# block 1

Fig. 1: block 1, ports around the boundary
The bar under the picture is 20 um long. Pins as bars across the die edge, other pins in grey.
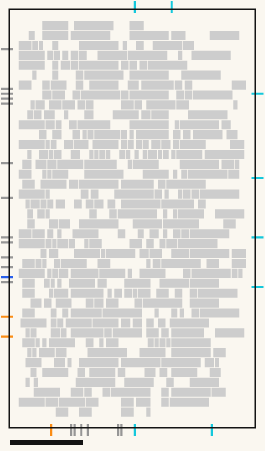

**src/rtl/ccg_truth_table_sweeper_pkg.sv**
```systemverilog
// Shared constants for the CCG truth-table sweeper: default geometry, FSM encodings
// and a width helper that never returns zero.
package ccg_tt_pkg;
  localparam int N_IN_DEF   = 3;
  localparam int N_OUT_DEF  = 8;
  localparam int SETTLE_DEF = 1;

  function automatic int clog2_min1(input int n);
    return (n <= 2) ? 1 : $clog2(n);
  endfunction

  localparam int N_VEC = 1 << N_IN_DEF;
  localparam int IDX_W = clog2_min1(N_OUT_DEF);

  localparam logic [1:0] ST_IDLE   = 2'd0;
  localparam logic [1:0] ST_DRIVE  = 2'd1;
  localparam logic [1:0] ST_SAMPLE = 2'd2;
  localparam logic [1:0] ST_EMIT   = 2'd3;
endpackage

```
**src/rtl/ccg_truth_table_sweeper_if.sv**
```systemverilog
// Sweep control, netlist stimulus/response and truth-table stream bundled as one port.
interface ccg_tt_if #(
  parameter int N_IN  = 3,
  parameter int N_OUT = 8
);
  import ccg_tt_pkg::*;
  localparam int IW = clog2_min1(N_OUT);
  localparam int NV = 1 << N_IN;

  logic            start;
  logic            busy;
  logic [N_IN-1:0] dut_x;
  logic [N_OUT-1:0] dut_f;
  logic            tt_valid;
  logic            tt_ready;
  logic [IW-1:0]   tt_idx;
  logic [NV-1:0]   tt_data;
  logic            tt_last;
  logic            done;

  modport master (
    input  start, dut_f, tt_ready,
    output busy, dut_x, tt_valid, tt_idx, tt_data, tt_last, done
  );

  modport slave (
    output start, dut_f, tt_ready,
    input  busy, dut_x, tt_valid, tt_idx, tt_data, tt_last, done
  );
endinterface

```
**src/rtl/ccg_truth_table_sweeper_capture_buf.sv**
```systemverilog
// Capture store: one column (all outputs for a vector) written per sample,
// one row (full truth table of one output) read per emitted beat.
module ccg_tt_capture_buf #(
  parameter int N_OUT = 8,
  parameter int N_VEC = 8,
  parameter int IDX_W = 3,
  parameter int COL_W = 3
) (
  input  logic             i_clk,
  input  logic             i_rst,
  input  logic             i_we,
  input  logic [COL_W-1:0] i_col,
  input  logic [N_OUT-1:0] i_din,
  input  logic [IDX_W-1:0] i_row,
  output logic [N_VEC-1:0] o_row
);
  logic [N_VEC-1:0] r_mem [N_OUT];

  // Column write of every output bit at the sampled vector position.
  always_ff @(posedge i_clk) begin
    if (i_rst) begin
      for (int k = 0; k < N_OUT; k++) r_mem[k] <= '0;
    end else if (i_we) begin
      for (int k = 0; k < N_OUT; k++) r_mem[k][i_col] <= i_din[k];
    end else begin
      for (int k = 0; k < N_OUT; k++) r_mem[k] <= r_mem[k];
    end
  end

  // Row read of the table currently being streamed.
  always_comb begin
    o_row = r_mem[i_row];
  end
endmodule

```
**src/rtl/ccg_truth_table_sweeper.sv**
```systemverilog
// Exhaustive sweeper: walks every input vector through a combinational netlist,
// captures all outputs, then streams one truth table per output over valid/ready.
module ccg_truth_table_sweeper
  import ccg_tt_pkg::*;
#(
  parameter int N_IN   = N_IN_DEF,
  parameter int N_OUT  = N_OUT_DEF,
  parameter int SETTLE = SETTLE_DEF
) (
  input  logic     i_clk,
  input  logic     i_rst,
  ccg_tt_if.master io_bus
);
  localparam int VEC_N = 1 << N_IN;
  localparam int IW    = clog2_min1(N_OUT);
  localparam int SW    = clog2_min1(SETTLE + 1);
  localparam int VW    = N_IN + 1;

  logic [1:0]      r_state;
  logic [VW-1:0]   r_vec;
  logic [SW-1:0]   r_settle;
  logic [IW-1:0]   r_idx;
  logic            r_busy;
  logic [N_IN-1:0] r_dut_x;
  logic            r_valid;
  logic            r_last;
  logic            r_done;
  logic            w_we;
  logic [VEC_N-1:0] w_row;

  ccg_tt_capture_buf #(
    .N_OUT (N_OUT),
    .N_VEC (VEC_N),
    .IDX_W (IW),
    .COL_W (N_IN)
  ) u_buf (
    .i_clk (i_clk),
    .i_rst (i_rst),
    .i_we  (w_we),
    .i_col (r_vec[N_IN-1:0]),
    .i_din (io_bus.dut_f),
    .i_row (r_idx),
    .o_row (w_row)
  );

  // Capture happens only in the single SAMPLE cycle of each vector.
  always_comb begin
    w_we = (r_state == ST_SAMPLE);
  end

  // Sweep FSM; a start coinciding with the done pulse is deliberately dropped.
  always_ff @(posedge i_clk) begin
    if (i_rst) begin
      r_state  <= ST_IDLE;
      r_vec    <= '0;
      r_settle <= '0;
      r_idx    <= '0;
      r_busy   <= 1'b0;
      r_dut_x  <= '0;
      r_valid  <= 1'b0;
      r_last   <= 1'b0;
      r_done   <= 1'b0;
    end else begin
      r_done <= 1'b0;
      case (r_state)
        ST_IDLE: begin
          if (io_bus.start && !r_done) begin
            r_state  <= ST_DRIVE;
            r_busy   <= 1'b1;
            r_vec    <= '0;
            r_settle <= '0;
            r_dut_x  <= '0;
          end else begin
            r_state <= ST_IDLE;
          end
        end
        ST_DRIVE: begin
          if (r_settle == SW'(SETTLE)) begin
            r_settle <= '0;
            r_state  <= ST_SAMPLE;
          end else begin
            r_settle <= r_settle + 1'b1;
          end
        end
        ST_SAMPLE: begin
          if (r_vec == VW'(VEC_N - 1)) begin
            r_state <= ST_EMIT;
            r_valid <= 1'b1;
            r_idx   <= '0;
            r_last  <= (N_OUT == 1) ? 1'b1 : 1'b0;
            r_dut_x <= '0;
          end else begin
            r_vec   <= r_vec + 1'b1;
            r_dut_x <= r_vec[N_IN-1:0] + 1'b1;
            r_state <= ST_DRIVE;
          end
        end
        ST_EMIT: begin
          if (io_bus.tt_ready) begin
            if (r_last) begin
              r_state <= ST_IDLE;
              r_valid <= 1'b0;
              r_last  <= 1'b0;
              r_idx   <= '0;
              r_busy  <= 1'b0;
              r_done  <= 1'b1;
            end else begin
              r_idx  <= r_idx + 1'b1;
              r_last <= (r_idx == IW'(N_OUT - 2));
            end
          end else begin
            r_idx <= r_idx;
          end
        end
        default: r_state <= ST_IDLE;
      endcase
    end
  end

  // Payload is a register-file row; gated so it reads zero whenever no beat is offered.
  always_comb begin
    io_bus.busy     = r_busy;
    io_bus.dut_x    = r_dut_x;
    io_bus.tt_valid = r_valid;
    io_bus.tt_idx   = r_idx;
    io_bus.tt_last  = r_last;
    io_bus.done     = r_done;
    if (r_valid) io_bus.tt_data = w_row;
    else         io_bus.tt_data = '0;
  end
endmodule

```
**src/flat_wrapper.sv**
```systemverilog
// flat-port wrapper written by rule: the top's interface ports become plain ports
module ccg_truth_table_sweeper_flat import ccg_tt_pkg::*;
#(
  parameter int N_IN   = N_IN_DEF,
  parameter int N_OUT  = N_OUT_DEF,
  parameter int SETTLE = SETTLE_DEF
)
  (i_clk, i_rst, io_bus_start, io_bus_dut_f, io_bus_tt_ready, io_bus_busy, io_bus_dut_x, io_bus_tt_valid, io_bus_tt_idx, io_bus_tt_data, io_bus_tt_last, io_bus_done);
  ccg_tt_if #(.N_IN(N_IN), .N_OUT(N_OUT)) io_bus_i ();
  input  logic i_clk;
  input  logic i_rst;
  input wire logic [$bits(io_bus_i.start)-1:0] io_bus_start;
  input wire logic [$bits(io_bus_i.dut_f)-1:0] io_bus_dut_f;
  input wire logic [$bits(io_bus_i.tt_ready)-1:0] io_bus_tt_ready;
  output wire logic [$bits(io_bus_i.busy)-1:0] io_bus_busy;
  output wire logic [$bits(io_bus_i.dut_x)-1:0] io_bus_dut_x;
  output wire logic [$bits(io_bus_i.tt_valid)-1:0] io_bus_tt_valid;
  output wire logic [$bits(io_bus_i.tt_idx)-1:0] io_bus_tt_idx;
  output wire logic [$bits(io_bus_i.tt_data)-1:0] io_bus_tt_data;
  output wire logic [$bits(io_bus_i.tt_last)-1:0] io_bus_tt_last;
  output wire logic [$bits(io_bus_i.done)-1:0] io_bus_done;
  assign io_bus_i.start = io_bus_start;
  assign io_bus_i.dut_f = io_bus_dut_f;
  assign io_bus_i.tt_ready = io_bus_tt_ready;
  assign io_bus_busy = io_bus_i.busy;
  assign io_bus_dut_x = io_bus_i.dut_x;
  assign io_bus_tt_valid = io_bus_i.tt_valid;
  assign io_bus_tt_idx = io_bus_i.tt_idx;
  assign io_bus_tt_data = io_bus_i.tt_data;
  assign io_bus_tt_last = io_bus_i.tt_last;
  assign io_bus_done = io_bus_i.done;
  ccg_truth_table_sweeper #(.N_IN(N_IN), .N_OUT(N_OUT), .SETTLE(SETTLE)) u_core (.i_clk(i_clk), .i_rst(i_rst), .io_bus(io_bus_i));
endmodule
```
**config.mk**
```make
export PLATFORM = sky130hd
export DESIGN_NAME = ccg_truth_table_sweeper_flat
export DESIGN_NICKNAME = d
export VERILOG_FILES = /design/src/rtl/ccg_truth_table_sweeper_pkg.sv /design/src/rtl/ccg_truth_table_sweeper_if.sv /design/src/rtl/ccg_truth_table_sweeper_capture_buf.sv /design/src/rtl/ccg_truth_table_sweeper.sv /design/src/flat_wrapper.sv
export SDC_FILE = /design/constraint.sdc
export NUM_CORES = 1
export LEC_CHECK = 0
export ABC_AREA = 0
export CAP_MARGIN = 10
export CORE_ASPECT_RATIO = 1.75
export CORE_MARGIN = 2
export CORE_UTILIZATION = 55
export DETAILED_ROUTE_END_ITERATION = 7
export PLACE_DENSITY_LB_ADDON = 0.15
export SYNTH_ARGS = -nofsm -noshare
export SYNTH_HDL_FRONTEND = slang
export SYNTH_SLANG_ARGS = --single-unit
```
**constraint.sdc**
```tcl
create_clock -name i_clk -period 2.15 [get_ports i_clk]
set_input_delay 0.43 -clock i_clk [delete_from_list [all_inputs] [get_ports i_clk]]
set_output_delay 0.43 -clock i_clk [all_outputs]
set_load 0.05 [all_outputs]
```
# block 2

`src/rtl/eth_pkt_arb.sv`:
```
// Packet-granular round-robin arbiter: NPORT ingress requesters share one output
// beat register. Ownership is held from SOP to EOP, and every packet passes through an IDLE arbitration cycle.
module eth_pkt_arb #(
  parameter int          NPORT        = 4,
  parameter int          DW           = 64,
  parameter logic [31:0] PKT_CNT_INIT = 32'd0
) (
  input  logic                clk,
  input  logic                reset,
  input  logic [NPORT*DW-1:0] req_data,
  input  logic [NPORT-1:0]    req_sop,
  input  logic [NPORT-1:0]    req_eop,
  input  logic [NPORT-1:0]    req_vld,
  output logic [NPORT-1:0]    req_rdy,
  output logic [DW-1:0]       inData,
  output logic                inSop,
  output logic                inEop,
  output logic                vld,
  input  logic                out_rdy,
  output logic [NPORT-1:0]    grant,
  output logic [31:0]         pkt_cnt,
  output logic                err_sop
);

  localparam int IW = $clog2(NPORT);

  typedef enum logic {IDLE, BUSY} state_t;
  state_t state, stateNext;

  logic [DW-1:0]    portData [NPORT];
  logic [NPORT-1:0] request;
  logic [IW-1:0]    lastGrant, gIdx, pickIdx;
  logic             pickValid, firstBeat, accept, acceptEop, outXfer, portRdy;

  for (genvar i = 0; i < NPORT; i++) begin : gSplit
    assign portData[i] = req_data[i*DW +: DW];
  end

  assign request   = req_vld & req_sop;
  assign portRdy   = ~vld | out_rdy;
  assign accept    = (state == BUSY) & req_vld[gIdx] & portRdy;
  assign acceptEop = accept & req_eop[gIdx];
  assign outXfer   = vld & out_rdy;

  // Scan from the farthest port back to lastGrant+1 so the nearest requester is written last and wins.
  always_comb begin
    pickIdx   = '0;
    pickValid = 1'b0;
    for (int k = NPORT; k >= 1; k--) begin
      if (request[IW'((int'(lastGrant) + k) % NPORT)]) begin
        pickIdx   = IW'((int'(lastGrant) + k) % NPORT);
        pickValid = 1'b1;
      end
    end
  end

  always_ff @(posedge clk) begin
    if (reset) state <= IDLE;
    else       state <= stateNext;
  end

  always_comb begin
    stateNext = state;
    req_rdy   = '0;
    case (state)
      IDLE: if (pickValid) stateNext = BUSY;
      BUSY: begin
        req_rdy[gIdx] = portRdy;
        if (acceptEop) stateNext = IDLE;
      end
      default: stateNext = IDLE;
    endcase
  end

  // Grant is loaded on the same edge that enters BUSY and released on the edge that accepts EOP.
  always_ff @(posedge clk) begin
    if (reset) begin
      grant     <= '0;
      gIdx      <= '0;
      lastGrant <= IW'(NPORT - 1);
      firstBeat <= 1'b0;
    end else if (state == IDLE) begin
      if (pickValid) begin
        grant     <= {{(NPORT-1){1'b0}}, 1'b1} << pickIdx;
        gIdx      <= pickIdx;
        firstBeat <= 1'b1;
      end
    end else if (accept) begin
      firstBeat <= 1'b0;
      if (req_eop[gIdx]) begin
        grant     <= '0;
        lastGrant <= gIdx;
      end
    end
  end

  always_ff @(posedge clk) begin
    if (reset) begin
      inData  <= '0;
      inSop   <= 1'b0;
      inEop   <= 1'b0;
      vld     <= 1'b0;
      pkt_cnt <= PKT_CNT_INIT;
      err_sop <= 1'b0;
    end else begin
      if (accept) begin
        inData <= portData[gIdx];
        inSop  <= req_sop[gIdx];
        inEop  <= req_eop[gIdx];
        vld    <= 1'b1;
      end else if (outXfer) begin
        vld <= 1'b0;
      end
      if (outXfer && inEop) pkt_cnt <= pkt_cnt + 32'd1;
      err_sop <= accept & req_sop[gIdx] & ~firstBeat;
    end
  end

endmodule

```
`config.mk`:
```
export PLATFORM = sky130hd
export DESIGN_NAME = eth_pkt_arb
export DESIGN_NICKNAME = d
export VERILOG_FILES = /design/src/rtl/eth_pkt_arb.sv
export SDC_FILE = /design/constraint.sdc
export NUM_CORES = 1
export LEC_CHECK = 0
export ABC_CLOCK_PERIOD_IN_PS = 3700
export CAP_MARGIN = 25
export CORE_AREA = 2 2 146 148
export CTS_CLUSTER_DIAMETER = 30
export CTS_CLUSTER_SIZE = 14
export DETAILED_ROUTE_END_ITERATION = 10
export DIE_AREA = 0 0 148 150
export PLACE_DENSITY = 0.71
export SETUP_SLACK_MARGIN = 0.5
export SKIP_LAST_GASP = 1
export SLEW_MARGIN = 25
export SYNTH_ARGS = -nofsm -noshare
export SYNTH_HDL_FRONTEND = slang
export SYNTH_SLANG_ARGS = --single-unit
```
`constraint.sdc`:
```
create_clock -name clk -period 3.7 [get_ports clk]
set_clock_uncertainty 0.05 [all_clocks]
set_input_delay 0.555 -clock clk [delete_from_list [all_inputs] [get_ports clk]]
set_output_delay 0.555 -clock clk [all_outputs]
set_load 0.05 [all_outputs]
```
# block 3

File: src/rtl/conv_pkg.sv
// Shared constants for the K=3 rate-1/2 convolutional code.
// Generators and symbol bit order are common to encoder and decoder.
package conv_pkg;

  localparam int K = 3;
  localparam logic [K-1:0] G1 = 3'b101;
  localparam logic [K-1:0] G2 = 3'b111;

  localparam int SYM_C1 = 1;
  localparam int SYM_C2 = 0;

  typedef enum logic [1:0] {
    IDLE,
    DATA,
    TAIL
  } enc_state_e;

  // Taps are {u[n], u[n-1], u[n-2]} masked by each generator.
  function automatic logic [1:0] conv_sym(
    input logic         u,
    input logic [K-2:0] sr
  );
    logic [K-1:0] w;
    logic [1:0]   s;
    w = {u, sr};
    s = '0;
    s[SYM_C1] = ^(w & G1);
    s[SYM_C2] = ^(w & G2);
    return s;
  endfunction

endpackage

File: src/rtl/conv_enc_core.sv
// Encoder shift register and generator XORs.
// clr_i forces the trellis back to state 0 after the current symbol.
module conv_enc_core
  import conv_pkg::*;
(
  input  logic       clk,
  input  logic       rst,
  input  logic       en_i,
  input  logic       clr_i,
  input  logic       u_i,
  output logic [1:0] sym_o
);

  logic [K-2:0] sr_q;
  logic [K-2:0] sr_d;

  assign sym_o = conv_sym(u_i, sr_q);

  // Next trellis state: shift on a generated symbol, clear wins.
  always_comb begin
    sr_d = sr_q;
    if (clr_i) begin
      sr_d = '0;
    end else if (en_i) begin
      sr_d = {u_i, sr_q[K-2]};
    end
  end

  // Trellis state register.
  always_ff @(posedge clk) begin
    if (rst) begin
      sr_q <= '0;
    end else begin
      sr_q <= sr_d;
    end
  end

endmodule

File: src/rtl/conv_enc_frame.sv
// Framed K=3 rate-1/2 encoder with a single-register output slot.
// CONV_ENC_TAIL_EN adds two zero tail symbols per frame.
module conv_enc_frame
  import conv_pkg::*;
#(
  parameter int FRAME_LEN = 1024,
  parameter int CNT_W     = $clog2(FRAME_LEN + 1)
) (
  input  logic       clk,
  input  logic       rst,
  input  logic       in_valid,
  output logic       in_ready,
  input  logic       in_bit,
  output logic       out_valid,
  input  logic       out_ready,
  output logic [1:0] out_sym,
  output logic       out_sof,
  output logic       out_eof
);

  localparam logic [CNT_W-1:0] LAST = CNT_W'(FRAME_LEN);

  enc_state_e       state_q, state_d;
  logic [CNT_W-1:0] cnt_q, cnt_d;
  logic [CNT_W-1:0] cnt_nxt;
`ifdef CONV_ENC_TAIL_EN
  logic             tcnt_q, tcnt_d;
`endif

  logic       vld_q;
  logic [1:0] sym_q;
  logic       sof_q, eof_q;

  logic       free;
  logic       gen;
  logic       clr;
  logic       u;
  logic       sof_d, eof_d;
  logic [1:0] sym;

  assign free      = !vld_q || out_ready;
  assign out_valid = vld_q;
  assign out_sym   = sym_q;
  assign out_sof   = sof_q;
  assign out_eof   = eof_q;

  conv_enc_core u_core (
    .clk   (clk),
    .rst   (rst),
    .en_i  (gen),
    .clr_i (clr),
    .u_i   (u),
    .sym_o (sym)
  );

  // Frame FSM: decides when a symbol is generated and its flags.
  always_comb begin
    state_d  = state_q;
    cnt_d    = cnt_q;
    cnt_nxt  = cnt_q + CNT_W'(1);
`ifdef CONV_ENC_TAIL_EN
    tcnt_d   = tcnt_q;
`endif
    in_ready = 1'b0;
    gen      = 1'b0;
    clr      = 1'b0;
    u        = in_bit;
    sof_d    = 1'b0;
    eof_d    = 1'b0;
    unique case (state_q)
      IDLE, DATA: begin
        in_ready = free;
        if (in_valid && free) begin
          gen     = 1'b1;
          sof_d   = (state_q == IDLE);
          cnt_d   = cnt_nxt;
          state_d = DATA;
          if (cnt_nxt == LAST) begin
`ifdef CONV_ENC_TAIL_EN
            state_d = TAIL;
            tcnt_d  = 1'b0;
`else
            eof_d   = 1'b1;
            clr     = 1'b1;
            cnt_d   = '0;
            state_d = IDLE;
`endif
          end
        end
      end
`ifdef CONV_ENC_TAIL_EN
      TAIL: begin
        u = 1'b0;
        if (free) begin
          gen    = 1'b1;
          tcnt_d = 1'b1;
          if (tcnt_q) begin
            eof_d   = 1'b1;
            clr     = 1'b1;
            cnt_d   = '0;
            state_d = IDLE;
          end
        end
      end
`endif
      default: begin
        state_d = IDLE;
        cnt_d   = '0;
      end
    endcase
  end

  // FSM and counter registers.
  always_ff @(posedge clk) begin
    if (rst) begin
      state_q <= IDLE;
      cnt_q   <= '0;
`ifdef CONV_ENC_TAIL_EN
      tcnt_q  <= 1'b0;
`endif
    end else begin
      state_q <= state_d;
      cnt_q   <= cnt_d;
`ifdef CONV_ENC_TAIL_EN
      tcnt_q  <= tcnt_d;
`endif
    end
  end

  // Output slot: reload when freed, hold under backpressure.
  always_ff @(posedge clk) begin
    if (rst) begin
      vld_q <= 1'b0;
      sym_q <= 2'b00;
      sof_q <= 1'b0;
      eof_q <= 1'b0;
    end else if (gen) begin
      vld_q <= 1'b1;
      sym_q <= sym;
      sof_q <= sof_d;
      eof_q <= eof_d;
    end else if (out_ready) begin
      vld_q <= 1'b0;
    end
  end

endmodule

File: config.mk
export PLATFORM = sky130hd
export DESIGN_NAME = conv_enc_frame
export DESIGN_NICKNAME = d
export VERILOG_FILES = /design/src/rtl/conv_pkg.sv /design/src/rtl/conv_enc_core.sv /design/src/rtl/conv_enc_frame.sv
export SDC_FILE = /design/constraint.sdc
export NUM_CORES = 1
export LEC_CHECK = 0
export CAP_MARGIN = 10
export CORE_MARGIN = 1.5
export CORE_UTILIZATION = 35
export DETAILED_ROUTE_END_ITERATION = 8
export GPL_ROUTABILITY_DRIVEN = 0
export PLACE_DENSITY = 0.55
export SYNTH_ARGS = -nofsm -noshare
export SYNTH_HDL_FRONTEND = slang
export SYNTH_SLANG_ARGS = --single-unit
File: constraint.sdc
create_clock -name clk -period 1.6 [get_ports clk]
set_input_delay 0.4 -clock clk [delete_from_list [all_inputs] [get_ports clk]]
set_output_delay 0.4 -clock clk [all_outputs]
set_load 0.05 [all_outputs]
# block 4

File: config.mk
export PLATFORM = sky130hd
export DESIGN_NAME = duck_sprite_sequencer
export DESIGN_NICKNAME = d
export VERILOG_FILES = /design/src/rtl/duck_pkg.sv /design/src/rtl/duck_addr_gen.sv /design/src/rtl/duck_sprite_sequencer.sv
export SDC_FILE = /design/constraint.sdc
export NUM_CORES = 1
export LEC_CHECK = 0
export CORE_UTILIZATION = 45
export CTS_CLUSTER_DIAMETER = 40
export CTS_CLUSTER_SIZE = 14
export DETAILED_ROUTE_END_ITERATION = 7
export GPL_TIMING_DRIVEN = 0
export PLACE_DENSITY = 0.72
export SLEW_MARGIN = 20
export SYNTH_ARGS = -nofsm -noshare
export SYNTH_HDL_FRONTEND = slang
export SYNTH_SLANG_ARGS = --single-unit
File: constraint.sdc
create_clock -name clock -period 3.66 [get_ports clock]
set_input_delay 0.549 -clock clock [delete_from_list [all_inputs] [get_ports clock]]
set_output_delay 0.549 -clock clock [all_outputs]
set_load 0.01 [all_outputs]
File: src/rtl/duck_pkg.sv
// Shared types and constants for the duck sprite sequencer: FSM states, special frames
// and the per-frame sprite size table.
package duck_pkg;

   typedef enum logic [2:0] {IDLE, FLY, SHOT, FALL, DONE} duck_state_t;

   localparam logic [4:0] FRAME_SHOT    = 5'd8;
   localparam logic [4:0] FRAME_FALL    = 5'd9;
   localparam logic [6:0] DUCK_H        = 7'd64;
   localparam logic [6:0] DUCK_W_NARROW = 7'd64;
   localparam logic [6:0] DUCK_W_WIDE   = 7'd68;

   // Climbing flap frames (4-7) carry wider wings than every other frame.
   function automatic logic [6:0] duck_width(input logic [4:0] frame);
      return (frame >= 5'd4 && frame <= 5'd7) ? DUCK_W_WIDE : DUCK_W_NARROW;
   endfunction

endpackage

File: src/rtl/duck_addr_gen.sv
// Two-stage pipeline: draw coordinate -> sprite-local ROM address (stage 1),
// then a hit flag delayed to line up with the ROM's registered q (stage 2).
module duck_addr_gen
   import duck_pkg::*;
(
   input  logic        clock,
   input  logic        reset,
   input  logic        active,
   input  logic        face_left,
   input  logic [4:0]  frame,
   input  logic [9:0]  duck_x,
   input  logic [9:0]  duck_y,
   input  logic [9:0]  draw_x,
   input  logic [9:0]  draw_y,
   output logic [13:0] rom_address,
   output logic        pix_valid
);

   logic signed [10:0] dx;
   logic signed [10:0] dy;
   logic [6:0]         width;
   logic [6:0]         dxm;
   logic               in_box;
   logic               in_q;
   logic [13:0]        addr_next;

   assign dx    = $signed({1'b0, draw_x}) - $signed({1'b0, duck_x});
   assign dy    = $signed({1'b0, draw_y}) - $signed({1'b0, duck_y});
   assign width = duck_width(frame);

   assign in_box = active && !dx[10] && !dy[10] &&
                   (dx[9:0] < {3'b000, width}) && (dy[9:0] < {3'b000, DUCK_H});

   // Only meaningful when in_box, where dx < 68 always fits in 7 bits.
   assign dxm = face_left ? (width - 7'd1 - dx[6:0]) : dx[6:0];

   // NOTE: every signal written in always_comb gets a default first, so no latch is inferred.
   always_comb begin
      addr_next = '0;
      if (width == DUCK_W_NARROW)
         addr_next = {2'b00, dy[5:0], dxm[5:0]};
      else
         addr_next = ({8'b0, dy[5:0]} << 6) + ({8'b0, dy[5:0]} << 2) + {7'b0, dxm};
   end

   // NOTE: sequential state uses non-blocking assignments only, so every register sees pre-edge values.
   always_ff @(posedge clock or posedge reset) begin
      if (reset) begin
         rom_address <= '0;
         in_q        <= 1'b0;
         pix_valid   <= 1'b0;
      end else begin
         rom_address <= in_box ? addr_next : 14'd0;
         in_q        <= in_box;
         pix_valid   <= in_q && active;
      end
   end

endmodule

File: src/rtl/duck_sprite_sequencer.sv
// Duck animation FSM (flap / shot pose / fall) driving the sprite ROM frame select,
// plus the coordinate-to-address pipeline feeding the ROM.
module duck_sprite_sequencer
   import duck_pkg::*;
#(
   parameter int FLAP_DIV  = 6,
   parameter int SHOT_HOLD = 30
) (
   input  logic        clock,
   input  logic        reset,
   input  logic        frame_tick,
   input  logic        launch,
   input  logic        shot,
   input  logic        climb,
   input  logic        face_left,
   input  logic        landed,
   input  logic [9:0]  duck_x,
   input  logic [9:0]  duck_y,
   input  logic [9:0]  draw_x,
   input  logic [9:0]  draw_y,
   output logic [4:0]  frame,
   output logic [13:0] rom_address,
   output logic        pix_valid,
   output logic        active,
   output logic        done
);

   localparam logic [5:0] FLAP_LAST = 6'(FLAP_DIV - 1);
   localparam logic [7:0] HOLD_LAST = 8'(SHOT_HOLD - 1);

   duck_state_t state;
   logic [5:0]  flap_cnt;
   logic [1:0]  phase;
   logic [7:0]  hold_cnt;

   assign active = (state == FLY) || (state == SHOT) || (state == FALL);

   // Frame only changes on a frame_tick or a state entry, never mid-scanline.
   always_ff @(posedge clock or posedge reset) begin
      if (reset) begin
         state    <= IDLE;
         frame    <= '0;
         flap_cnt <= '0;
         phase    <= '0;
         hold_cnt <= '0;
         done     <= 1'b0;
      end else begin
         done <= 1'b0;
         case (state)
            IDLE, DONE: begin
               if (launch) begin
                  state    <= FLY;
                  flap_cnt <= '0;
                  phase    <= '0;
                  frame    <= {2'b00, climb, 2'b00};
               end
            end
            FLY: begin
               // A shot beats a coincident frame_tick; the hold count starts from zero.
               if (shot) begin
                  state    <= SHOT;
                  hold_cnt <= '0;
                  frame    <= FRAME_SHOT;
               end else if (frame_tick) begin
                  if (flap_cnt == FLAP_LAST) begin
                     flap_cnt <= '0;
                     phase    <= phase + 2'd1;
                     frame    <= {2'b00, climb, phase + 2'd1};
                  end else begin
                     flap_cnt <= flap_cnt + 6'd1;
                     frame    <= {2'b00, climb, phase};
                  end
               end
            end
            SHOT: begin
               if (frame_tick) begin
                  if (hold_cnt == HOLD_LAST) begin
                     state <= FALL;
                     frame <= FRAME_FALL;
                  end else begin
                     hold_cnt <= hold_cnt + 8'd1;
                  end
               end
            end
            FALL: begin
               if (landed) begin
                  state <= DONE;
                  done  <= 1'b1;
               end
            end
            default: state <= IDLE;
         endcase
      end
   end

   duck_addr_gen u_addr_gen (
      .clock       (clock),
      .reset       (reset),
      .active      (active),
      .face_left   (face_left),
      .frame       (frame),
      .duck_x      (duck_x),
      .duck_y      (duck_y),
      .draw_x      (draw_x),
      .draw_y      (draw_y),
      .rom_address (rom_address),
      .pix_valid   (pix_valid)
   );

endmodule

Fig. 2: block 4, ports around the boundary
The bar under the picture is 20 um long. Pins as bars across the die edge, other pins in grey.
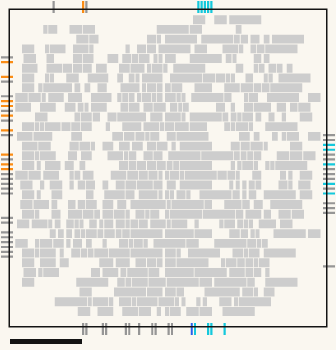
`draw_y`: marked orange, pins 10, direction input, edge 9 left, 1 top. `rom_address`: marked cyan, pins 14, direction output, edge 5 top, 5 right, 4 bottom. `reset`: marked blue, pins 1, direction input, edge bottom.
height of the die: 88.4 um
Port Buffers: 68
die boundary width: 88.4 um

==> results.txt, block 4 <==
Here are the numbers from the latest Yosys + OpenROAD run.

The non-filler instance count after layout came out at ~600. In this run the critical path is formed by dlygate4sd2_1 -> inv_2 -> ha_4 -> inv_2 -> fa_2 -> xnor2_2 -> ha_4 -> nor2_2 -> a21oi_2 -> ha_2 -> inv_2 -> fa_2 -> nor2b_4 -> o21ai_2 -> a21oi_2 -> buf_4 -> buf_4 -> xnor2_2 -> nor2_1 -> xnor2_1 -> nor2_1. The relative slew slack is roughly three fifths. The flop and latch count out of synthesis is 40. The hold violation total from the final report is 0. The overall via count from detail_route came out at 3245. The share of flip-flops with an asynchronous set or reset after synthesis is 100%. The cell family with the largest share of critical-path delay is adder cells. The chip area from the yosys synthesis statistics came out at roughly 0.0034 sq mm. The clock network accounts for 13.4% of the total power. The final standard cell utilization of the core came out at between 60 and 70%. After layout, the design draws a total of between 2 and 2.5 mW.

The register clock-pin slew on the reported worst setup and hold paths came out at about 80 ps. After synthesis the cells add up to 0.00336 sq mm. The final critical delay including setup and external delays is approximately 3600 ps. The count of instances resized after the clock tree is built is between 50 and 60.

The required time at the worst-slack endpoint came out at about 3800 ps. The number of maximum-capacitance constraint violations came out at 0. The actual transition at the worst max-transition pin is 573 ps.

According to the finish report, the design has a final net count of around 590. The endpoint of the worst setup timing path is u_addr_gen.rom_address[8]. Detailed routing placed a total of 286 um of wire on met3. The detailed router's first-iteration violation count is approximately 180.

The run finished with clean final reports. The most frequent logic cell in the layout is sky130_fd_sc_hd__clkdlybuf4s50_1. The net switching power came out at just under 900 uW. met3 track demand over resource after global routing is under 10%.

The most critical min-delay path falls under flop to flop. The first detailed-routing pass ran for 4 iterations. The routability congestion estimate came out at 0.845. u_addr_gen.rom_address holds more flip-flops than any other register.
## block 4: kinds of logic after synthesis
logic type | synth area share [%]
xor gates and xnor gates | 7.04
DFF | 29.8
adders and majority gates | 15.0
muxes | 0.931
AOI/OAI and AO/OA | 20.5
and+or+nand+nor | 20.3
buffers and inverters | 6.41
other | 0.112
## block 4: layout make-up
cell class,instances,area share [%]
inverter,43,3.36
tap,99,2.57
multi-input combinational,309,50.7
buffer,10,1.04
clock buffer,6,1.51
timing repair buffer,98,19.7
clock inverter,2,0.338
sequential,40,20.8
## block 4: power by group through the flow
stage	logic [mW]	clock network [mW]	registers (mW)
floorplan	0.701	0	0.562
global placement	0.944	0	0.562
detailed placement	0.969	0	0.564
CTS	1.16	0.294	0.556
global route	1.43	0.312	0.565
finish	1.29	0.285	0.557
## block 4: metrics by stage
step | hold slack [ps] | TNS [ps] | worst slack, ps
after global placement | 433 | -3860 | -716
final | 452 | 0 | 61.7
after detailed placement | 444 | -4400 | -784
after global routing | 482 | -149 | -94.3
after CTS | 453 | -16.9 | -16.9
after floorplan | 428 | -5.56 | -5.56
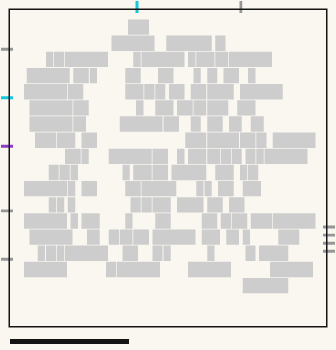
Fig. 3. Ports around the boundary (block 3).
The bar under the picture is 20 um long. Pins as bars across the die edge, other pins in grey.
`in_bit`: marked purple, pins 1, direction input, edge left. `out_sym`: marked cyan, pins 2, direction output, edge 1 left, 1 top.

==> results.txt, block 3 <==
Here are the numbers from the latest Yosys + OpenROAD run.

The final critical-path setup slack is -71.9 ps. The total non-filler cell area in the finished layout came out at about 0.0012 sq mm. The post-CTS setup buffer count came out at 0. The area taken by flip-flops and latches came out at 383 sq um. The capture point of the critical path was reported as u_core.sr_q[1]. The cell-internal power is approximately 660 uW.

The final number of max-transition violations is 0. The run finished, with violations left. Summed over all instances, the cell type with the most area after synthesis is sky130_fd_sc_hd__dfxtp_1. The worst setup path is of the flop to flop kind.

The final standard cell utilization of the core is approximately half. The area enclosed by the die boundary is about 0.0028 sq mm. TritonRoute reported its final design rule violation total as 0. The final clock skew came out at around 1.5 ps. The net switching power is around 250 uW. Per the layout report, the design carries approximately 250 filler cells. The checks that failed: negative setup slack. The cell count in the Yosys report is between 100 and 150. STA classifies the critical path startpoint as a flop. The worst reg-to-reg setup slack is -70 ps.

For this block, the initial DRC count from the detailed router was 20. The share of total power dissipated in combinational logic is 16.5%. The fraction of power spent switching nets is between 20% and 30%. The total setup violations reported at the end of the flow came out at 7.
## block 3: cells in the mapped netlist (all sizes together) (2+ instances only)
cell type  instances
xnor2              2
and2               3
nor3               3
inv                2
o21ai              4
nand4              2
nor2              15
or3                3
nand3              6
a21oi              8
xor2               6
dfxtp             19
nand2             11
and3               3
## block 3: cell families after synthesis
kind of cell / share of synthesized area [%]
xor+xnor: 7.94
flops: 43.1
compound gates: 16.5
simple gates: 27.4
mux: 1.13
fa+ha+maj: 1.42
buf+inv: 2.55
## block 3: state kept, by name, summed over array words and instances (netlist names)
register and cells:
out_sof 1, out_eof 1, u_core.sr_q 2, cnt_q 11, out_valid 1, state_q 1
out_sym 2
## block 3: layer usage
layer / wire length (um) / vias to the layer above
li1: - / 425
met1: 917 / 363
met2: 848 / 26
met3: 113 / 6
met4: 35 / 0
met5: 0 / -
## block 3: final cells by class
type | count | share of cell area (%)
Multi-Input combinational cell | 80 | 41.0
Sequential cell | 19 | 30.7
Timing Repair Buffer | 26 | 22.5
Tap cell | 30 | 3.01
Clock buffer | 3 | 1.81
Inverter | 2 | 0.602
Clock inverter | 1 | 0.402
## block 3: timing repair
action	in CTS	in global routing
gates resized	3	5
setup endpoints to repair	8	11
cloned	0	0
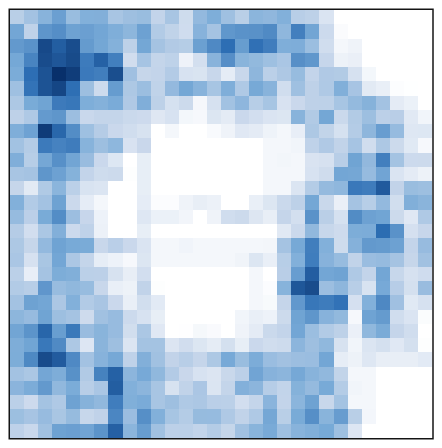
Fig. 4. Signal metal coverage by tile (block 2).
30 x 30 tiles, from white (low) to dark blue (high), scaled to the fullest tile. Values are wire area over tile area, all layers added.
The densest ninth of the die: upper left. 16% of the tiles are nearly empty. 18% of the tiles are over half the peak. The mean over all tiles is 0.17.
total wire length after detailed routing: 22.8 mm
global router's overall resource usage: 20.1%

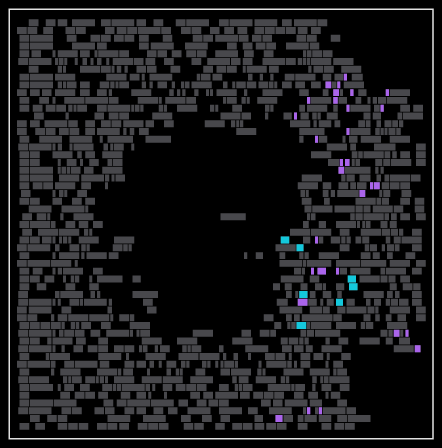
Fig. 5. Selected gate families (block 2).
non-inverting ao/oa cells: marked cyan, cells 7. nor cells: marked purple, cells 30, where a column on the right.
Finished Layout Cells: 1256
most numerous logic cell after layout: sky130_fd_sc_hd__clkdlybuf4s50_1
logic share of the area: 34.9%

==> results.txt, block 2 <==
Here are the numbers from the latest Yosys + OpenROAD run.

The run finished with clean final reports. The detailed router's first-iteration violation count is 264. The slowest stage of the critical path belongs to the cell sky130_fd_sc_hd__dlygate4sd2_1. Summed over its instances, the top area cell type makes up between 30% and 40% of the synthesized netlist area.

around 380 I/O pins were placed. The first detailed-routing pass took 5 iterations. The synthesized netlist net count is between 800 and 900. The standby leakage power came out at roughly 3.5 nW. The total non-filler cell area in the finished layout came out at approximately 0.010 sq mm. The H-tree depth reported by CTS is 3. The number of global-route vias before repair is around 6200. The flop and latch count out of synthesis is between 100 and 150. The number of nets in the layout is roughly 1200. The instance area after placement is 0.0100 sq mm. inData holds more flip-flops than any other register. Setup repair after global routing left no endpoint under its margin. Counting endpoints that fail hold in the final report gives 0.

The met3 track demand over resource came out at 6.16%. The last timing report of the flow puts the setup violation total at 0. The area added between synthesis and finish is 70.2%.

In the global route stage, met2 resource usage came out at about 36%. The number of clock sinks came out at about 110. Looking at the setup timing report, the critical path kind is primary input to output pin.

The count of cell types in the netlist is 50. The maximum fanout along the worst path is 5. For reference, the critical path is launched at out_rdy. The count of instances resized after the clock tree is built came out at 1.

On the worst setup and hold paths after CTS, the clock-pin slew comes to approximately 70 ps. The number of buffers added by the clock tree synthesis step came out at 9. The Yosys warning count is 0. The clock passes through at most 2 buffers. In the synthesized netlist, the dominant kind of combinational cell is multiplexers. In this run the VDD rail shows a maximum IR drop of between 0.0002 and 0.00025 V.

The total congestion overflow came out at 0. The sequential cell area fraction in the yosys report is between 30% and 40%. The switching portion of total power comes to a little under a third. In this run, the synthesized area fraction spent on AND-OR/OR-AND gates is recorded as approximately an eighth. The relative slew slack came out at about two fifths.
block 2: power by group through the flow:
| stage | Sequential [mW] | Combinational [mW] | Clock, mW |
|---|---|---|---|
| final | 1.30 | 1.15 | 0.971 |
| after global routing | 1.31 | 1.22 | 1.05 |
| after CTS | 1.30 | 1.16 | 1.01 |
| after detailed placement | 1.33 | 1.16 | 0 |
| after global placement | 1.32 | 1.15 | 0 |
| after floorplan | 1.53 | 0.442 | 0 |
block 2: final cells by class:
class                   instances  area [sq um]
inverters                       5          18.8
multi-input cells             460          3610
clock inverters                 5          57.6
flip-flops and latches        110          2210
well taps                     275           344
repair buffers                386          3860
diodes                          4          10.0
clock buffers                  11           233
fillers                      1925         10300
block 2: worst paths after layout:
path              depth (start not counted)  slack (ps)          to
setup / recovery                          5         760  req_rdy[0]
hold / removal                            1         400     err_sop
setup reg to reg                          5        1400  inData[11]
hold reg to reg                           1         400     err_sop
block 2: worst max-delay path, delay by kind of cell:
kind	cells	cell delay, ps
and+or+nand+nor	3	700
buffers and inverters	2	1060
block 2: routing by layer:
metal,up-vias,routed length (um)
li1,3016,-
met1,3062,8600
met2,213,12000
met3,29,1650
met4,0,529
met5,-,0
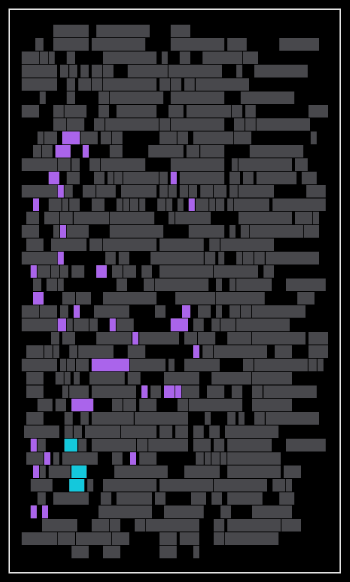
Fig. 6. Selected gate families (block 1).
nor cells: marked purple, cells 31. non-inverting ao/oa cells: marked cyan, cells 3.
logic share of the area: 34.0%
most numerous logic cell after layout: sky130_fd_sc_hd__edfxtp_1
Finished Layout Cells: 471

## Picture notes: Fig. 1
`io_bus_tt_data`: marked cyan, pins 8, direction output, edge 4 right, 2 bottom, 2 top. `io_bus_tt_idx`: marked orange, pins 3, direction output, edge 2 left, 1 bottom. `io_bus_tt_last`: marked blue, pins 1, direction output, edge left.
Port Buffers: 29
die boundary width: 67.1 um

==> results.txt, block 1 <==
Here are the numbers from the latest Yosys + OpenROAD run.

The standby leakage power came out at 1.73 nW. Per the final layout report, the fraction of cells sized above drive strength 1 comes to 24.8%. Setup slack on the critical path of the routed design comes to -0.292 ps. The largest registers in the layout are u_core.u_buf.r_mem x64, u_core.r_vec x4. The final clock skew is around 4 ps. The portion of the clock cycle consumed by the worst path in the final layout came out at 100%. Along the worst path, the maximum fanout reaches 8. TritonCTS built the clock tree.

The cell family with the largest share of critical-path delay is multiplexers. The maximum ir drop on the vdd rail came out at around 0.00048 V. The post-synthesis average cell area is between 10 and 15 sq um. The overall via count from detail_route came out at about 2700. The run reported a max-capacitance violation count of 0. The routed via count divided by cell count is 5.66. The run finished, with violations left. The total setup violations reported at the end of the flow came out at 1.

The worst setup path is launched from a flop. For this run, the register share of the synthesized area comes to 56.4%. The final reports fail on negative setup slack. Among the non-sequential cells, simple AND/OR/NAND/NOR gates take the most area.
## block 1: final cells by class
type | instances | share of cell area, %
flip-flops and latches | 84 | 45.6
multi-input cells | 219 | 34.0
repair buffers | 55 | 11.3
clock buffers | 11 | 5.32
well taps | 84 | 2.21
inverters | 13 | 1.03
clock inverters | 5 | 0.553
## block 1: routing by layer
layer  global-route usage, %  wire, um  vias up
met5                       0         0        -
met4                    11.7       151        0
met3                    4.33       317       10
li1                        -         -     1288
met2                    44.4      4870       61
met1                    28.6      3310     1308
## block 1: Yosys cell counts, drive strengths merged, types with 2 or more instances
master and n:
a21oi 12, and2 45, clkbuf 12, nand2 29, mux2i 6, and3 6
a31oi 2, nor2 20, edfxtp 48, a31o 2, or2 7, mux4 16
nand2b 3, inv 13, nor3 3, nor2b 3, dfxtp 36, nand3 13
buf 6, o21ai 31, a22oi 2, ha 3, nand3b 3, nor4 2
## block 1: where the power goes
group,total (mW),internal (mW),switching (mW)
registers,1.77,1.74,0.0278
logic,0.216,0.0869,0.129
clock network,1.41,0.834,0.579
total,3.40,2.66,0.736

# block 5

File: src/rtl/alu_mp_sequencer.sv
// Multi-precision sequencer that walks an 8-bit combinational ALU over NBYTES bytes per wide operation.
// Carry/borrow and shift bits chain from byte to byte, the zero flag is ANDed across bytes, and results commit when DONE pulses.
module alu_mp_sequencer #(
  parameter int NBYTES = 4,
  localparam int W = 8 * NBYTES,
  localparam int IW = $clog2(NBYTES)
) (
  input  logic         CLK,
  input  logic         RST_N,
  input  logic         START,
  input  logic [3:0]   OP,
  input  logic [W-1:0] OPA,
  input  logic [W-1:0] OPB,
  input  logic         CIN,
  output logic         BUSY,
  output logic         DONE,
  output logic         ERR,
  output logic [W-1:0] RESULT_MP,
  output logic         C_OUT,
  output logic         Z_OUT,
  output logic [3:0]   ALU_SEL,
  output logic [7:0]   ALU_A,
  output logic [7:0]   ALU_B,
  output logic         ALU_CIN,
  input  logic [7:0]   ALU_RESULT,
  input  logic         ALU_C,
  input  logic         ALU_Z
);

  typedef enum logic [1:0] {S_IDLE, S_RUN, S_FIN} state_t;

  localparam logic [3:0] OP_ADD = 4'd0, OP_ADDC = 4'd1, OP_SUB = 4'd2, OP_SUBC = 4'd3,
                         OP_CMP = 4'd4, OP_AND = 4'd5, OP_OR = 4'd6, OP_XOR = 4'd7,
                         OP_TEST = 4'd8, OP_LSL = 4'd9, OP_LSR = 4'd10, OP_ROL = 4'd11,
                         OP_ROR = 4'd12, OP_ASR = 4'd13, OP_MOV = 4'd14, OP_ILL = 4'd15;

  state_t         r_state;
  logic [3:0]     r_op;
  logic [W-1:0]   r_opa;
  logic [W-1:0]   r_opb;
  logic [W-1:0]   r_work;
  logic           r_cin;
  logic           r_chain;
  logic           r_zacc;
  logic [IW-1:0]  r_idx;
  logic [IW-1:0]  r_cnt;
  logic           r_busy;
  logic           r_done;
  logic           r_err;
  logic [W-1:0]   r_result;
  logic           r_c;
  logic           r_z;

  logic [7:0]     w_a_bytes [NBYTES];
  logic [7:0]     w_b_bytes [NBYTES];
  logic [W-1:0]   w_work_merged;
  logic           w_first;
  logic           w_last;
  logic           w_c_commit;

  // Shift-right family walks from the top byte down so the shifted-in bit enters at the MSB.
  function automatic logic is_msb_first(input logic [3:0] op);
    return (op == OP_LSR) || (op == OP_ROR) || (op == OP_ASR);
  endfunction

  for (genvar gi = 0; gi < NBYTES; gi++) begin : g_bytes
    assign w_a_bytes[gi] = r_opa[8*gi +: 8];
    assign w_b_bytes[gi] = r_opb[8*gi +: 8];
    assign w_work_merged[8*gi +: 8] = (r_idx == IW'(gi)) ? ALU_RESULT : r_work[8*gi +: 8];
  end

  assign w_first = (r_cnt == '0);
  assign w_last  = (r_cnt == IW'(NBYTES - 1));

  always_comb begin
    ALU_SEL = OP_ILL;
    ALU_A   = 8'h00;
    ALU_B   = 8'h00;
    ALU_CIN = 1'b0;
    if (r_state == S_RUN) begin
      ALU_A = w_a_bytes[r_idx];
      ALU_B = w_b_bytes[r_idx];
      case (r_op)
        OP_ADD:  begin ALU_SEL = w_first ? OP_ADD : OP_ADDC; ALU_CIN = w_first ? 1'b0 : r_chain; end
        OP_ADDC: begin ALU_SEL = OP_ADDC; ALU_CIN = w_first ? r_cin : r_chain; end
        OP_SUB:  begin ALU_SEL = w_first ? OP_SUB : OP_SUBC; ALU_CIN = w_first ? 1'b0 : r_chain; end
        OP_CMP:  begin ALU_SEL = w_first ? OP_CMP : OP_SUBC; ALU_CIN = w_first ? 1'b0 : r_chain; end
        OP_SUBC: begin ALU_SEL = OP_SUBC; ALU_CIN = w_first ? r_cin : r_chain; end
        OP_AND, OP_OR, OP_XOR, OP_TEST, OP_MOV: ALU_SEL = r_op;
        OP_LSL:  begin ALU_SEL = OP_LSL; ALU_CIN = w_first ? r_cin : r_chain; end
        OP_ROL:  begin ALU_SEL = OP_LSL; ALU_CIN = w_first ? r_opa[W-1] : r_chain; end
        OP_LSR:  begin ALU_SEL = OP_LSR; ALU_CIN = w_first ? r_cin : r_chain; end
        OP_ROR:  begin ALU_SEL = OP_LSR; ALU_CIN = w_first ? r_opa[0] : r_chain; end
        OP_ASR:  begin ALU_SEL = w_first ? OP_ASR : OP_LSR; ALU_CIN = w_first ? 1'b0 : r_chain; end
        default: ALU_SEL = OP_ILL;
      endcase
    end
  end

  always_comb begin
    case (r_op)
      OP_AND, OP_OR, OP_XOR, OP_TEST, OP_MOV: w_c_commit = 1'b0;
      default:                                w_c_commit = ALU_C;
    endcase
  end

  always_ff @(posedge CLK or negedge RST_N) begin
    if (!RST_N) begin
      r_state  <= S_IDLE;
      r_op     <= 4'd0;
      r_opa    <= '0;
      r_opb    <= '0;
      r_work   <= '0;
      r_cin    <= 1'b0;
      r_chain  <= 1'b0;
      r_zacc   <= 1'b0;
      r_idx    <= '0;
      r_cnt    <= '0;
      r_busy   <= 1'b0;
      r_done   <= 1'b0;
      r_err    <= 1'b0;
      r_result <= '0;
      r_c      <= 1'b0;
      r_z      <= 1'b0;
    end else begin
      r_done <= 1'b0;
      r_err  <= 1'b0;
      case (r_state)
        S_IDLE: begin
          if (START) begin
            r_op    <= OP;
            r_opa   <= OPA;
            r_opb   <= OPB;
            r_cin   <= CIN;
            r_zacc  <= 1'b1;
            r_chain <= 1'b0;
            r_cnt   <= '0;
            r_idx   <= is_msb_first(OP) ? IW'(NBYTES - 1) : '0;
            r_busy  <= 1'b1;
            if (OP == OP_ILL) begin
              r_state <= S_FIN;
              r_done  <= 1'b1;
              r_err   <= 1'b1;
            end else begin
              r_state <= S_RUN;
            end
          end
        end
        S_RUN: begin
          r_work  <= w_work_merged;
          r_chain <= ALU_C;
          r_zacc  <= r_zacc & ALU_Z;
          r_cnt   <= r_cnt + 1'b1;
          r_idx   <= is_msb_first(r_op) ? r_idx - 1'b1 : r_idx + 1'b1;
          // Commit on the last byte so the results are already visible while DONE is high.
          if (w_last) begin
            r_state <= S_FIN;
            r_done  <= 1'b1;
            r_c     <= w_c_commit;
            r_z     <= r_zacc & ALU_Z;
            if (r_op != OP_CMP && r_op != OP_TEST)
              r_result <= w_work_merged;
          end
        end
        S_FIN: begin
          r_busy  <= 1'b0;
          r_state <= S_IDLE;
        end
        default: r_state <= S_IDLE;
      endcase
    end
  end

  assign BUSY      = r_busy;
  assign DONE      = r_done;
  assign ERR       = r_err;
  assign RESULT_MP = r_result;
  assign C_OUT     = r_c;
  assign Z_OUT     = r_z;

endmodule

File: config.mk
export PLATFORM = sky130hd
export DESIGN_NAME = alu_mp_sequencer
export DESIGN_NICKNAME = d
export VERILOG_FILES = /design/src/rtl/alu_mp_sequencer.sv
export SDC_FILE = /design/constraint.sdc
export NUM_CORES = 1
export LEC_CHECK = 0
export ABC_AREA = 1
export CAP_MARGIN = 30
export CORE_ASPECT_RATIO = 0.8
export CORE_UTILIZATION = 50
export DETAILED_ROUTE_END_ITERATION = 8
export MAX_ROUTING_LAYER = met4
export PLACE_DENSITY = 0.74
export SLEW_MARGIN = 20
export SYNTH_ARGS = -nofsm -noshare
export SYNTH_HDL_FRONTEND = slang
export SYNTH_SLANG_ARGS = --single-unit
export TNS_END_PERCENT = 30
File: constraint.sdc
create_clock -name CLK -period 2.1 [get_ports CLK]
set_input_delay 0.42 -clock CLK [delete_from_list [all_inputs] [get_ports CLK]]
set_output_delay 0.42 -clock CLK [all_outputs]
set_load 0.005 [all_outputs]
# block 6

$ cat src/rtl/time_set_ctrl_pkg.sv
// Shared types and constants for the time-setting controller (package clock_pkg).
package clock_pkg;

    localparam int VALUE_W       = 6;
    localparam int MIN_SEC_LIMIT = 60;

    // Encoding doubles as the mode output: 0 run, 1 seconds, 2 minutes, 3 hours.
    typedef enum logic [1:0] {
        RUN = 2'd0,
        SEC = 2'd1,
        MIN = 2'd2,
        HR  = 2'd3
    } mode_t;

    function automatic logic [VALUE_W-1:0] field_max(mode_t m, int hours_limit);
        int lim;
        lim = (m == HR) ? hours_limit : MIN_SEC_LIMIT;
        return VALUE_W'(lim - 1);
    endfunction

    function automatic logic [VALUE_W-1:0] clamp_field(logic [VALUE_W-1:0] v, mode_t m,
                                                       int hours_limit);
        logic [VALUE_W-1:0] mx;
        mx = field_max(m, hours_limit);
        return (v > mx) ? mx : v;
    endfunction

endpackage

$ cat src/rtl/time_set_ctrl_if.sv
// Counter-side bus of the time-setting controller: live counts and tick in, load/enable out.
interface time_set_ctrl_if;
    import clock_pkg::*;

    logic [VALUE_W-1:0] cur_sec;
    logic [VALUE_W-1:0] cur_min;
    logic [VALUE_W-1:0] cur_hr;
    logic               tick;
    logic               load;
    logic [1:0]         mode;
    logic [VALUE_W-1:0] value;
    logic               sec_en;

    modport master (
        input  cur_sec, cur_min, cur_hr, tick,
        output load, mode, value, sec_en
    );

    modport slave (
        output cur_sec, cur_min, cur_hr, tick,
        input  load, mode, value, sec_en
    );
endinterface

$ cat src/rtl/time_set_ctrl_btn_conditioner.sv
// Push-button conditioner: 2-flop synchronizer, optional debounce, rising-edge press pulse.
// Debounce is compiled in with TIME_SET_DEBOUNCE_EN.
module btn_conditioner #(
    parameter int DEBOUNCE_CYCLES = 16
) (
    input  logic Clk,
    input  logic Clr,
    input  logic btn,
    output logic press
);

    logic [1:0] sync;

    always_ff @(posedge Clk or posedge Clr) begin
        if (Clr) sync <= '0;
        else     sync <= {sync[0], btn};
    end

`ifdef TIME_SET_DEBOUNCE_EN
    localparam int CNT_W = $clog2(DEBOUNCE_CYCLES + 1);

    logic             level;
    logic [CNT_W-1:0] cnt;

    // level follows sync[1] only after the difference has persisted through the full count.
    always_ff @(posedge Clk or posedge Clr) begin
        if (Clr) begin
            level <= 1'b0;
            cnt   <= '0;
        end else if (sync[1] == level) begin
            cnt <= '0;
        end else if (cnt == CNT_W'(DEBOUNCE_CYCLES)) begin
            level <= sync[1];
            cnt   <= '0;
        end else begin
            cnt <= cnt + 1'b1;
        end
    end

    assign press = sync[1] & ~level & (cnt == CNT_W'(DEBOUNCE_CYCLES));
`else
    logic level_q;

    always_ff @(posedge Clk or posedge Clr) begin
        if (Clr) level_q <= 1'b0;
        else     level_q <= sync[1];
    end

    assign press = sync[1] & ~level_q;
`endif

endmodule

$ cat src/rtl/time_set_ctrl.sv
// Time-setting controller: cycles RUN/HR/MIN/SEC on btn_mode, edits the field with inc/dec.
// Define TIME_SET_DEBOUNCE_EN to add per-button debounce.
module time_set_ctrl
    import clock_pkg::*;
#(
    parameter int HOURS_LIMIT     = 24,
    parameter int DEBOUNCE_CYCLES = 16
) (
    input  logic Clk,
    input  logic Clr,
    input  logic btn_mode,
    input  logic btn_inc,
    input  logic btn_dec,
    time_set_ctrl_if.master bus
);

    logic mode_p, inc_p, dec_p;

    btn_conditioner #(.DEBOUNCE_CYCLES(DEBOUNCE_CYCLES)) u_mode (
        .Clk(Clk), .Clr(Clr), .btn(btn_mode), .press(mode_p)
    );
    btn_conditioner #(.DEBOUNCE_CYCLES(DEBOUNCE_CYCLES)) u_inc (
        .Clk(Clk), .Clr(Clr), .btn(btn_inc), .press(inc_p)
    );
    btn_conditioner #(.DEBOUNCE_CYCLES(DEBOUNCE_CYCLES)) u_dec (
        .Clk(Clk), .Clr(Clr), .btn(btn_dec), .press(dec_p)
    );

    mode_t              state, state_nxt;
    logic [VALUE_W-1:0] value, value_nxt;
    logic               load, load_nxt;
    logic [VALUE_W-1:0] fmax;

    assign fmax = field_max(state, HOURS_LIMIT);

    always_ff @(posedge Clk or posedge Clr) begin
        if (Clr) begin
            state <= RUN;
            value <= '0;
            load  <= 1'b0;
        end else begin
            state <= state_nxt;
            value <= value_nxt;
            load  <= load_nxt;
        end
    end

    // A mode press pre-empts inc/dec; inc and dec together cancel out.
    always_comb begin
        state_nxt = state;
        value_nxt = value;
        load_nxt  = 1'b0;
        if (mode_p) begin
            unique case (state)
                RUN: begin
                    state_nxt = HR;
                    value_nxt = clamp_field(bus.cur_hr, HR, HOURS_LIMIT);
                end
                HR: begin
                    state_nxt = MIN;
                    value_nxt = clamp_field(bus.cur_min, MIN, HOURS_LIMIT);
                end
                MIN: begin
                    state_nxt = SEC;
                    value_nxt = clamp_field(bus.cur_sec, SEC, HOURS_LIMIT);
                end
                SEC: state_nxt = RUN;
            endcase
        end else if (state != RUN && (inc_p ^ dec_p)) begin
            load_nxt = 1'b1;
            if (inc_p) value_nxt = (value >= fmax) ? '0 : value + 1'b1;
            else       value_nxt = (value == '0) ? fmax : value - 1'b1;
        end
    end

    assign bus.load   = load;
    assign bus.mode   = state;
    assign bus.value  = value;
    assign bus.sec_en = bus.tick & (state == RUN) & ~Clr;

endmodule

$ cat src/flat_wrapper.sv
// flat-port wrapper written by rule: the top's interface ports become plain ports
module time_set_ctrl_flat import clock_pkg::*;
#(
    parameter int HOURS_LIMIT     = 24,
    parameter int DEBOUNCE_CYCLES = 16
)
  (Clk, Clr, btn_mode, btn_inc, btn_dec, bus_cur_sec, bus_cur_min, bus_cur_hr, bus_tick, bus_load, bus_mode, bus_value, bus_sec_en);
  time_set_ctrl_if bus_i ();
  input  logic Clk;
  input  logic Clr;
  input  logic btn_mode;
  input  logic btn_inc;
  input  logic btn_dec;
  input wire logic [$bits(bus_i.cur_sec)-1:0] bus_cur_sec;
  input wire logic [$bits(bus_i.cur_min)-1:0] bus_cur_min;
  input wire logic [$bits(bus_i.cur_hr)-1:0] bus_cur_hr;
  input wire logic [$bits(bus_i.tick)-1:0] bus_tick;
  output wire logic [$bits(bus_i.load)-1:0] bus_load;
  output wire logic [$bits(bus_i.mode)-1:0] bus_mode;
  output wire logic [$bits(bus_i.value)-1:0] bus_value;
  output wire logic [$bits(bus_i.sec_en)-1:0] bus_sec_en;
  assign bus_i.cur_sec = bus_cur_sec;
  assign bus_i.cur_min = bus_cur_min;
  assign bus_i.cur_hr = bus_cur_hr;
  assign bus_i.tick = bus_tick;
  assign bus_load = bus_i.load;
  assign bus_mode = bus_i.mode;
  assign bus_value = bus_i.value;
  assign bus_sec_en = bus_i.sec_en;
  time_set_ctrl #(.HOURS_LIMIT(HOURS_LIMIT), .DEBOUNCE_CYCLES(DEBOUNCE_CYCLES)) u_core (.Clk(Clk), .Clr(Clr), .btn_mode(btn_mode), .btn_inc(btn_inc), .btn_dec(btn_dec), .bus(bus_i));
endmodule
$ cat config.mk
export PLATFORM = sky130hd
export DESIGN_NAME = time_set_ctrl_flat
export DESIGN_NICKNAME = d
export VERILOG_FILES = /design/src/rtl/time_set_ctrl_pkg.sv /design/src/rtl/time_set_ctrl_if.sv /design/src/rtl/time_set_ctrl_btn_conditioner.sv /design/src/rtl/time_set_ctrl.sv /design/src/flat_wrapper.sv
export SDC_FILE = /design/constraint.sdc
export NUM_CORES = 1
export LEC_CHECK = 0
export ABC_AREA = 1
export CAP_MARGIN = 20
export CORE_MARGIN = 2
export CORE_UTILIZATION = 53
export CTS_CLUSTER_SIZE = 28
export DETAILED_ROUTE_END_ITERATION = 8
export PLACE_DENSITY = 0.94
export SETUP_SLACK_MARGIN = 0.05
export SYNTH_ARGS = -nofsm -noshare
export SYNTH_HDL_FRONTEND = slang
export SYNTH_SLANG_ARGS = --single-unit
$ cat constraint.sdc
create_clock -name Clk -period 3.28 [get_ports Clk]
set_input_delay 0.656 -clock Clk [delete_from_list [all_inputs] [get_ports Clk]]
set_output_delay 0.656 -clock Clk [all_outputs]
set_load 0.005 [all_outputs]
# block 7

### src/rtl/bcd_scan_counter.sv
// NUM_DIGITS-digit BCD up/down counter with parallel load and a digit scanner
// that feeds A..D/E and a one-hot digit select to a downstream 7-seg decoder.
module bcd_digit (
    input  logic [3:0] d,
    input  logic       cin,
    input  logic       up,
    output logic [3:0] q,
    output logic       cout
);
    always_comb begin
        q    = d;
        cout = 1'b0;
        if (cin) begin
            if (up) begin
                if (d == 4'd9) begin
                    q    = 4'd0;
                    cout = 1'b1;
                end else begin
                    q = d + 4'd1;
                end
            end else begin
                if (d == 4'd0) begin
                    q    = 4'd9;
                    cout = 1'b1;
                end else begin
                    q = d - 4'd1;
                end
            end
        end
    end
endmodule

module bcd_scan_counter #(
    parameter int NUM_DIGITS   = 4,
    parameter int SCAN_DIV     = 1000,
    parameter int BLANK_CYCLES = 2
) (
    input  logic                    clk,
    input  logic                    rst,
    input  logic                    count_en,
    input  logic                    up_dn,
    input  logic                    load,
    input  logic [4*NUM_DIGITS-1:0] load_val,
    input  logic                    blank_lz,
    output logic [4*NUM_DIGITS-1:0] value,
    output logic                    carry,
    output logic                    A,
    output logic                    B,
    output logic                    C,
    output logic                    D,
    output logic                    E,
    output logic [NUM_DIGITS-1:0]   dig_sel
);
    localparam int PW = $clog2(SCAN_DIV);
    localparam int IW = $clog2(NUM_DIGITS);
    localparam logic [PW-1:0] PSC_LAST = PW'(SCAN_DIV - 1);
    localparam logic [PW-1:0] PSC_BLK  = PW'(BLANK_CYCLES);
    localparam logic [IW-1:0] IDX_LAST = IW'(NUM_DIGITS - 1);

    logic [NUM_DIGITS-1:0][3:0] dig, dig_step, ld_clean;
    logic [NUM_DIGITS:0]        chain;

    assign chain[0] = 1'b1;

    for (genvar g = 0; g < NUM_DIGITS; g++) begin : g_dig
        bcd_digit u_dig (
            .d    (dig[g]),
            .cin  (chain[g]),
            .up   (up_dn),
            .q    (dig_step[g]),
            .cout (chain[g+1])
        );
        assign ld_clean[g] = (load_val[4*g +: 4] > 4'd9) ? 4'd0 : load_val[4*g +: 4];
    end

    // Ripple out of the top digit is exactly the wrap condition in either direction.
    always_ff @(posedge clk or posedge rst) begin
        if (rst) begin
            dig   <= '0;
            carry <= 1'b0;
        end else begin
            carry <= 1'b0;
            if (load) begin
                dig <= ld_clean;
            end else if (count_en) begin
                dig   <= dig_step;
                carry <= chain[NUM_DIGITS];
            end
        end
    end

    assign value = dig;

    logic [PW-1:0]       psc, psc_nxt;
    logic [IW-1:0]       idx, idx_nxt;
    logic                psc_wrap, blk;
    logic [NUM_DIGITS:0] hz;
    logic [3:0]          nib;

    assign psc_wrap = (psc == PSC_LAST);
    assign psc_nxt  = psc_wrap ? '0 : psc + PW'(1);
    assign idx_nxt  = psc_wrap ? ((idx == IDX_LAST) ? '0 : idx + IW'(1)) : idx;

    // hz[j]: digit j and every digit above it are zero.
    always_comb begin
        hz             = '0;
        hz[NUM_DIGITS] = 1'b1;
        for (int j = NUM_DIGITS - 1; j >= 0; j--)
            hz[j] = hz[j+1] && (dig[j] == 4'd0);
    end

    assign blk = blank_lz && (idx_nxt != '0) && hz[idx_nxt];

    // Outputs are built from next-state slot info so E/A..D line up with dig_sel.
    always_ff @(posedge clk or posedge rst) begin
        if (rst) begin
            psc     <= '0;
            idx     <= '0;
            dig_sel <= NUM_DIGITS'(1);
            nib     <= 4'd0;
            E       <= 1'b0;
        end else begin
            psc <= psc_nxt;
            idx <= idx_nxt;
            if (psc_wrap)
                dig_sel <= {dig_sel[NUM_DIGITS-2:0], dig_sel[NUM_DIGITS-1]};
            nib <= dig[idx_nxt];
            E   <= (psc_nxt >= PSC_BLK) && !blk;
        end
    end

    assign {A, B, C, D} = nib;
endmodule

### config.mk
export PLATFORM = sky130hd
export DESIGN_NAME = bcd_scan_counter
export DESIGN_NICKNAME = d
export VERILOG_FILES = /design/src/rtl/bcd_scan_counter.sv
export SDC_FILE = /design/constraint.sdc
export NUM_CORES = 1
export LEC_CHECK = 0
export CORE_UTILIZATION = 57
export CTS_CLUSTER_SIZE = 30
export DETAILED_ROUTE_END_ITERATION = 8
export HOLD_SLACK_MARGIN = 0.08
export MAX_ROUTING_LAYER = met4
export PLACE_DENSITY_LB_ADDON = 0.1
export SLEW_MARGIN = 20
export SYNTH_ARGS = -nofsm -noshare
export SYNTH_HDL_FRONTEND = slang
export SYNTH_SLANG_ARGS = --single-unit
### constraint.sdc
create_clock -name clk -period 6.1 [get_ports clk]
set_input_delay 1.22 -clock clk [delete_from_list [all_inputs] [get_ports clk]]
set_output_delay 1.22 -clock clk [all_outputs]
set_load 0.02 [all_outputs]
# block 8

## config.mk

```make
export PLATFORM = sky130hd
export DESIGN_NAME = op_queue_reader
export DESIGN_NICKNAME = d
export VERILOG_FILES = /design/src/rtl/op_queue_reader.sv
export SDC_FILE = /design/constraint.sdc
export NUM_CORES = 1
export LEC_CHECK = 0
export ABC_AREA = 1
export CORE_MARGIN = 2
export CORE_UTILIZATION = 37
export DETAILED_ROUTE_END_ITERATION = 8
export PLACE_DENSITY = 0.84
export SLEW_MARGIN = 0
export SYNTH_ARGS = -nofsm -noshare
export SYNTH_HDL_FRONTEND = slang
export SYNTH_SLANG_ARGS = --single-unit
```

## constraint.sdc

```tcl
create_clock -name clk -period 1.24 [get_ports clk]
set_clock_uncertainty 0.2 [all_clocks]
set_input_delay 0.124 -clock clk [delete_from_list [all_inputs] [get_ports clk]]
set_output_delay 0.124 -clock clk [all_outputs]
set_load 0.01 [all_outputs]
```

## src/rtl/op_queue_reader.sv

```systemverilog
// Consumer side of the checkpointed op queue: streams GROUP_LEN-op groups downstream,
// committing on grp_done and rewinding/replaying on grp_fail. Optional macro: READER_TIMEOUT_EN.
`ifndef OP_SIZE
`define OP_SIZE 8
`endif

module op_queue_reader #(
  parameter int GROUP_LEN   = 4,
  parameter int MAX_RETRY   = 3,
  parameter int ACK_TIMEOUT = 64
) (
  input  logic                clk,
  input  logic                rst,
  input  logic                q_empty,
  input  logic [`OP_SIZE-1:0] q_data,
  output logic                q_pop,
  output logic                q_next,
  output logic                q_reset,
  output logic                op_valid,
  output logic [`OP_SIZE-1:0] op_data,
  input  logic                op_ready,
  input  logic                grp_done,
  input  logic                grp_fail,
  output logic                busy,
  output logic                error
);

  localparam int CNT_W = $clog2(GROUP_LEN + 1);
  localparam int RTY_W = $clog2(MAX_RETRY + 1);
  localparam logic [CNT_W-1:0] LAST_OP = CNT_W'(GROUP_LEN - 1);
  localparam logic [RTY_W-1:0] RTY_MAX = RTY_W'(MAX_RETRY);

  typedef enum logic [2:0] {
    IDLE     = 3'd0,
    ISSUE    = 3'd1,
    WAIT_ACK = 3'd2,
    REWIND   = 3'd3,
    HALT     = 3'd4
  } state_t;

  state_t           state;
  logic [CNT_W-1:0] op_cnt;
  logic [RTY_W-1:0] retry_cnt;
  logic             op_valid_q;
  logic             busy_q;
  logic             error_q;
  logic             accept;
  logic             ack_done;
  logic             ack_fail;
  logic             can_retry;
  logic             timeout_hit;

`ifdef READER_TIMEOUT_EN
  localparam int TO_W = $clog2(ACK_TIMEOUT + 1);
  localparam logic [TO_W-1:0] TO_LIMIT = TO_W'(ACK_TIMEOUT);
  logic [TO_W-1:0] to_cnt;

  // Ack watchdog: zero whenever outside WAIT_ACK, so it starts from zero on entry.
  always_ff @(posedge clk or posedge rst) begin
    if (rst) begin
      to_cnt <= '0;
    end else if (state != WAIT_ACK) begin
      to_cnt <= '0;
    end else if (to_cnt != TO_LIMIT) begin
      to_cnt <= to_cnt + TO_W'(1);
    end else begin
      to_cnt <= to_cnt;
    end
  end

  assign timeout_hit = (state == WAIT_ACK) && (to_cnt == TO_LIMIT);
`else
  assign timeout_hit = 1'b0;
`endif

  // A real ack in the timeout cycle wins over the timeout; fail wins over done.
  assign accept    = op_valid_q & op_ready;
  assign ack_fail  = (state == WAIT_ACK) && (grp_fail || (timeout_hit && !grp_done));
  assign ack_done  = (state == WAIT_ACK) && grp_done && !grp_fail;
  assign can_retry = (retry_cnt < RTY_MAX);

  assign q_pop    = accept;
  assign q_next   = ack_done;
  assign q_reset  = ack_fail && can_retry;
  assign op_valid = op_valid_q;
  assign op_data  = op_valid_q ? q_data : {`OP_SIZE{1'b0}};
  assign busy     = busy_q;
  assign error    = error_q;

  // Group sequencing FSM with registered valid/busy/error flags.
  always_ff @(posedge clk or posedge rst) begin
    if (rst) begin
      state      <= IDLE;
      op_cnt     <= '0;
      retry_cnt  <= '0;
      op_valid_q <= 1'b0;
      busy_q     <= 1'b0;
      error_q    <= 1'b0;
    end else begin
      case (state)
        IDLE: begin
          if (!q_empty) begin
            state      <= ISSUE;
            op_valid_q <= 1'b1;
            busy_q     <= 1'b1;
          end else begin
            state <= IDLE;
          end
        end
        ISSUE: begin
          if (accept && (op_cnt == LAST_OP)) begin
            op_cnt     <= '0;
            state      <= WAIT_ACK;
            op_valid_q <= 1'b0;
          end else if (accept) begin
            op_cnt <= op_cnt + CNT_W'(1);
          end else begin
            op_cnt <= op_cnt;
          end
        end
        WAIT_ACK: begin
          if (ack_fail && can_retry) begin
            retry_cnt <= retry_cnt + RTY_W'(1);
            state     <= REWIND;
          end else if (ack_fail) begin
            error_q <= 1'b1;
            state   <= HALT;
          end else if (ack_done) begin
            retry_cnt <= '0;
            state     <= IDLE;
            busy_q    <= 1'b0;
          end else begin
            state <= WAIT_ACK;
          end
        end
        REWIND: begin
          // q_data has settled on the checkpoint entry by now.
          state      <= ISSUE;
          op_valid_q <= 1'b1;
        end
        HALT: begin
          state <= HALT;
        end
        default: begin
          state      <= IDLE;
          op_valid_q <= 1'b0;
          busy_q     <= 1'b0;
        end
      endcase
    end
  end

endmodule

```

Fig. 7: block 5, selected gate families
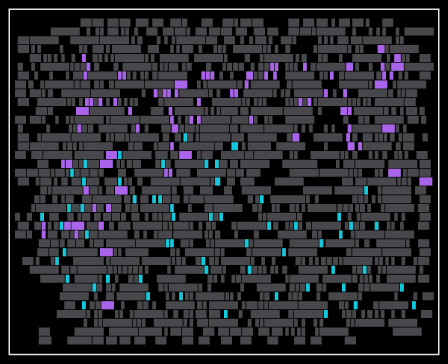
inv cells: marked cyan, cells 58. nor cells: marked purple, cells 80.

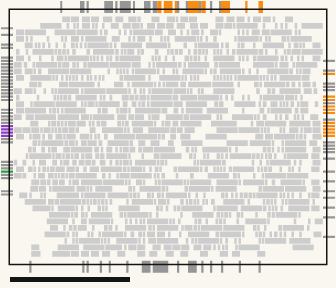
Fig. 8. Ports around the boundary (block 5).
The bar under the picture is 50 um long. Pins as bars across the die edge, other pins in grey.
`OP`: marked purple, pins 4, direction input, edge left. `OPB`: marked orange, pins 32, direction input, edge 21 top, 11 right. `ALU_C`: marked green, pins 1, direction input, edge left.
height of the die: 106 um
die boundary width: 132 um

==> results.txt, block 5 <==
Here are the numbers from the latest Yosys + OpenROAD run.

The top achievable clock speed is ~440 MHz. The count of cell types in the netlist came out at 25. The final critical-path setup slack is -160 ps.

The first global-routing pass estimated 30.4 mm of wire. The aoi/oai-family share of the synthesized area came out at a little over a tenth. The area added between synthesis and finish came out at 39.3%.

The detailed-route wire length is a little under 20 mm. The placeable core region is 0.0130 sq mm. The portion of the clock cycle consumed by the worst path in the final layout is 108%. The synthesized-area fraction occupied by xor and xnor cells is less than 1%.

The checks that failed: negative setup slack. The number of global-route vias before repair is around 6100. Across the VDD grid, the largest voltage drop is approximately 0.00093 V. Counting only logic cells after layout, the most numerous master is sky130_fd_sc_hd__nand2_1. Looking at the gate-level netlist, the highest instance count belongs to sky130_fd_sc_hd__nand2_1.

The maximum buffer depth of the clock tree came out at 2. The total power density per cell area came out at about 1600 mW/mm^2. Among cell families on the critical path, the largest total delay comes from simple AND/OR/NAND/NOR gates. The number of fill cells is 1009.

The number of cells traversed by the worst register-to-register path came out at 7. The share of the core filled by cells before placement is 51.9%. The overall via count from detail_route came out at 6384. The kind of start point of the critical path is a flop. The critical path maximum fanout is 5.

Sequential cells were found to cover a little over half of the synthesized design area. In this run the count of I/O pins placed on the die edge is ~140. The share of cell area taken by muxes after synthesis came out at 0%.

OpenROAD emitted warnings numbering 32. The run finished, with violations left. The number of buffers added by the clock tree synthesis step came out at 17. The setup TNS is -313 ps. The total setup violations reported at the end of the flow is 4.
## block 5: per-stage QoR
step,hold WS [ps],util (%),std cells,total power [mW]
6_report,451,72.3,1222,15.2
5_1_grt,466,72.3,1222,16.3
2_1_floorplan,124,-,871,8.33
4_1_cts,452,70.7,1215,14.6
3_5_place_dp,337,64.5,1168,11.0
3_3_place_gp,334,64.5,1168,10.9
## block 5: layout make-up
type / count / area, sq um / area share (%)
Sequential cell: 146 / 3660 / 38.9
Multi-Input combinational cell: 623 / 2860 / 30.4
Timing Repair Buffer: 190 / 1830 / 19.5
Clock buffer: 20 / 447 / 4.75
Inverter: 58 / 221 / 2.36
Tap cell: 175 / 219 / 2.33
Clock inverter: 10 / 160 / 1.70
## block 5: state kept, by name, indices dropped and copies added, names as in the netlist
name / count
BUSY: 1
r_idx: 2
r_chain: 1
r_cin: 1
r_cnt: 2
r_state: 2
RESULT_MP: 32
r_opa: 32
DONE: 1
r_opb: 32
r_work: 32
r_op: 4
r_zacc: 1
ERR: 1
Z_OUT: 1
C_OUT: 1
## block 5: power by group
group          switching, mW  internal [mW]
combinational           4.07           3.08
clock                   1.18           2.00
sequential             0.775           4.11
total                   6.02           9.20
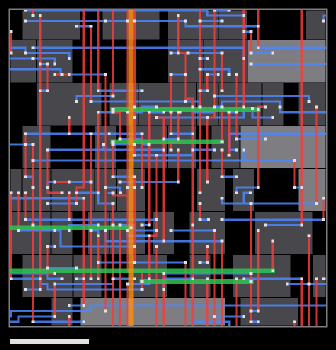
Fig. 9. Zoomed window (block 7).
The bar under the picture is 5 um long. Region (25, 39) to (45, 59) um. Cells in grey, sequential cells in the stronger grey; small squares are vias.
M1: marked blue. M4: marked orange. M3: marked green. M2: marked red.
44 logic cells have their middle in the window. Sequential cells in the window: 3. Netlist names of flops here include `value` (3). Most frequent: nor2_1 (6), mux2i_1 (4).

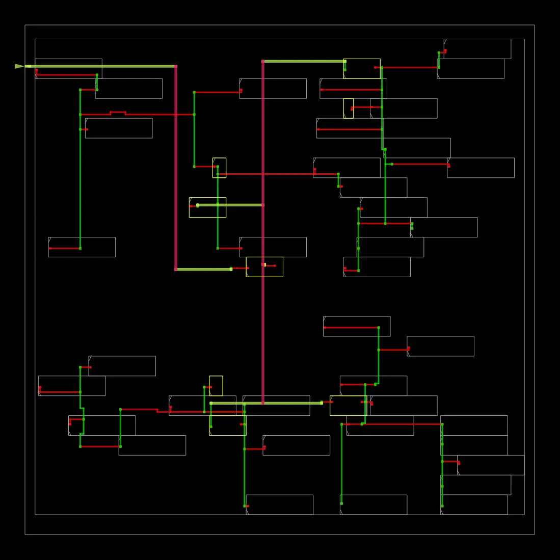
Fig. 10. Clock wiring as the flow saved it (block 7).
number of buffers created by CTS: 5
Clock Skew: 12.7 ps
clk pwr: 169 uW
layout sequential cell count: 38
Num Clock Sinks: 38

==> results.txt, block 7 <==
Here are the numbers from the latest Yosys + OpenROAD run.

In this run the cell area of the synthesized design comes to 0.00263 sq mm. The number of top-level design ports is around 48. The tightest min-delay check is of the flop to flop type. The top cell types in the final layout, fill and taps aside, are 47 x sky130_fd_sc_hd__clkdlybuf4s50_1, 37 x sky130_fd_sc_hd__dfrtp_1, 23 x sky130_fd_sc_hd__nand2_1, 22 x sky130_fd_sc_hd__nor2_1, 18 x sky130_fd_sc_hd__o21ai_0. The non-filler instance count after layout came out at roughly 380. The pin count of the biggest net entering global routing is 39. In this run the deepest clock path goes through 2 buffers.

Of all flip-flops after synthesis, the portion carrying an async set or reset was 100%. According to the floorplan report, the die height is between 60 and 70 um. The area taken by flip-flops and latches is 952 sq um.

The standby leakage power is 1.25 nW. Yosys reported a register bit count of 38. The flow ran to the end, and the final reports show no timing, DRC or antenna violations. Warnings reported by Yosys during synthesis add up to 0. The area fraction of the largest cell type after synthesis is a little over a third. The synthesized-area fraction occupied by xor and xnor cells is roughly 5%.

The register share of the cell area is between 30% and 40%.
==> block 7: final timing paths <==
check | to | startpoint | slack, ps | cells after the start
worst min register to register | psc[0] | psc[0] | 510 | 1
min in group asynchronous | value[0] | rst | 1340 | 3
max in group asynchronous | dig_sel[0] | rst | 4390 | 3
worst min-delay path | psc[0] | psc[0] | 510 | 1
worst max-delay path | value[14] | up_dn | 2210 | 6
worst max register to register | E | psc[0] | 3170 | 7
==> block 7: critical path, stage by stage <==
cell	delay, ps
sky130_fd_sc_hd__clkdlybuf4s50_1	940
sky130_fd_sc_hd__or3_1	580
sky130_fd_sc_hd__a21o_1	330
sky130_fd_sc_hd__nor4_4	510
sky130_fd_sc_hd__mux2_1	360
sky130_fd_sc_hd__o22ai_1	160
==> block 7: power breakdown <==
group	internal [mW]	switching, mW	leakage, nW
registers	0.266	0.0334	0.488
clock network	0.0792	0.0898	0.0450
logic	0.0801	0.0823	0.717
total	0.425	0.206	1.25
==> block 7: layer usage <==
layer,vias to the layer above,track usage (%),share of wire [%],wire length (um)
met5,-,-,0,0
met4,0,7.33,1.3,74
met3,6,4.33,3.7,208
met2,54,43.7,52,2960
met1,1113,33.2,43,2450
li1,1154,-,-,-
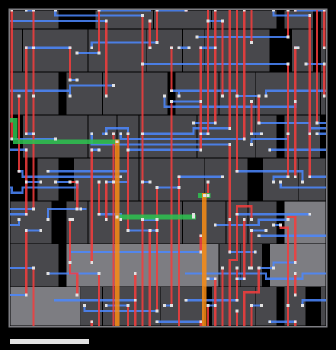
Fig. 11. Zoomed window (block 8).
The bar under the picture is 5 um long. Region (13, 22) to (33, 42) um. Cells in grey, sequential cells in the stronger grey; small squares are vias.
M1: marked blue. M3: marked green. M2: marked red. M4: marked orange.
40 logic cells have their middle in the window. Most frequent: inv_1 (6), buf_6 (6). Netlist names of flops here include `state` (1). Sequential cells in the window: 1.

==> results.txt, block 8 <==
Here are the numbers from the latest Yosys + OpenROAD run.

The non-filler instance count after layout came out at approximately 180. The met3 layer wire length in the routed design came out at between 80 and 90 um. Entering global routing, the biggest net connects 12 pins. The run finished, with violations left.

The flow reports that the clock network draws under 10% of the design power. The total setup violations reported at the end of the flow came out at 23. The report lists the power per cell area as ~2000 mW/mm^2. The largest cell class by area is non-clock buffers. The min-delay analysis places its worst path in the category flop to flop.

The share of flip-flops with an asynchronous set or reset after synthesis is 100%. The standby leakage power came out at around 0.76 nW. The maximum fanout along the worst path is 3. The power drawn by the sequential cells came out at 629 uW.

The final reports fail on negative setup slack. The number of multi-input combinational cells is 59. The area share of the leading cell type in the synthesized netlist came out at 41.7%.

The clock distribution power is about 270 uW. Across the whole layout, storage elements make up just over 20% of the cell area. The post-synthesis average cell area is a little under 7 sq um. STA lists the startpoint of the worst register-to-register path as retry_cnt[1].

The final critical-path setup slack came out at -315 ps. The number of cells traversed by the worst register-to-register path came out at 6. The post-cts hold buffer count came out at 1. The number of buffers added by the clock tree synthesis step came out at 3. The detailed-routed wire length on met2 came out at between 1 and 1.5 mm. The placeable core region is around 0.0017 sq mm. The post-detailed-route DRC marker count came out at 0. The biggest slice of the total power is consumed by combinational logic.
## block 8: per-stage QoR
| stage | total power [mW] | setup slack [ps] | TNS (ps) |
|---|---|---|---|
| final | 2.78 | -315 | -4220 |
| after global routing | 3.00 | -377 | -5180 |
| after detailed placement | 1.83 | -594 | -6030 |
| after floorplan | 1.26 | -8.88 | -17.8 |
| after global placement | 1.79 | -506 | -5470 |
| after CTS | 2.51 | -318 | -4010 |
## block 8: worst max-delay path, stage by stage (launching register included)
cell	delay (ps)
sky130_fd_sc_hd__dfrtp_1	380
sky130_fd_sc_hd__inv_2	80
sky130_fd_sc_hd__nor2_4	120
sky130_fd_sc_hd__nand2_2	80
sky130_fd_sc_hd__nor3_4	120
sky130_fd_sc_hd__buf_2	150
## block 8: cells by family (layout without fill, tap and decap cells)
kind of cell / after synthesis / count (layout) / share of synthesized area [%]
fa+ha+maj: 2 / 2 / 3.79
buf+inv: 27 / 87 / 15.9
flops: 11 / 11 / 41.7
compound gates: 7 / 7 / 5.30
simple gates: 50 / 50 / 33.3
## block 8: registers in the layout, summed over array words and instances (netlist names)
name	count
op_cnt	3
retry_cnt	2
state	3
busy	1
error	1
op_valid	1
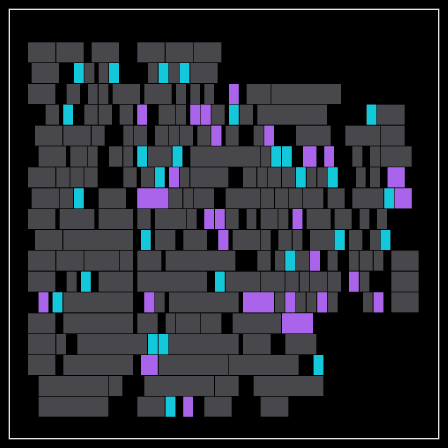
Fig. 12. Selected gate families (block 6).
nor cells: marked purple, cells 27. inv cells: marked cyan, cells 27, where all over the die.
Finished Layout Cells: 257
logic share of the area: 46.0%
most numerous logic cell after layout: sky130_fd_sc_hd__nand2_1

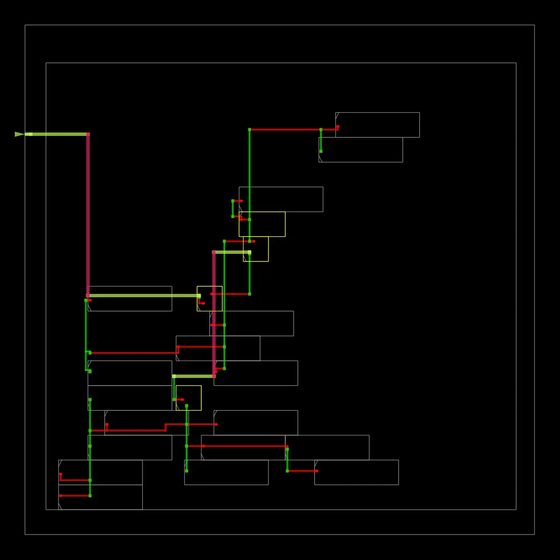
Fig. 13. Clock wiring as the flow saved it (block 6).
source-to-sink clock delay at the later pin of the worst-skew pair: 300 ps
layout sequential cell count: 18
Clock Skew: 8.92 ps

==> results.txt, block 6 <==
Here are the numbers from the latest Yosys + OpenROAD run.

The number of buffer cells added on primary ports is 33. The critical path maximum fanout is 4. The endpoint of the worst hold path is reported as u_core.u_inc.sync[1]. The fraction of power spent switching nets is between 40% and 50%.

The final number of max-transition violations came out at 0. The final hold violation count recorded for this run is 0. The overall via count from detail_route is 1348. The clock distribution power is approximately 140 uW. Per the area breakdown, the dominant cell category is combinational gates. The share of flip-flops with an asynchronous set or reset after synthesis came out at 100%. The number of flip-flops in the largest register is 6. The tap cell count is 30. The run finished with clean final reports. The detailed router's first-iteration violation count is between 50 and 60.

When the netlist entered floorplanning its net count stood at about 230. The number of clock buffers in the layout came out at 4. The area added between synthesis and finish came out at 24.4%.

The standby leakage power is roughly 0.88 nW. The register share of the cell area is about a quarter. The cell-mix breakdown from Yosys lists the compound-gate area share as 11.5%. The maximum ir drop on the vdd rail is roughly 0.00050 V. Summed over all combinational cells, the power is 817 uW.

The startpoint of the lowest-slack register-to-register path is u_core.bus.mode[1]. The worst reg-to-reg setup slack is approximately 1300 ps. Before placement the cells fill 56.4% of the core. A synthesized cell averages ~7.3 sq um. Wire segments on met2 add up to 1.60 mm in the final route. The total setup violations reported at the end of the flow is 0. The Yosys warning count came out at 0. The most critical setup path has its endpoint at bus_sec_en. The area enclosed by the die boundary came out at just over 0.003 sq mm. TritonCTS built the clock tree. The most critical hold endpoint after final layout shows a slack of about 360 ps.

The top achievable clock speed came out at 411 MHz. The final critical delay including setup and external delays is about 2400 ps. After synthesis, the netlist uses 27 different library cells. The chip area from the yosys synthesis statistics came out at between 0.001 and 0.0015 sq mm. Entering global routing, the biggest net connects 19 pins. The post-route utilization of the core is recorded as a little over two thirds. In this run the number of H-tree levels came out at 1.

Setup repair after global routing left no endpoint under its margin.
-- block 6: Yosys cell counts (2+ instances only) --
cell type                 instances  area, sq um
sky130_fd_sc_hd__nand2_4          4         45.0
sky130_fd_sc_hd__nor2_1          20         75.1
sky130_fd_sc_hd__o21ai_1          3         15.0
sky130_fd_sc_hd__o21ai_0          9         45.0
sky130_fd_sc_hd__a21oi_2          2         17.5
sky130_fd_sc_hd__nor2_4           3         33.8
sky130_fd_sc_hd__ha_1             8          100
sky130_fd_sc_hd__nor2_2           3         18.8
sky130_fd_sc_hd__xor2_1           3         26.3
sky130_fd_sc_hd__xnor2_1          2         17.5
sky130_fd_sc_hd__nand2_2          2         12.5
sky130_fd_sc_hd__nand2_1         48          180
sky130_fd_sc_hd__a21oi_1          9         45.0
sky130_fd_sc_hd__o21ai_2          2         17.5
sky130_fd_sc_hd__nand4_1          3         18.8
sky130_fd_sc_hd__buf_6            5         56.3
sky130_fd_sc_hd__dfrtp_1         18          450
sky130_fd_sc_hd__nand3_1         17         85.1
sky130_fd_sc_hd__inv_1           23         86.3
sky130_fd_sc_hd__inv_2            4         15.0

==> layout pictures side by side <==
Signal metal coverage by tile.
Plate I
11 x 11 tiles, from white (low) to dark blue (high), scaled to the fullest tile. Values are wire area over tile area, all layers added.
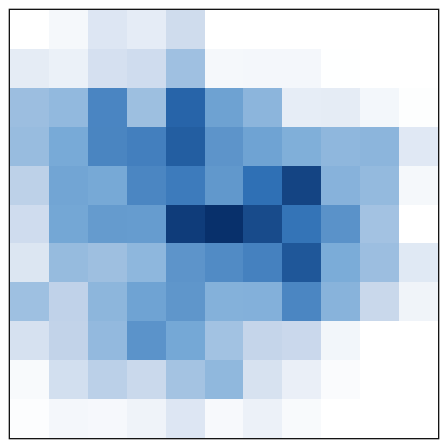
Plate II
9 x 9 tiles, from white (low) to dark blue (high), scaled to the fullest tile. Values are wire area over tile area, all layers added.
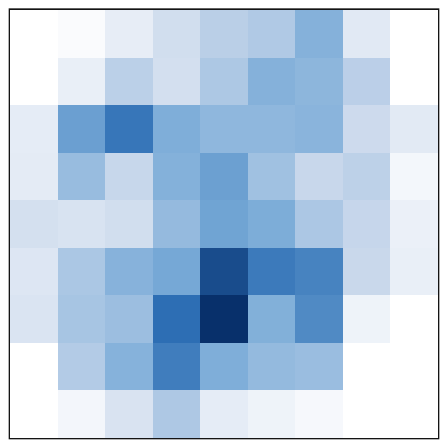
Plate III
26 x 21 tiles, from white (low) to dark blue (high), scaled to the fullest tile. Values are wire area over tile area, all layers added.
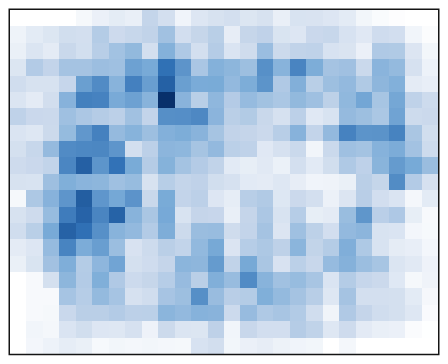
Plate IV
14 x 14 tiles, from white (low) to dark blue (high), scaled to the fullest tile. Values are wire area over tile area, all layers added.
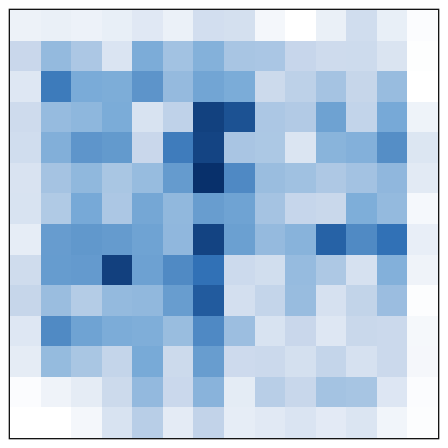
For block 8, see Plate II.
For block 5, see Plate III.
For block 6, see Plate I.
For block 7, see Plate IV.


# block 9

### config.mk
export PLATFORM = sky130hd
export DESIGN_NAME = lsu
export DESIGN_NICKNAME = d
export VERILOG_FILES = /design/src/rtl/core_pkg.sv /design/src/rtl/lsu_align.sv /design/src/rtl/lsu.sv
export SDC_FILE = /design/constraint.sdc
export NUM_CORES = 1
export LEC_CHECK = 0
export CAP_MARGIN = 20
export CORE_UTILIZATION = 45
export CTS_BUF_LIST = sky130_fd_sc_hd__clkbuf_8
export DETAILED_ROUTE_END_ITERATION = 10
export PLACE_DENSITY = 0.82
export SETUP_SLACK_MARGIN = 0.5
export SLEW_MARGIN = 20
export SYNTH_ARGS = -nofsm -noshare
export SYNTH_HDL_FRONTEND = slang
export SYNTH_SLANG_ARGS = --single-unit
### constraint.sdc
create_clock -name clk -period 2.4 [get_ports clk]
set_clock_uncertainty 0.2 [all_clocks]
set_input_delay 0.48 -clock clk [delete_from_list [all_inputs] [get_ports clk]]
set_output_delay 0.48 -clock clk [all_outputs]
set_load 0.05 [all_outputs]
### src/rtl/core_pkg.sv
// Shared core types: memory access width codes, LSU state encoding and
// the access legality check used when a request is accepted.
package core_pkg;

  typedef enum logic [2:0] {
    MW_B  = 3'b000,
    MW_H  = 3'b001,
    MW_W  = 3'b010,
    MW_BU = 3'b100,
    MW_HU = 3'b101
  } mem_width_e;

  typedef enum logic [1:0] {
    ST_IDLE,
    ST_REQ,
    ST_WAIT,
    ST_RESP
  } lsu_state_e;

  localparam int WSTRB_W = 4;

  // Illegal width code for the direction, or address not aligned to the width.
  function automatic logic access_err(input logic we, input logic [2:0] funct3,
                                      input logic [1:0] addr_lo);
    logic illegal;
    logic misaligned;
    if (we) illegal = !(funct3 inside {MW_B, MW_H, MW_W});
    else    illegal = !(funct3 inside {MW_B, MW_H, MW_W, MW_BU, MW_HU});
    case (funct3)
      MW_H, MW_HU: misaligned = addr_lo[0];
      MW_W:        misaligned = |addr_lo;
      default:     misaligned = 1'b0;
    endcase
    return illegal | misaligned;
  endfunction

endpackage

### src/rtl/lsu_align.sv
// Combinational lane logic: store data replication and byte strobes,
// load data extraction with sign/zero extension.
module lsu_align
  import core_pkg::*;
#(
  parameter int DATA_WIDTH = 32
) (
  input  logic                  we,
  input  mem_width_e            funct3,
  input  logic [1:0]            addr_lo,
  input  logic [DATA_WIDTH-1:0] wdata,
  input  logic [DATA_WIDTH-1:0] rdata,
  output logic [DATA_WIDTH-1:0] st_wdata,
  output logic [WSTRB_W-1:0]    st_wstrb,
  output logic [DATA_WIDTH-1:0] ld_data
);

  logic [DATA_WIDTH-1:0] shifted;

  always_comb begin
    st_wdata = '0;
    st_wstrb = '0;
    case (funct3)
      MW_B: begin
        st_wdata = {4{wdata[7:0]}};
        st_wstrb = 4'b0001 << addr_lo;
      end
      MW_H: begin
        st_wdata = {2{wdata[15:0]}};
        st_wstrb = 4'b0011 << addr_lo;
      end
      MW_W: begin
        st_wdata = wdata;
        st_wstrb = 4'b1111;
      end
      default: begin
        st_wdata = '0;
        st_wstrb = '0;
      end
    endcase
    if (!we) st_wstrb = '0;
  end

  always_comb begin
    shifted = rdata >> {addr_lo, 3'b000};
    case (funct3)
      MW_B:    ld_data = {{24{shifted[7]}}, shifted[7:0]};
      MW_BU:   ld_data = {24'h0, shifted[7:0]};
      MW_H:    ld_data = {{16{shifted[15]}}, shifted[15:0]};
      MW_HU:   ld_data = {16'h0, shifted[15:0]};
      default: ld_data = shifted;
    endcase
  end

endmodule

### src/rtl/lsu.sv
// Load/store unit: single outstanding request, word-aligned memory handshake,
// one-cycle response pulse with extended load data or an access error.
module lsu
  import core_pkg::*;
#(
  parameter int DATA_WIDTH = 32,
  parameter int ADDR_WIDTH = 32
) (
  input  logic                  clk,
  input  logic                  rst,
  input  logic                  req_valid,
  output logic                  req_ready,
  input  logic                  req_we,
  input  logic [2:0]            req_funct3,
  input  logic [ADDR_WIDTH-1:0] req_addr,
  input  logic [DATA_WIDTH-1:0] req_wdata,
  output logic                  rsp_valid,
  output logic [DATA_WIDTH-1:0] rsp_rdata,
  output logic                  rsp_err,
  output logic                  mem_valid,
  input  logic                  mem_ready,
  output logic                  mem_we,
  output logic [ADDR_WIDTH-1:0] mem_addr,
  output logic [WSTRB_W-1:0]    mem_wstrb,
  output logic [DATA_WIDTH-1:0] mem_wdata,
  input  logic                  mem_rvalid,
  input  logic [DATA_WIDTH-1:0] mem_rdata
);

  lsu_state_e            state;
  logic                  we_q;
  mem_width_e            funct3_q;
  logic [ADDR_WIDTH-1:0] addr_q;
  logic [DATA_WIDTH-1:0] wdata_q;
  logic [DATA_WIDTH-1:0] ld_data;

  lsu_align #(.DATA_WIDTH(DATA_WIDTH)) u_align (
    .we       (we_q),
    .funct3   (funct3_q),
    .addr_lo  (addr_q[1:0]),
    .wdata    (wdata_q),
    .rdata    (mem_rdata),
    .st_wdata (mem_wdata),
    .st_wstrb (mem_wstrb),
    .ld_data  (ld_data)
  );

  // Memory-side outputs come straight from the capture registers, so they
  // hold steady for the whole REQ phase regardless of mem_ready stalls.
  assign mem_we   = we_q;
  assign mem_addr = {addr_q[ADDR_WIDTH-1:2], 2'b00};

  always_ff @(posedge clk) begin
    if (rst) begin
      state     <= ST_IDLE;
      req_ready <= 1'b1;
      mem_valid <= 1'b0;
      rsp_valid <= 1'b0;
      rsp_err   <= 1'b0;
      rsp_rdata <= '0;
      we_q      <= 1'b0;
      funct3_q  <= MW_B;
      addr_q    <= '0;
      wdata_q   <= '0;
    end else begin
      case (state)
        ST_IDLE: begin
          if (req_valid) begin
            we_q      <= req_we;
            funct3_q  <= mem_width_e'(req_funct3);
            addr_q    <= req_addr;
            wdata_q   <= req_wdata;
            req_ready <= 1'b0;
            if (access_err(req_we, req_funct3, req_addr[1:0])) begin
              state     <= ST_RESP;
              rsp_valid <= 1'b1;
              rsp_err   <= 1'b1;
              rsp_rdata <= '0;
            end else begin
              state     <= ST_REQ;
              mem_valid <= 1'b1;
            end
          end
        end
        ST_REQ: begin
          if (mem_ready) begin
            mem_valid <= 1'b0;
            if (we_q) begin
              state     <= ST_RESP;
              rsp_valid <= 1'b1;
              rsp_err   <= 1'b0;
              rsp_rdata <= '0;
            end else begin
              state <= ST_WAIT;
            end
          end
        end
        ST_WAIT: begin
          if (mem_rvalid) begin
            state     <= ST_RESP;
            rsp_valid <= 1'b1;
            rsp_err   <= 1'b0;
            rsp_rdata <= ld_data;
          end
        end
        ST_RESP: begin
          state     <= ST_IDLE;
          req_ready <= 1'b1;
          rsp_valid <= 1'b0;
          rsp_err   <= 1'b0;
          rsp_rdata <= '0;
        end
        default: state <= ST_IDLE;
      endcase
    end
  end

endmodule

# block 10

--- config.mk ---
export PLATFORM = sky130hd
export DESIGN_NAME = ad7606_conv_ctrl
export DESIGN_NICKNAME = d
export VERILOG_FILES = /design/src/rtl/ad7606_conv_ctrl.sv
export SDC_FILE = /design/constraint.sdc
export NUM_CORES = 1
export LEC_CHECK = 0
export CAP_MARGIN = 20
export CORE_AREA = 2 2 73 75
export CTS_CLUSTER_DIAMETER = 80
export DETAILED_ROUTE_END_ITERATION = 10
export DIE_AREA = 0 0 75 77
export GPL_TIMING_DRIVEN = 1
export PLACE_DENSITY = 0.73
export SLEW_MARGIN = 10
export SYNTH_ARGS = -nofsm -noshare
export SYNTH_HDL_FRONTEND = slang
export SYNTH_SLANG_ARGS = --single-unit
--- constraint.sdc ---
create_clock -name clk -period 2.1 [get_ports clk]
set_clock_uncertainty 0.05 [all_clocks]
set_input_delay 0.42 -clock clk [delete_from_list [all_inputs] [get_ports clk]]
set_output_delay 0.42 -clock clk [all_outputs]
set_load 0.005 [all_outputs]
--- src/rtl/ad7606_conv_ctrl.sv ---
// AD7606 conversion/readback sequencer: one CONVST + CH_NUM parallel reads per trigger.
// Optional FRSTDATA alignment check compiled in with `define AD_FRSTDATA_CHK_EN.
module ad7606_conv_ctrl #(
    parameter int CH_NUM         = 8,
    parameter int AD_RST_CYC     = 10,
    parameter int CONVST_LOW_CYC = 5,
    parameter int RD_LOW_CYC     = 4,
    parameter int RD_HIGH_CYC    = 2,
    parameter int BUSY_TIMEOUT   = 500
) (
    input  logic        clk,
    input  logic        rst,
    input  logic        sample_en_i,
    input  logic        ad_busy_i,
    input  logic        ad_frstdata_i,
    input  logic [15:0] ad_data_i,
    output logic        ad_reset_o,
    output logic        ad_convst_o,
    output logic        ad_cs_n_o,
    output logic        ad_rd_n_o,
    output logic [15:0] data_o,
    output logic [2:0]  data_ch_o,
    output logic        data_vld_o,
    output logic        frame_done_o,
    output logic        busy_o,
    output logic        overrun_o,
    output logic        timeout_o,
    output logic        frame_err_o
);

    localparam int M1      = (BUSY_TIMEOUT > AD_RST_CYC) ? BUSY_TIMEOUT : AD_RST_CYC;
    localparam int M2      = (CONVST_LOW_CYC > RD_LOW_CYC) ? CONVST_LOW_CYC : RD_LOW_CYC;
    localparam int M3      = (M2 > RD_HIGH_CYC) ? M2 : RD_HIGH_CYC;
    localparam int CNT_MAX = (M1 > M3) ? M1 : M3;
    localparam int CNT_W   = $clog2(CNT_MAX + 1);

    typedef enum logic [2:0] {
        ARST, IDLE, CONV, WAIT_HI, WAIT_LO, RD_L, RD_H, DONE
    } state_t;

    state_t           state;
    logic [CNT_W-1:0] cnt;
    logic [2:0]       ch_cnt;
    logic             busy_meta;
    logic             busy_s;
    logic             frst_bad;

`ifdef AD_FRSTDATA_CHK_EN
    assign frst_bad = (ch_cnt == 3'd0) && !ad_frstdata_i;
`else
    logic frst_unused;
    assign frst_unused = ad_frstdata_i;
    assign frst_bad    = 1'b0;
`endif

    // BUSY comes straight off the ADC pin, unrelated to clk
    always_ff @(posedge clk) begin
        if (rst) begin
            busy_meta <= 1'b0;
            busy_s    <= 1'b0;
        end else begin
            busy_meta <= ad_busy_i;
            busy_s    <= busy_meta;
        end
    end

    always_ff @(posedge clk) begin
        if (rst) begin
            state        <= ARST;
            cnt          <= '0;
            ch_cnt       <= '0;
            ad_reset_o   <= 1'b0;
            ad_convst_o  <= 1'b1;
            ad_cs_n_o    <= 1'b1;
            ad_rd_n_o    <= 1'b1;
            data_o       <= '0;
            data_ch_o    <= '0;
            data_vld_o   <= 1'b0;
            frame_done_o <= 1'b0;
            busy_o       <= 1'b1;
            overrun_o    <= 1'b0;
            timeout_o    <= 1'b0;
            frame_err_o  <= 1'b0;
        end else begin
            data_vld_o   <= 1'b0;
            frame_done_o <= 1'b0;
            timeout_o    <= 1'b0;
            frame_err_o  <= 1'b0;
            overrun_o    <= sample_en_i && (state != IDLE);

            case (state)
                ARST: begin
                    if (cnt == CNT_W'(AD_RST_CYC)) begin
                        ad_reset_o <= 1'b0;
                        busy_o     <= 1'b0;
                        state      <= IDLE;
                        cnt        <= '0;
                    end else begin
                        ad_reset_o <= 1'b1;
                        cnt        <= cnt + 1'b1;
                    end
                end
                IDLE: begin
                    if (sample_en_i) begin
                        ad_convst_o <= 1'b0;
                        busy_o      <= 1'b1;
                        state       <= CONV;
                        cnt         <= '0;
                    end
                end
                CONV: begin
                    if (cnt == CNT_W'(CONVST_LOW_CYC - 1)) begin
                        ad_convst_o <= 1'b1;
                        state       <= WAIT_HI;
                        cnt         <= '0;
                    end else begin
                        cnt <= cnt + 1'b1;
                    end
                end
                WAIT_HI: begin
                    if (busy_s) begin
                        state <= WAIT_LO;
                        cnt   <= '0;
                    end else if (cnt == CNT_W'(BUSY_TIMEOUT - 1)) begin
                        timeout_o <= 1'b1;
                        busy_o    <= 1'b0;
                        state     <= IDLE;
                        cnt       <= '0;
                    end else begin
                        cnt <= cnt + 1'b1;
                    end
                end
                WAIT_LO: begin
                    if (!busy_s) begin
                        ad_cs_n_o <= 1'b0;
                        ad_rd_n_o <= 1'b0;
                        state     <= RD_L;
                        cnt       <= '0;
                    end else if (cnt == CNT_W'(BUSY_TIMEOUT - 1)) begin
                        timeout_o <= 1'b1;
                        busy_o    <= 1'b0;
                        state     <= IDLE;
                        cnt       <= '0;
                    end else begin
                        cnt <= cnt + 1'b1;
                    end
                end
                RD_L: begin
                    if (cnt == CNT_W'(RD_LOW_CYC - 1)) begin
                        ad_rd_n_o <= 1'b1;
                        cnt       <= '0;
                        // Misaligned FRSTDATA means the ADC read pointer is off: drop the frame
                        if (frst_bad) begin
                            frame_err_o <= 1'b1;
                            ad_cs_n_o   <= 1'b1;
                            busy_o      <= 1'b0;
                            ch_cnt      <= '0;
                            state       <= IDLE;
                        end else begin
                            data_o     <= ad_data_i;
                            data_ch_o  <= ch_cnt;
                            data_vld_o <= 1'b1;
                            state      <= RD_H;
                        end
                    end else begin
                        cnt <= cnt + 1'b1;
                    end
                end
                RD_H: begin
                    if (cnt == CNT_W'(RD_HIGH_CYC - 1)) begin
                        cnt <= '0;
                        if (ch_cnt == 3'(CH_NUM - 1)) begin
                            ad_cs_n_o    <= 1'b1;
                            frame_done_o <= 1'b1;
                            state        <= DONE;
                        end else begin
                            ch_cnt    <= ch_cnt + 1'b1;
                            ad_rd_n_o <= 1'b0;
                            state     <= RD_L;
                        end
                    end else begin
                        cnt <= cnt + 1'b1;
                    end
                end
                DONE: begin
                    ch_cnt <= '0;
                    busy_o <= 1'b0;
                    cnt    <= '0;
                    state  <= IDLE;
                end
                default: begin
                    state <= ARST;
                    cnt   <= '0;
                end
            endcase
        end
    end

endmodule

# block 11

File: config.mk
export PLATFORM = sky130hd
export DESIGN_NAME = sdlc_rx_deframer
export DESIGN_NICKNAME = d
export VERILOG_FILES = /design/src/rtl/sdlc_rx_deframer.sv
export SDC_FILE = /design/constraint.sdc
export NUM_CORES = 1
export LEC_CHECK = 0
export ABC_CLOCK_PERIOD_IN_PS = 2200
export CAP_MARGIN = 25
export CORE_MARGIN = 4
export CORE_UTILIZATION = 36
export CTS_BUF_LIST = sky130_fd_sc_hd__clkbuf_8
export DETAILED_ROUTE_END_ITERATION = 10
export SLEW_MARGIN = 25
export SYNTH_ARGS = -nofsm -noshare
export SYNTH_HDL_FRONTEND = slang
export SYNTH_SLANG_ARGS = --single-unit
File: constraint.sdc
create_clock -name clk -period 2.2 [get_ports clk]
set_input_delay 0.44 -clock clk [delete_from_list [all_inputs] [get_ports clk]]
set_output_delay 0.44 -clock clk [all_outputs]
set_load 0.05 [all_outputs]
File: src/rtl/sdlc_rx_deframer.sv
// sdlc_rx_deframer: SDLC/HDLC receive deframer.
// Hunts 0x7E flags, removes stuffed zeros, detects aborts and misaligned
// closing flags, checks a reflected CRC and strips the FCS, then packs the
// payload into WORD_BYTES-wide entries of a first-word-fall-through FIFO.
module sdlc_rx_deframer #(
    parameter int               WORD_BYTES  = 2,
    parameter int               DEPTH       = 4,
    parameter int               CRC_W       = 16,
    parameter logic [CRC_W-1:0] CRC_POLY    = 16'h8408,
    parameter logic [CRC_W-1:0] CRC_INIT    = 16'hFFFF,
    parameter logic [CRC_W-1:0] CRC_RESIDUE = 16'hF0B8
) (
    input  logic                             clk,
    input  logic                             reset,
    input  logic                             bit_en,
    input  logic                             rx_data,
    output logic [8*WORD_BYTES-1:0]          out_data,
    output logic [$clog2(WORD_BYTES+1)-1:0]  out_nbytes,
    output logic                             out_last,
    output logic [4:0]                       out_status,
    output logic                             out_valid,
    input  logic                             out_ready,
    output logic                             in_frame,
    output logic                             overrun_sticky,
    input  logic                             clear
);

    localparam int CRC_BYTES = CRC_W / 8;
    localparam int DW        = 8 * WORD_BYTES;
    localparam int NBW       = $clog2(WORD_BYTES + 1);
    localparam int AW        = $clog2(DEPTH);
    localparam int CW        = AW + 1;
    localparam int BCW       = $clog2(CRC_BYTES + 2);
    localparam int LAST_BIT  = DW + NBW;
    localparam int EW        = DW + NBW + 6;

    localparam logic [1:0] ST_HUNT = 2'd0;
    localparam logic [1:0] ST_FLAG = 2'd1;
    localparam logic [1:0] ST_DATA = 2'd2;

    // One byte of the reflected CRC, LSB first, eight unrolled steps.
    function automatic logic [CRC_W-1:0] crc_byte(input logic [CRC_W-1:0] c,
                                                  input logic [7:0]       b);
        logic [CRC_W-1:0] r;
        r = c;
        for (int i = 0; i < 8; i++) begin
            if (r[0] ^ b[i]) begin
                r = (r >> 1) ^ CRC_POLY;
            end else begin
                r = r >> 1;
            end
        end
        return r;
    endfunction

    logic [1:0]       state_q, state_d;
    logic [2:0]       ones_q, ones_d;
    logic [7:0]       shreg_q, shreg_d;
    logic [2:0]       bitcnt_q, bitcnt_d;
    logic [CRC_W-1:0] crc_q, crc_d;
    logic [7:0]       dly_q [CRC_BYTES];
    logic [7:0]       dly_d [CRC_BYTES];
    logic [BCW-1:0]   bcnt_q, bcnt_d;
    logic [DW-1:0]    pk_data_q, pk_data_d;
    logic [NBW-1:0]   pk_n_q, pk_n_d;
    logic             frm_ovr_q, frm_ovr_d;
    logic             push_q, push_d;
    logic [EW-1:0]    push_ent_q, push_ent_d;
    logic [EW-1:0]    mem_q [DEPTH];
    logic [AW-1:0]    wr_q, wr_d, rd_q, rd_d;
    logic [CW-1:0]    cnt_q, cnt_d;
    logic             sticky_q, sticky_d;

    logic             is_data_s, is_flag_s, is_abort_s, byte_done_s, runt_s;
    logic [7:0]       byte_s;
    logic [4:0]       status_s;
    logic             pop_s, acc_s, drop_s;
    logic [EW-1:0]    head_s;

    // Raw-bit classification: stuffed zero, flag, abort or data bit.
    always_comb begin
        ones_d     = ones_q;
        is_data_s  = 1'b0;
        is_flag_s  = 1'b0;
        is_abort_s = 1'b0;
        if (bit_en) begin
            if (rx_data) begin
                ones_d = (ones_q == 3'd7) ? 3'd7 : ones_q + 3'd1;
                if (ones_q == 3'd6) begin
                    is_abort_s = 1'b1;
                end else begin
                    is_data_s = 1'b1;
                end
            end else begin
                ones_d = 3'd0;
                if (ones_q == 3'd6) begin
                    is_flag_s = 1'b1;
                end else if (ones_q == 3'd5) begin
                    is_data_s = 1'b0;
                end else begin
                    is_data_s = 1'b1;
                end
            end
        end else begin
            ones_d = ones_q;
        end
    end

    assign byte_s      = {rx_data, shreg_q[7:1]};
    assign byte_done_s = is_data_s && (bitcnt_q == 3'd7);
    assign runt_s      = (bcnt_q <= BCW'(CRC_BYTES));

    // Frame FSM, assembler, CRC, FCS delay line, packer and push request.
    always_comb begin
        state_d    = state_q;
        shreg_d    = shreg_q;
        bitcnt_d   = bitcnt_q;
        crc_d      = crc_q;
        dly_d      = dly_q;
        bcnt_d     = bcnt_q;
        pk_data_d  = pk_data_q;
        pk_n_d     = pk_n_q;
        frm_ovr_d  = frm_ovr_q | (drop_s & ~push_ent_q[LAST_BIT]);
        push_d     = 1'b0;
        push_ent_d = push_ent_q;
        status_s   = 5'b00000;

        if (is_data_s) begin
            shreg_d  = byte_s;
            bitcnt_d = bitcnt_q + 3'd1;
        end else begin
            shreg_d  = shreg_q;
            bitcnt_d = bitcnt_q;
        end

        if (is_flag_s || is_abort_s) begin
            // The 7 bits before an aligned flag are its own prefix; they
            // never completed a byte, so crc_q still covers the last octet.
            status_s[0] = is_flag_s && (bitcnt_q == 3'd7) && !runt_s &&
                          (crc_q != CRC_RESIDUE);
            status_s[1] = is_abort_s;
            status_s[2] = is_flag_s && (bitcnt_q != 3'd7);
            status_s[3] = frm_ovr_q;
            status_s[4] = runt_s;
            if (state_q == ST_DATA) begin
                push_d     = 1'b1;
                push_ent_d = {status_s, 1'b1, pk_n_q, pk_data_q};
            end else begin
                push_d     = 1'b0;
                push_ent_d = push_ent_q;
            end
            bitcnt_d  = 3'd0;
            crc_d     = CRC_INIT;
            for (int i = 0; i < CRC_BYTES; i++) begin
                dly_d[i] = 8'h00;
            end
            bcnt_d    = '0;
            pk_data_d = '0;
            pk_n_d    = '0;
            frm_ovr_d = 1'b0;
            state_d   = is_abort_s ? ST_HUNT : ST_FLAG;
        end else if (byte_done_s && (state_q != ST_HUNT)) begin
            state_d = ST_DATA;
            crc_d   = crc_byte(crc_q, byte_s);
            for (int i = CRC_BYTES - 1; i > 0; i--) begin
                dly_d[i] = dly_q[i-1];
            end
            dly_d[0] = byte_s;
            if (bcnt_q != BCW'(CRC_BYTES + 1)) begin
                bcnt_d = bcnt_q + BCW'(1);
            end else begin
                bcnt_d = bcnt_q;
            end
            // Only a byte pushed out of the full delay line is payload.
            if (bcnt_q >= BCW'(CRC_BYTES)) begin
                for (int i = 0; i < WORD_BYTES; i++) begin
                    pk_data_d[8*i +: 8] = (NBW'(i) == pk_n_q) ? dly_q[CRC_BYTES-1]
                                                             : pk_data_q[8*i +: 8];
                end
                if (pk_n_q == NBW'(WORD_BYTES - 1)) begin
                    push_d     = 1'b1;
                    push_ent_d = {5'b00000, 1'b0, NBW'(WORD_BYTES), pk_data_d};
                    pk_data_d  = '0;
                    pk_n_d     = '0;
                end else begin
                    pk_n_d = pk_n_q + NBW'(1);
                end
            end else begin
                pk_data_d = pk_data_q;
                pk_n_d    = pk_n_q;
            end
        end else begin
            state_d = state_q;
        end
    end

    // FIFO accept/drop decision and pointer/count/sticky next state.
    always_comb begin
        pop_s  = (cnt_q != '0) && out_ready;
        acc_s  = push_q && ((cnt_q != CW'(DEPTH)) || pop_s);
        drop_s = push_q && !acc_s;
        wr_d   = acc_s ? wr_q + AW'(1) : wr_q;
        rd_d   = pop_s ? rd_q + AW'(1) : rd_q;
        if (acc_s && !pop_s) begin
            cnt_d = cnt_q + CW'(1);
        end else if (!acc_s && pop_s) begin
            cnt_d = cnt_q - CW'(1);
        end else begin
            cnt_d = cnt_q;
        end
        if (drop_s) begin
            sticky_d = 1'b1;
        end else if (clear) begin
            sticky_d = 1'b0;
        end else begin
            sticky_d = sticky_q;
        end
    end

    // State registers with synchronous reset.
    always_ff @(posedge clk) begin
        if (reset) begin
            state_q    <= ST_HUNT;
            ones_q     <= 3'd0;
            shreg_q    <= 8'h00;
            bitcnt_q   <= 3'd0;
            crc_q      <= CRC_INIT;
            for (int i = 0; i < CRC_BYTES; i++) begin
                dly_q[i] <= 8'h00;
            end
            bcnt_q     <= '0;
            pk_data_q  <= '0;
            pk_n_q     <= '0;
            frm_ovr_q  <= 1'b0;
            push_q     <= 1'b0;
            push_ent_q <= '0;
            wr_q       <= '0;
            rd_q       <= '0;
            cnt_q      <= '0;
            sticky_q   <= 1'b0;
        end else begin
            state_q    <= state_d;
            ones_q     <= ones_d;
            shreg_q    <= shreg_d;
            bitcnt_q   <= bitcnt_d;
            crc_q      <= crc_d;
            dly_q      <= dly_d;
            bcnt_q     <= bcnt_d;
            pk_data_q  <= pk_data_d;
            pk_n_q     <= pk_n_d;
            frm_ovr_q  <= frm_ovr_d;
            push_q     <= push_d;
            push_ent_q <= push_ent_d;
            wr_q       <= wr_d;
            rd_q       <= rd_d;
            cnt_q      <= cnt_d;
            sticky_q   <= sticky_d;
        end
    end

    // FIFO storage; contents are masked at the outputs while empty.
    always_ff @(posedge clk) begin
        if (acc_s) begin
            mem_q[wr_q] <= push_ent_q;
        end
    end

    assign out_valid      = (cnt_q != '0);
    assign head_s         = out_valid ? mem_q[rd_q] : '0;
    assign out_data       = head_s[DW-1:0];
    assign out_nbytes     = head_s[DW +: NBW];
    assign out_last       = head_s[LAST_BIT];
    assign out_status     = head_s[LAST_BIT+1 +: 5];
    assign in_frame       = (state_q == ST_DATA);
    assign overrun_sticky = sticky_q;

endmodule


==> screenshots <==
Ports around the boundary.
picture 1
The bar under the picture is 20 um long. Pins as bars across the die edge, other pins in grey.
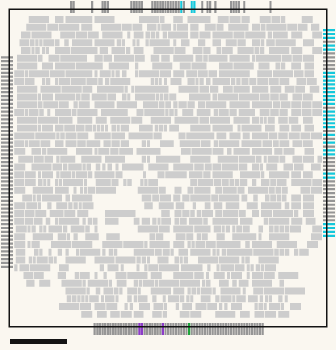
picture 2
The bar under the picture is 50 um long. Pins as bars across the die edge, other pins in grey.
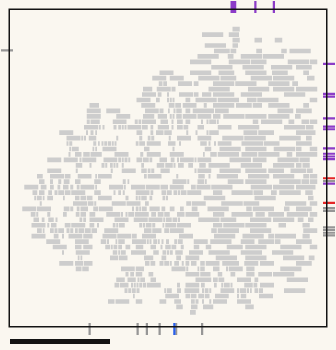
picture 3
The bar under the picture is 20 um long. Pins as bars across the die edge, other pins in grey.
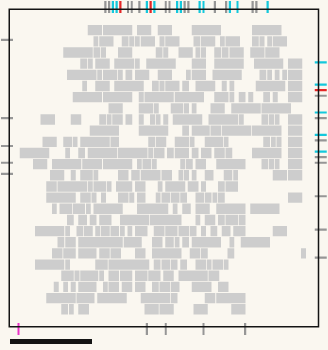
block 10: picture 3
block 9: picture 1
block 11: picture 2

Fig. 14: block 9, selected gate families
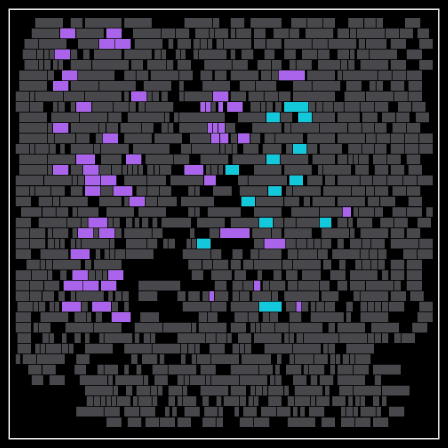
non-inverting ao/oa cells: marked cyan, cells 13. nor cells: marked purple, cells 52.
most numerous logic cell after layout: sky130_fd_sc_hd__nand2_1
logic share of the area: 38.3%
Finished Layout Cells: 1006

==> results.txt, block 9 <==
Here are the numbers from the latest Yosys + OpenROAD run.

The flow ran to the end, and the final reports show no timing, DRC or antenna violations. After synthesis, the mean cell area works out to 7.93 sq um. Per the OpenROAD floorplan log, the width of the die is between 100 and 150 um. By area, the combinational part of the netlist is dominated by AND-OR/OR-AND gates. The cell-internal power is 4.82 mW. The net switching power is 3.88 mW. The total power density per cell area came out at approximately 960 mW/mm^2.

Yosys instantiated no cell more often than sky130_fd_sc_hd__nand2_1. The maximum buffer depth of the clock tree came out at 2. The start point of the worst min-delay path is rst. The area enclosed by the die boundary came out at between 0.01 and 0.015 sq mm. The CTS tree is yes.

Summed over all layers, the global routing overflow is 0. The final power report lists total power as a little under 9 mW. The number of global-route vias before repair came out at between 5000 and 6000. The core region is approximately 0.011 sq mm.

The tool warning count is 32. For reference, the top cells by count after synthesis are 140 x sky130_fd_sc_hd__nand2_1, 115 x sky130_fd_sc_hd__a21oi_1, 106 x sky130_fd_sc_hd__dfxtp_1, 41 x sky130_fd_sc_hd__clkbuf_1, 34 x sky130_fd_sc_hd__nor2_1. The netlist area before placement is between 0.005 and 0.006 sq mm. In the global route stage, overall resource usage came out at roughly 29%. The number of nets in the layout came out at ~970.

The combinational cell power is approximately 5.1 mW. The total instance count after detailed placement is about 970.
-- block 9: area by class of cell --
class / count / area [sq um]
flip-flops and latches: 106 / 2150
clock buffers: 11 / 151
multi-input cells: 468 / 3460
repair buffers: 260 / 2970
well taps: 143 / 179
diodes: 1 / 2.50
fillers: 730 / 2440
clock inverters: 5 / 77.6
inverters: 12 / 47.5
-- block 9: worst max-delay path by stage --
stage	to	cells past startpoint	slack (ps)	startpoint
6_report	mem_wdata[4]	5	80	funct3_q[1]
5_1_grt	mem_wdata[4]	5	20	funct3_q[1]
4_1_cts	mem_wdata[7]	4	100	funct3_q[1]
3_5_place_dp	rsp_rdata[17]	5	-170	mem_rdata[31]
3_3_place_gp	rsp_rdata[23]	5	-120	mem_rdata[31]
2_1_floorplan	mem_wstrb[3]	6	330	addr_q[1]
-- block 9: metal layers --
metal / track usage [%] / part of all wire (%)
met5: 0 / 0
met4: 14.5 / 4.5
met2: 49.5 / 50
met3: 6.18 / 5.9
met1: 33.9 / 39
-- block 9: what timing repair did --
action                                  in CTS  in global routing
pin swaps                                   18                 16
setup buffers                                9                  8
gates resized                              292                 37
gates cloned                                 2                  1
endpoints found under the setup margin     136                 58
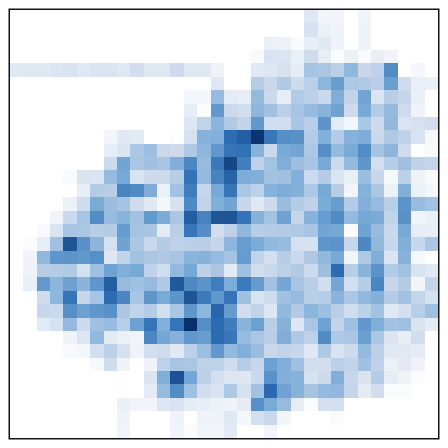
Fig. 15. Signal metal coverage by tile (block 11).
32 x 32 tiles, from white (low) to dark blue (high), scaled to the fullest tile. Values are wire area over tile area, all layers added.
32% of the tiles are nearly empty. The fullest tile reaches 0.42. 13% of the tiles are over half the peak.

==> results.txt, block 11 <==
Here are the numbers from the latest Yosys + OpenROAD run.

The final critical delay including setup and external delays came out at between 2000 and 2500 ps. In the synthesized netlist, the dominant kind of combinational cell is simple AND/OR/NAND/NOR gates. The layout inverter count without the clock tree came out at 8. The number of global-route vias before repair is between 5000 and 6000. The share of flip-flops with an asynchronous set or reset after synthesis is 0%. The share of the core filled by cells before placement came out at a little under two fifths. Looking at the gate-level netlist, the highest instance count belongs to sky130_fd_sc_hd__dfxtp_1. The global routing met2 resource utilization came out at 23.4%. In this run the clock root is driven by a sky130_fd_sc_hd__clkbuf_8. Setup slack on the critical path of the routed design comes to -203 ps. The area enclosed by the die boundary came out at roughly 0.025 sq mm. The count of flip-flops and latches came out at 199. The checks that failed: negative setup slack. The worst-path cell with the longest stage delay is sky130_fd_sc_hd__mux4_2. The total setup violations reported at the end of the flow is 24. The non-clock buffer share of cell area is a little under a tenth. Per the GRT log, the top usage layer is met2. The flow ran to the end, but the final reports show violations. The first global-routing pass estimated ~26 mm of wire.
block 11: sequential cells by signal, indices dropped and copies added (netlist names), named ones only:
register / count
push_ent_q: 24
mem_q: 96
bitcnt_q: 3
push_q: 1
overrun_sticky: 1
dly_q: 16
pk_data_q: 16
cnt_q: 3
state_q: 2
ones_q: 3
rd_q: 2
shreg_q: 7
wr_q: 2
pk_n_q: 2
crc_q: 16
bcnt_q: 2
frm_ovr_q: 1
block 11: critical path: cells and delay by family, from the launching register on:
family	cells	cell delay, ps
multiplexers	1	500
flip-flops	1	420
buffers and inverters	3	400
AND/OR/NAND/NOR	1	170
block 11: through the flow:
step	cells	instance area (sq um)	setup TNS (ps)
after global placement	946	8910	-1040
final	982	9600	-3380
after floorplan	639	8080	0
after CTS	983	9610	-4980
after detailed placement	946	8910	-4530
after global routing	982	9600	-5370
block 11: power breakdown:
part	total, mW	internal [mW]	switching (mW)
clock	2.41	0.977	1.43
combinational	0.129	0.0535	0.0751
sequential	3.86	3.85	0.00793
total	6.40	4.88	1.52
block 11: repair_timing:
action / in CTS / in global routing
resized: 53 / 7
setup endpoints to repair: 24 / 26
pin swaps: 0 / 2
gates cloned: 3 / 0
setup buffers: 2 / 0
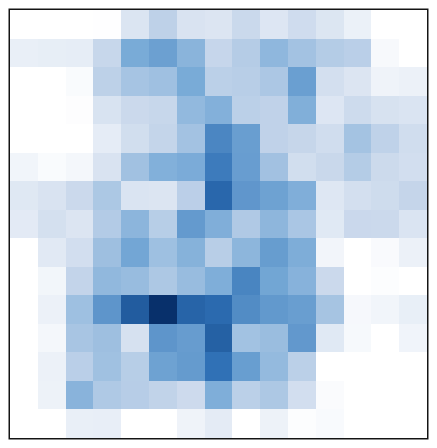
Fig. 16. Signal metal coverage by tile (block 10).
15 x 15 tiles, from white (low) to dark blue (high), scaled to the fullest tile. Values are wire area over tile area, all layers added.
19% of the tiles are nearly empty. The mean over all tiles is 0.14. The fullest tile reaches 0.54. 13% of the tiles are over half the peak.

==> results.txt, block 10 <==
Here are the numbers from the latest Yosys + OpenROAD run.

The chip area from the yosys synthesis statistics is between 0.002 and 0.0025 sq mm. The synthesis report lists the most area-consuming cells as sky130_fd_sc_hd__dfxtp_1 43%, sky130_fd_sc_hd__nand2_1 9.8%, sky130_fd_sc_hd__a21oi_1 7.8%, sky130_fd_sc_hd__nor2_1 4.1%, sky130_fd_sc_hd__ha_1 3.6%. The standby leakage power is 1.03 nW. The number of clock sinks is roughly 45. The run finished with clean final reports. Of all nets on the critical path, the largest fanout is 9. The number of cells on the critical path is 6. The clock network latency to the later pin of the worst-skew pair is 300 ps.

The area added between synthesis and finish is 38.2%. The layout cell share with drive strength beyond 1 is a little over an eighth. The count of library flops with an enable pin is 0.

The worst reg-to-reg setup slack came out at around 110 ps. The post-detailed-route DRC marker count came out at 0. The portion of the clock cycle consumed by the worst path in the final layout is between 90% and 100%. The type of element capturing the critical path is a flop. The tool warning count is 30. In this run the worst hold path is classified as flop to flop.
==> block 10: layout make-up <==
| class | count | area, sq um |
|---|---|---|
| Clock buffer | 6 | 72.6 |
| Clock inverter | 2 | 38.8 |
| Fill cell | 458 | 2060 |
| Inverter | 7 | 26.3 |
| Multi-Input combinational cell | 190 | 1110 |
| Sequential cell | 45 | 901 |
| Tap cell | 70 | 87.6 |
| Timing Repair Buffer | 72 | 683 |
==> block 10: worst min-delay path, cell delays in order (launching register included) <==
cell and delay [ps]:
sky130_fd_sc_hd__dfxtp_1 310, sky130_fd_sc_hd__nand2_1 50, sky130_fd_sc_hd__a21oi_1 50
==> block 10: where the power goes <==
group	internal, mW	switching (mW)
Sequential	0.908	0.0444
Clock	0.358	0.301
Combinational	0.364	0.365
==> block 10: stage by stage <==
step | setup slack [ps] | hold WS (ps) | util [%]
3_3_place_gp | -118 | 370 | 55.7
5_1_grt | 8.54 | 417 | 58.6
6_report | 110 | 406 | 58.6
3_5_place_dp | -132 | 396 | 55.7
4_1_cts | 37.9 | 408 | 58.3
2_1_floorplan | 46.5 | 364 | -


==> layout pictures side by side <==
Selected gate families.
(a)
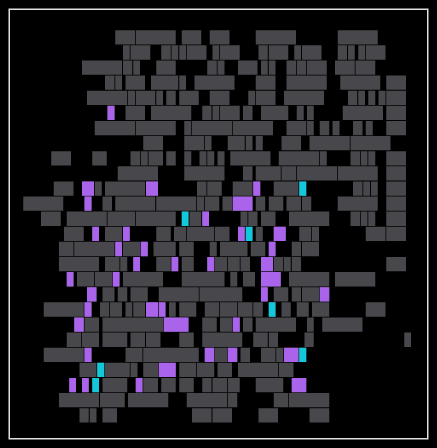
(b)
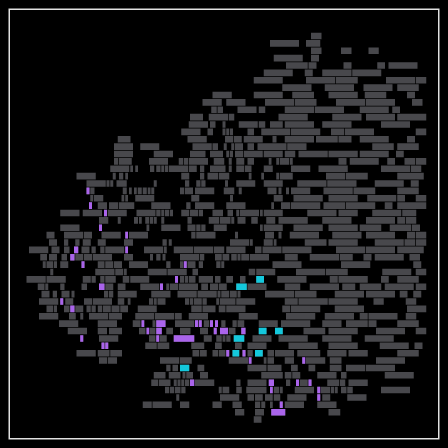
(c)
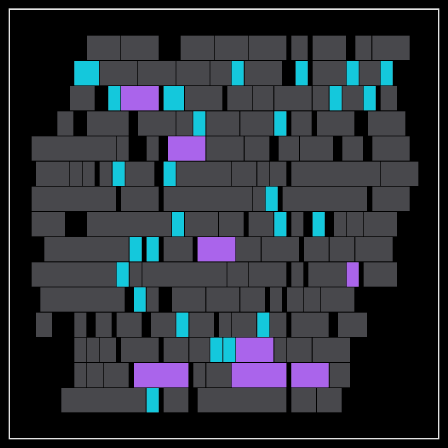
(d)
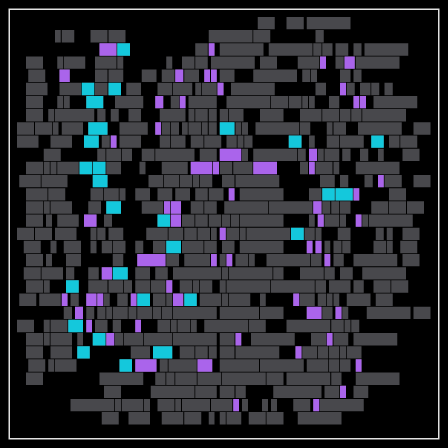
(e)
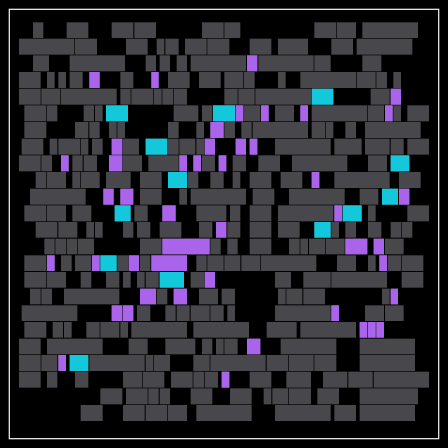
(f)
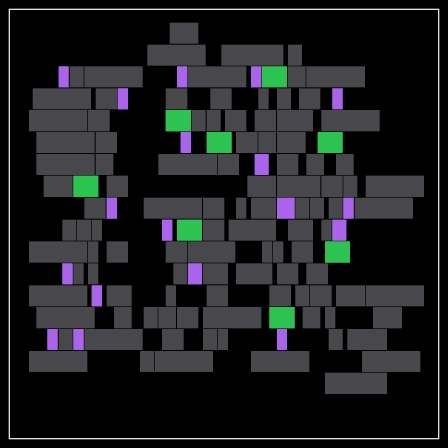
- most cells: (b)
| from | picture |
|---|---|
| block 3 | (f) |
| block 11 | (b) |
| block 4 | (d) |
| block 8 | (c) |
| block 10 | (a) |
| block 7 | (e) |


==> screenshots <==
Zoomed window.
shot_01.png
The bar under the picture is 5 um long. Region (64, 95) to (84, 115) um. Cells in grey, sequential cells in the stronger grey; small squares are vias.
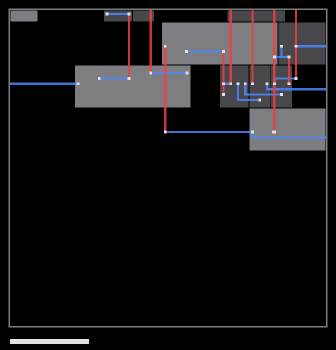
shot_02.png
The bar under the picture is 5 um long. Region (34, 52) to (54, 72) um. Cells in grey, sequential cells in the stronger grey; small squares are vias.
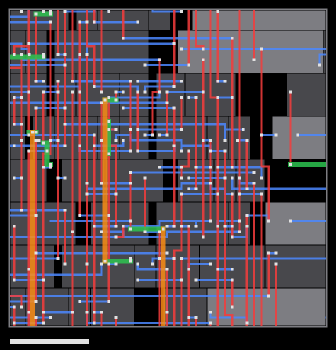
shot_03.png
The bar under the picture is 5 um long. Region (17, 27) to (37, 47) um. Cells in grey, sequential cells in the stronger grey; small squares are vias.
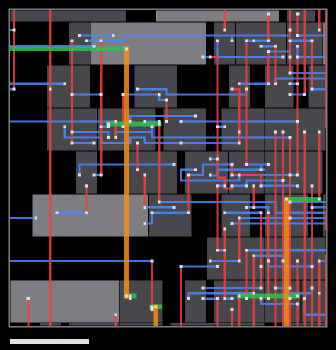
shot_04.png
The bar under the picture is 5 um long. Region (18, 29) to (38, 49) um. Cells in grey, sequential cells in the stronger grey; small squares are vias.
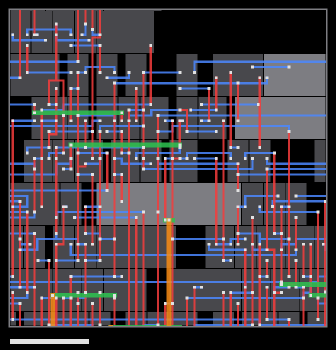
shot_05.png
The bar under the picture is 5 um long. Region (28, 44) to (48, 64) um. Cells in grey, sequential cells in the stronger grey; small squares are vias.
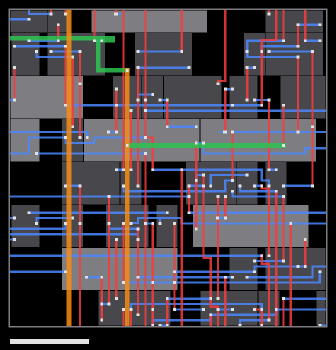
shot_06.png
The bar under the picture is 5 um long. Region (24, 70) to (44, 90) um. Cells in grey, sequential cells in the stronger grey; small squares are vias.
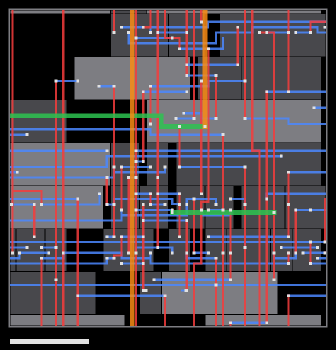
shot_02.png is block 4.
shot_06.png is block 1.
shot_03.png is block 3.
shot_05.png is block 10.
shot_01.png is block 2.
shot_04.png is block 6.
The one with the largest die is shot_01.png.

Key to shot_02.png:
M4: marked orange. M3: marked green. M1: marked blue. M2: marked red.
Most frequent: buf_4 (6), nand2_1 (4). Sequential cells in the window: 2. Netlist names of flops here include `u_addr_gen.rom_address` (2). 38 logic cells have their middle in the window.

No activity file was given, so power comes from the tool's default toggle rates.
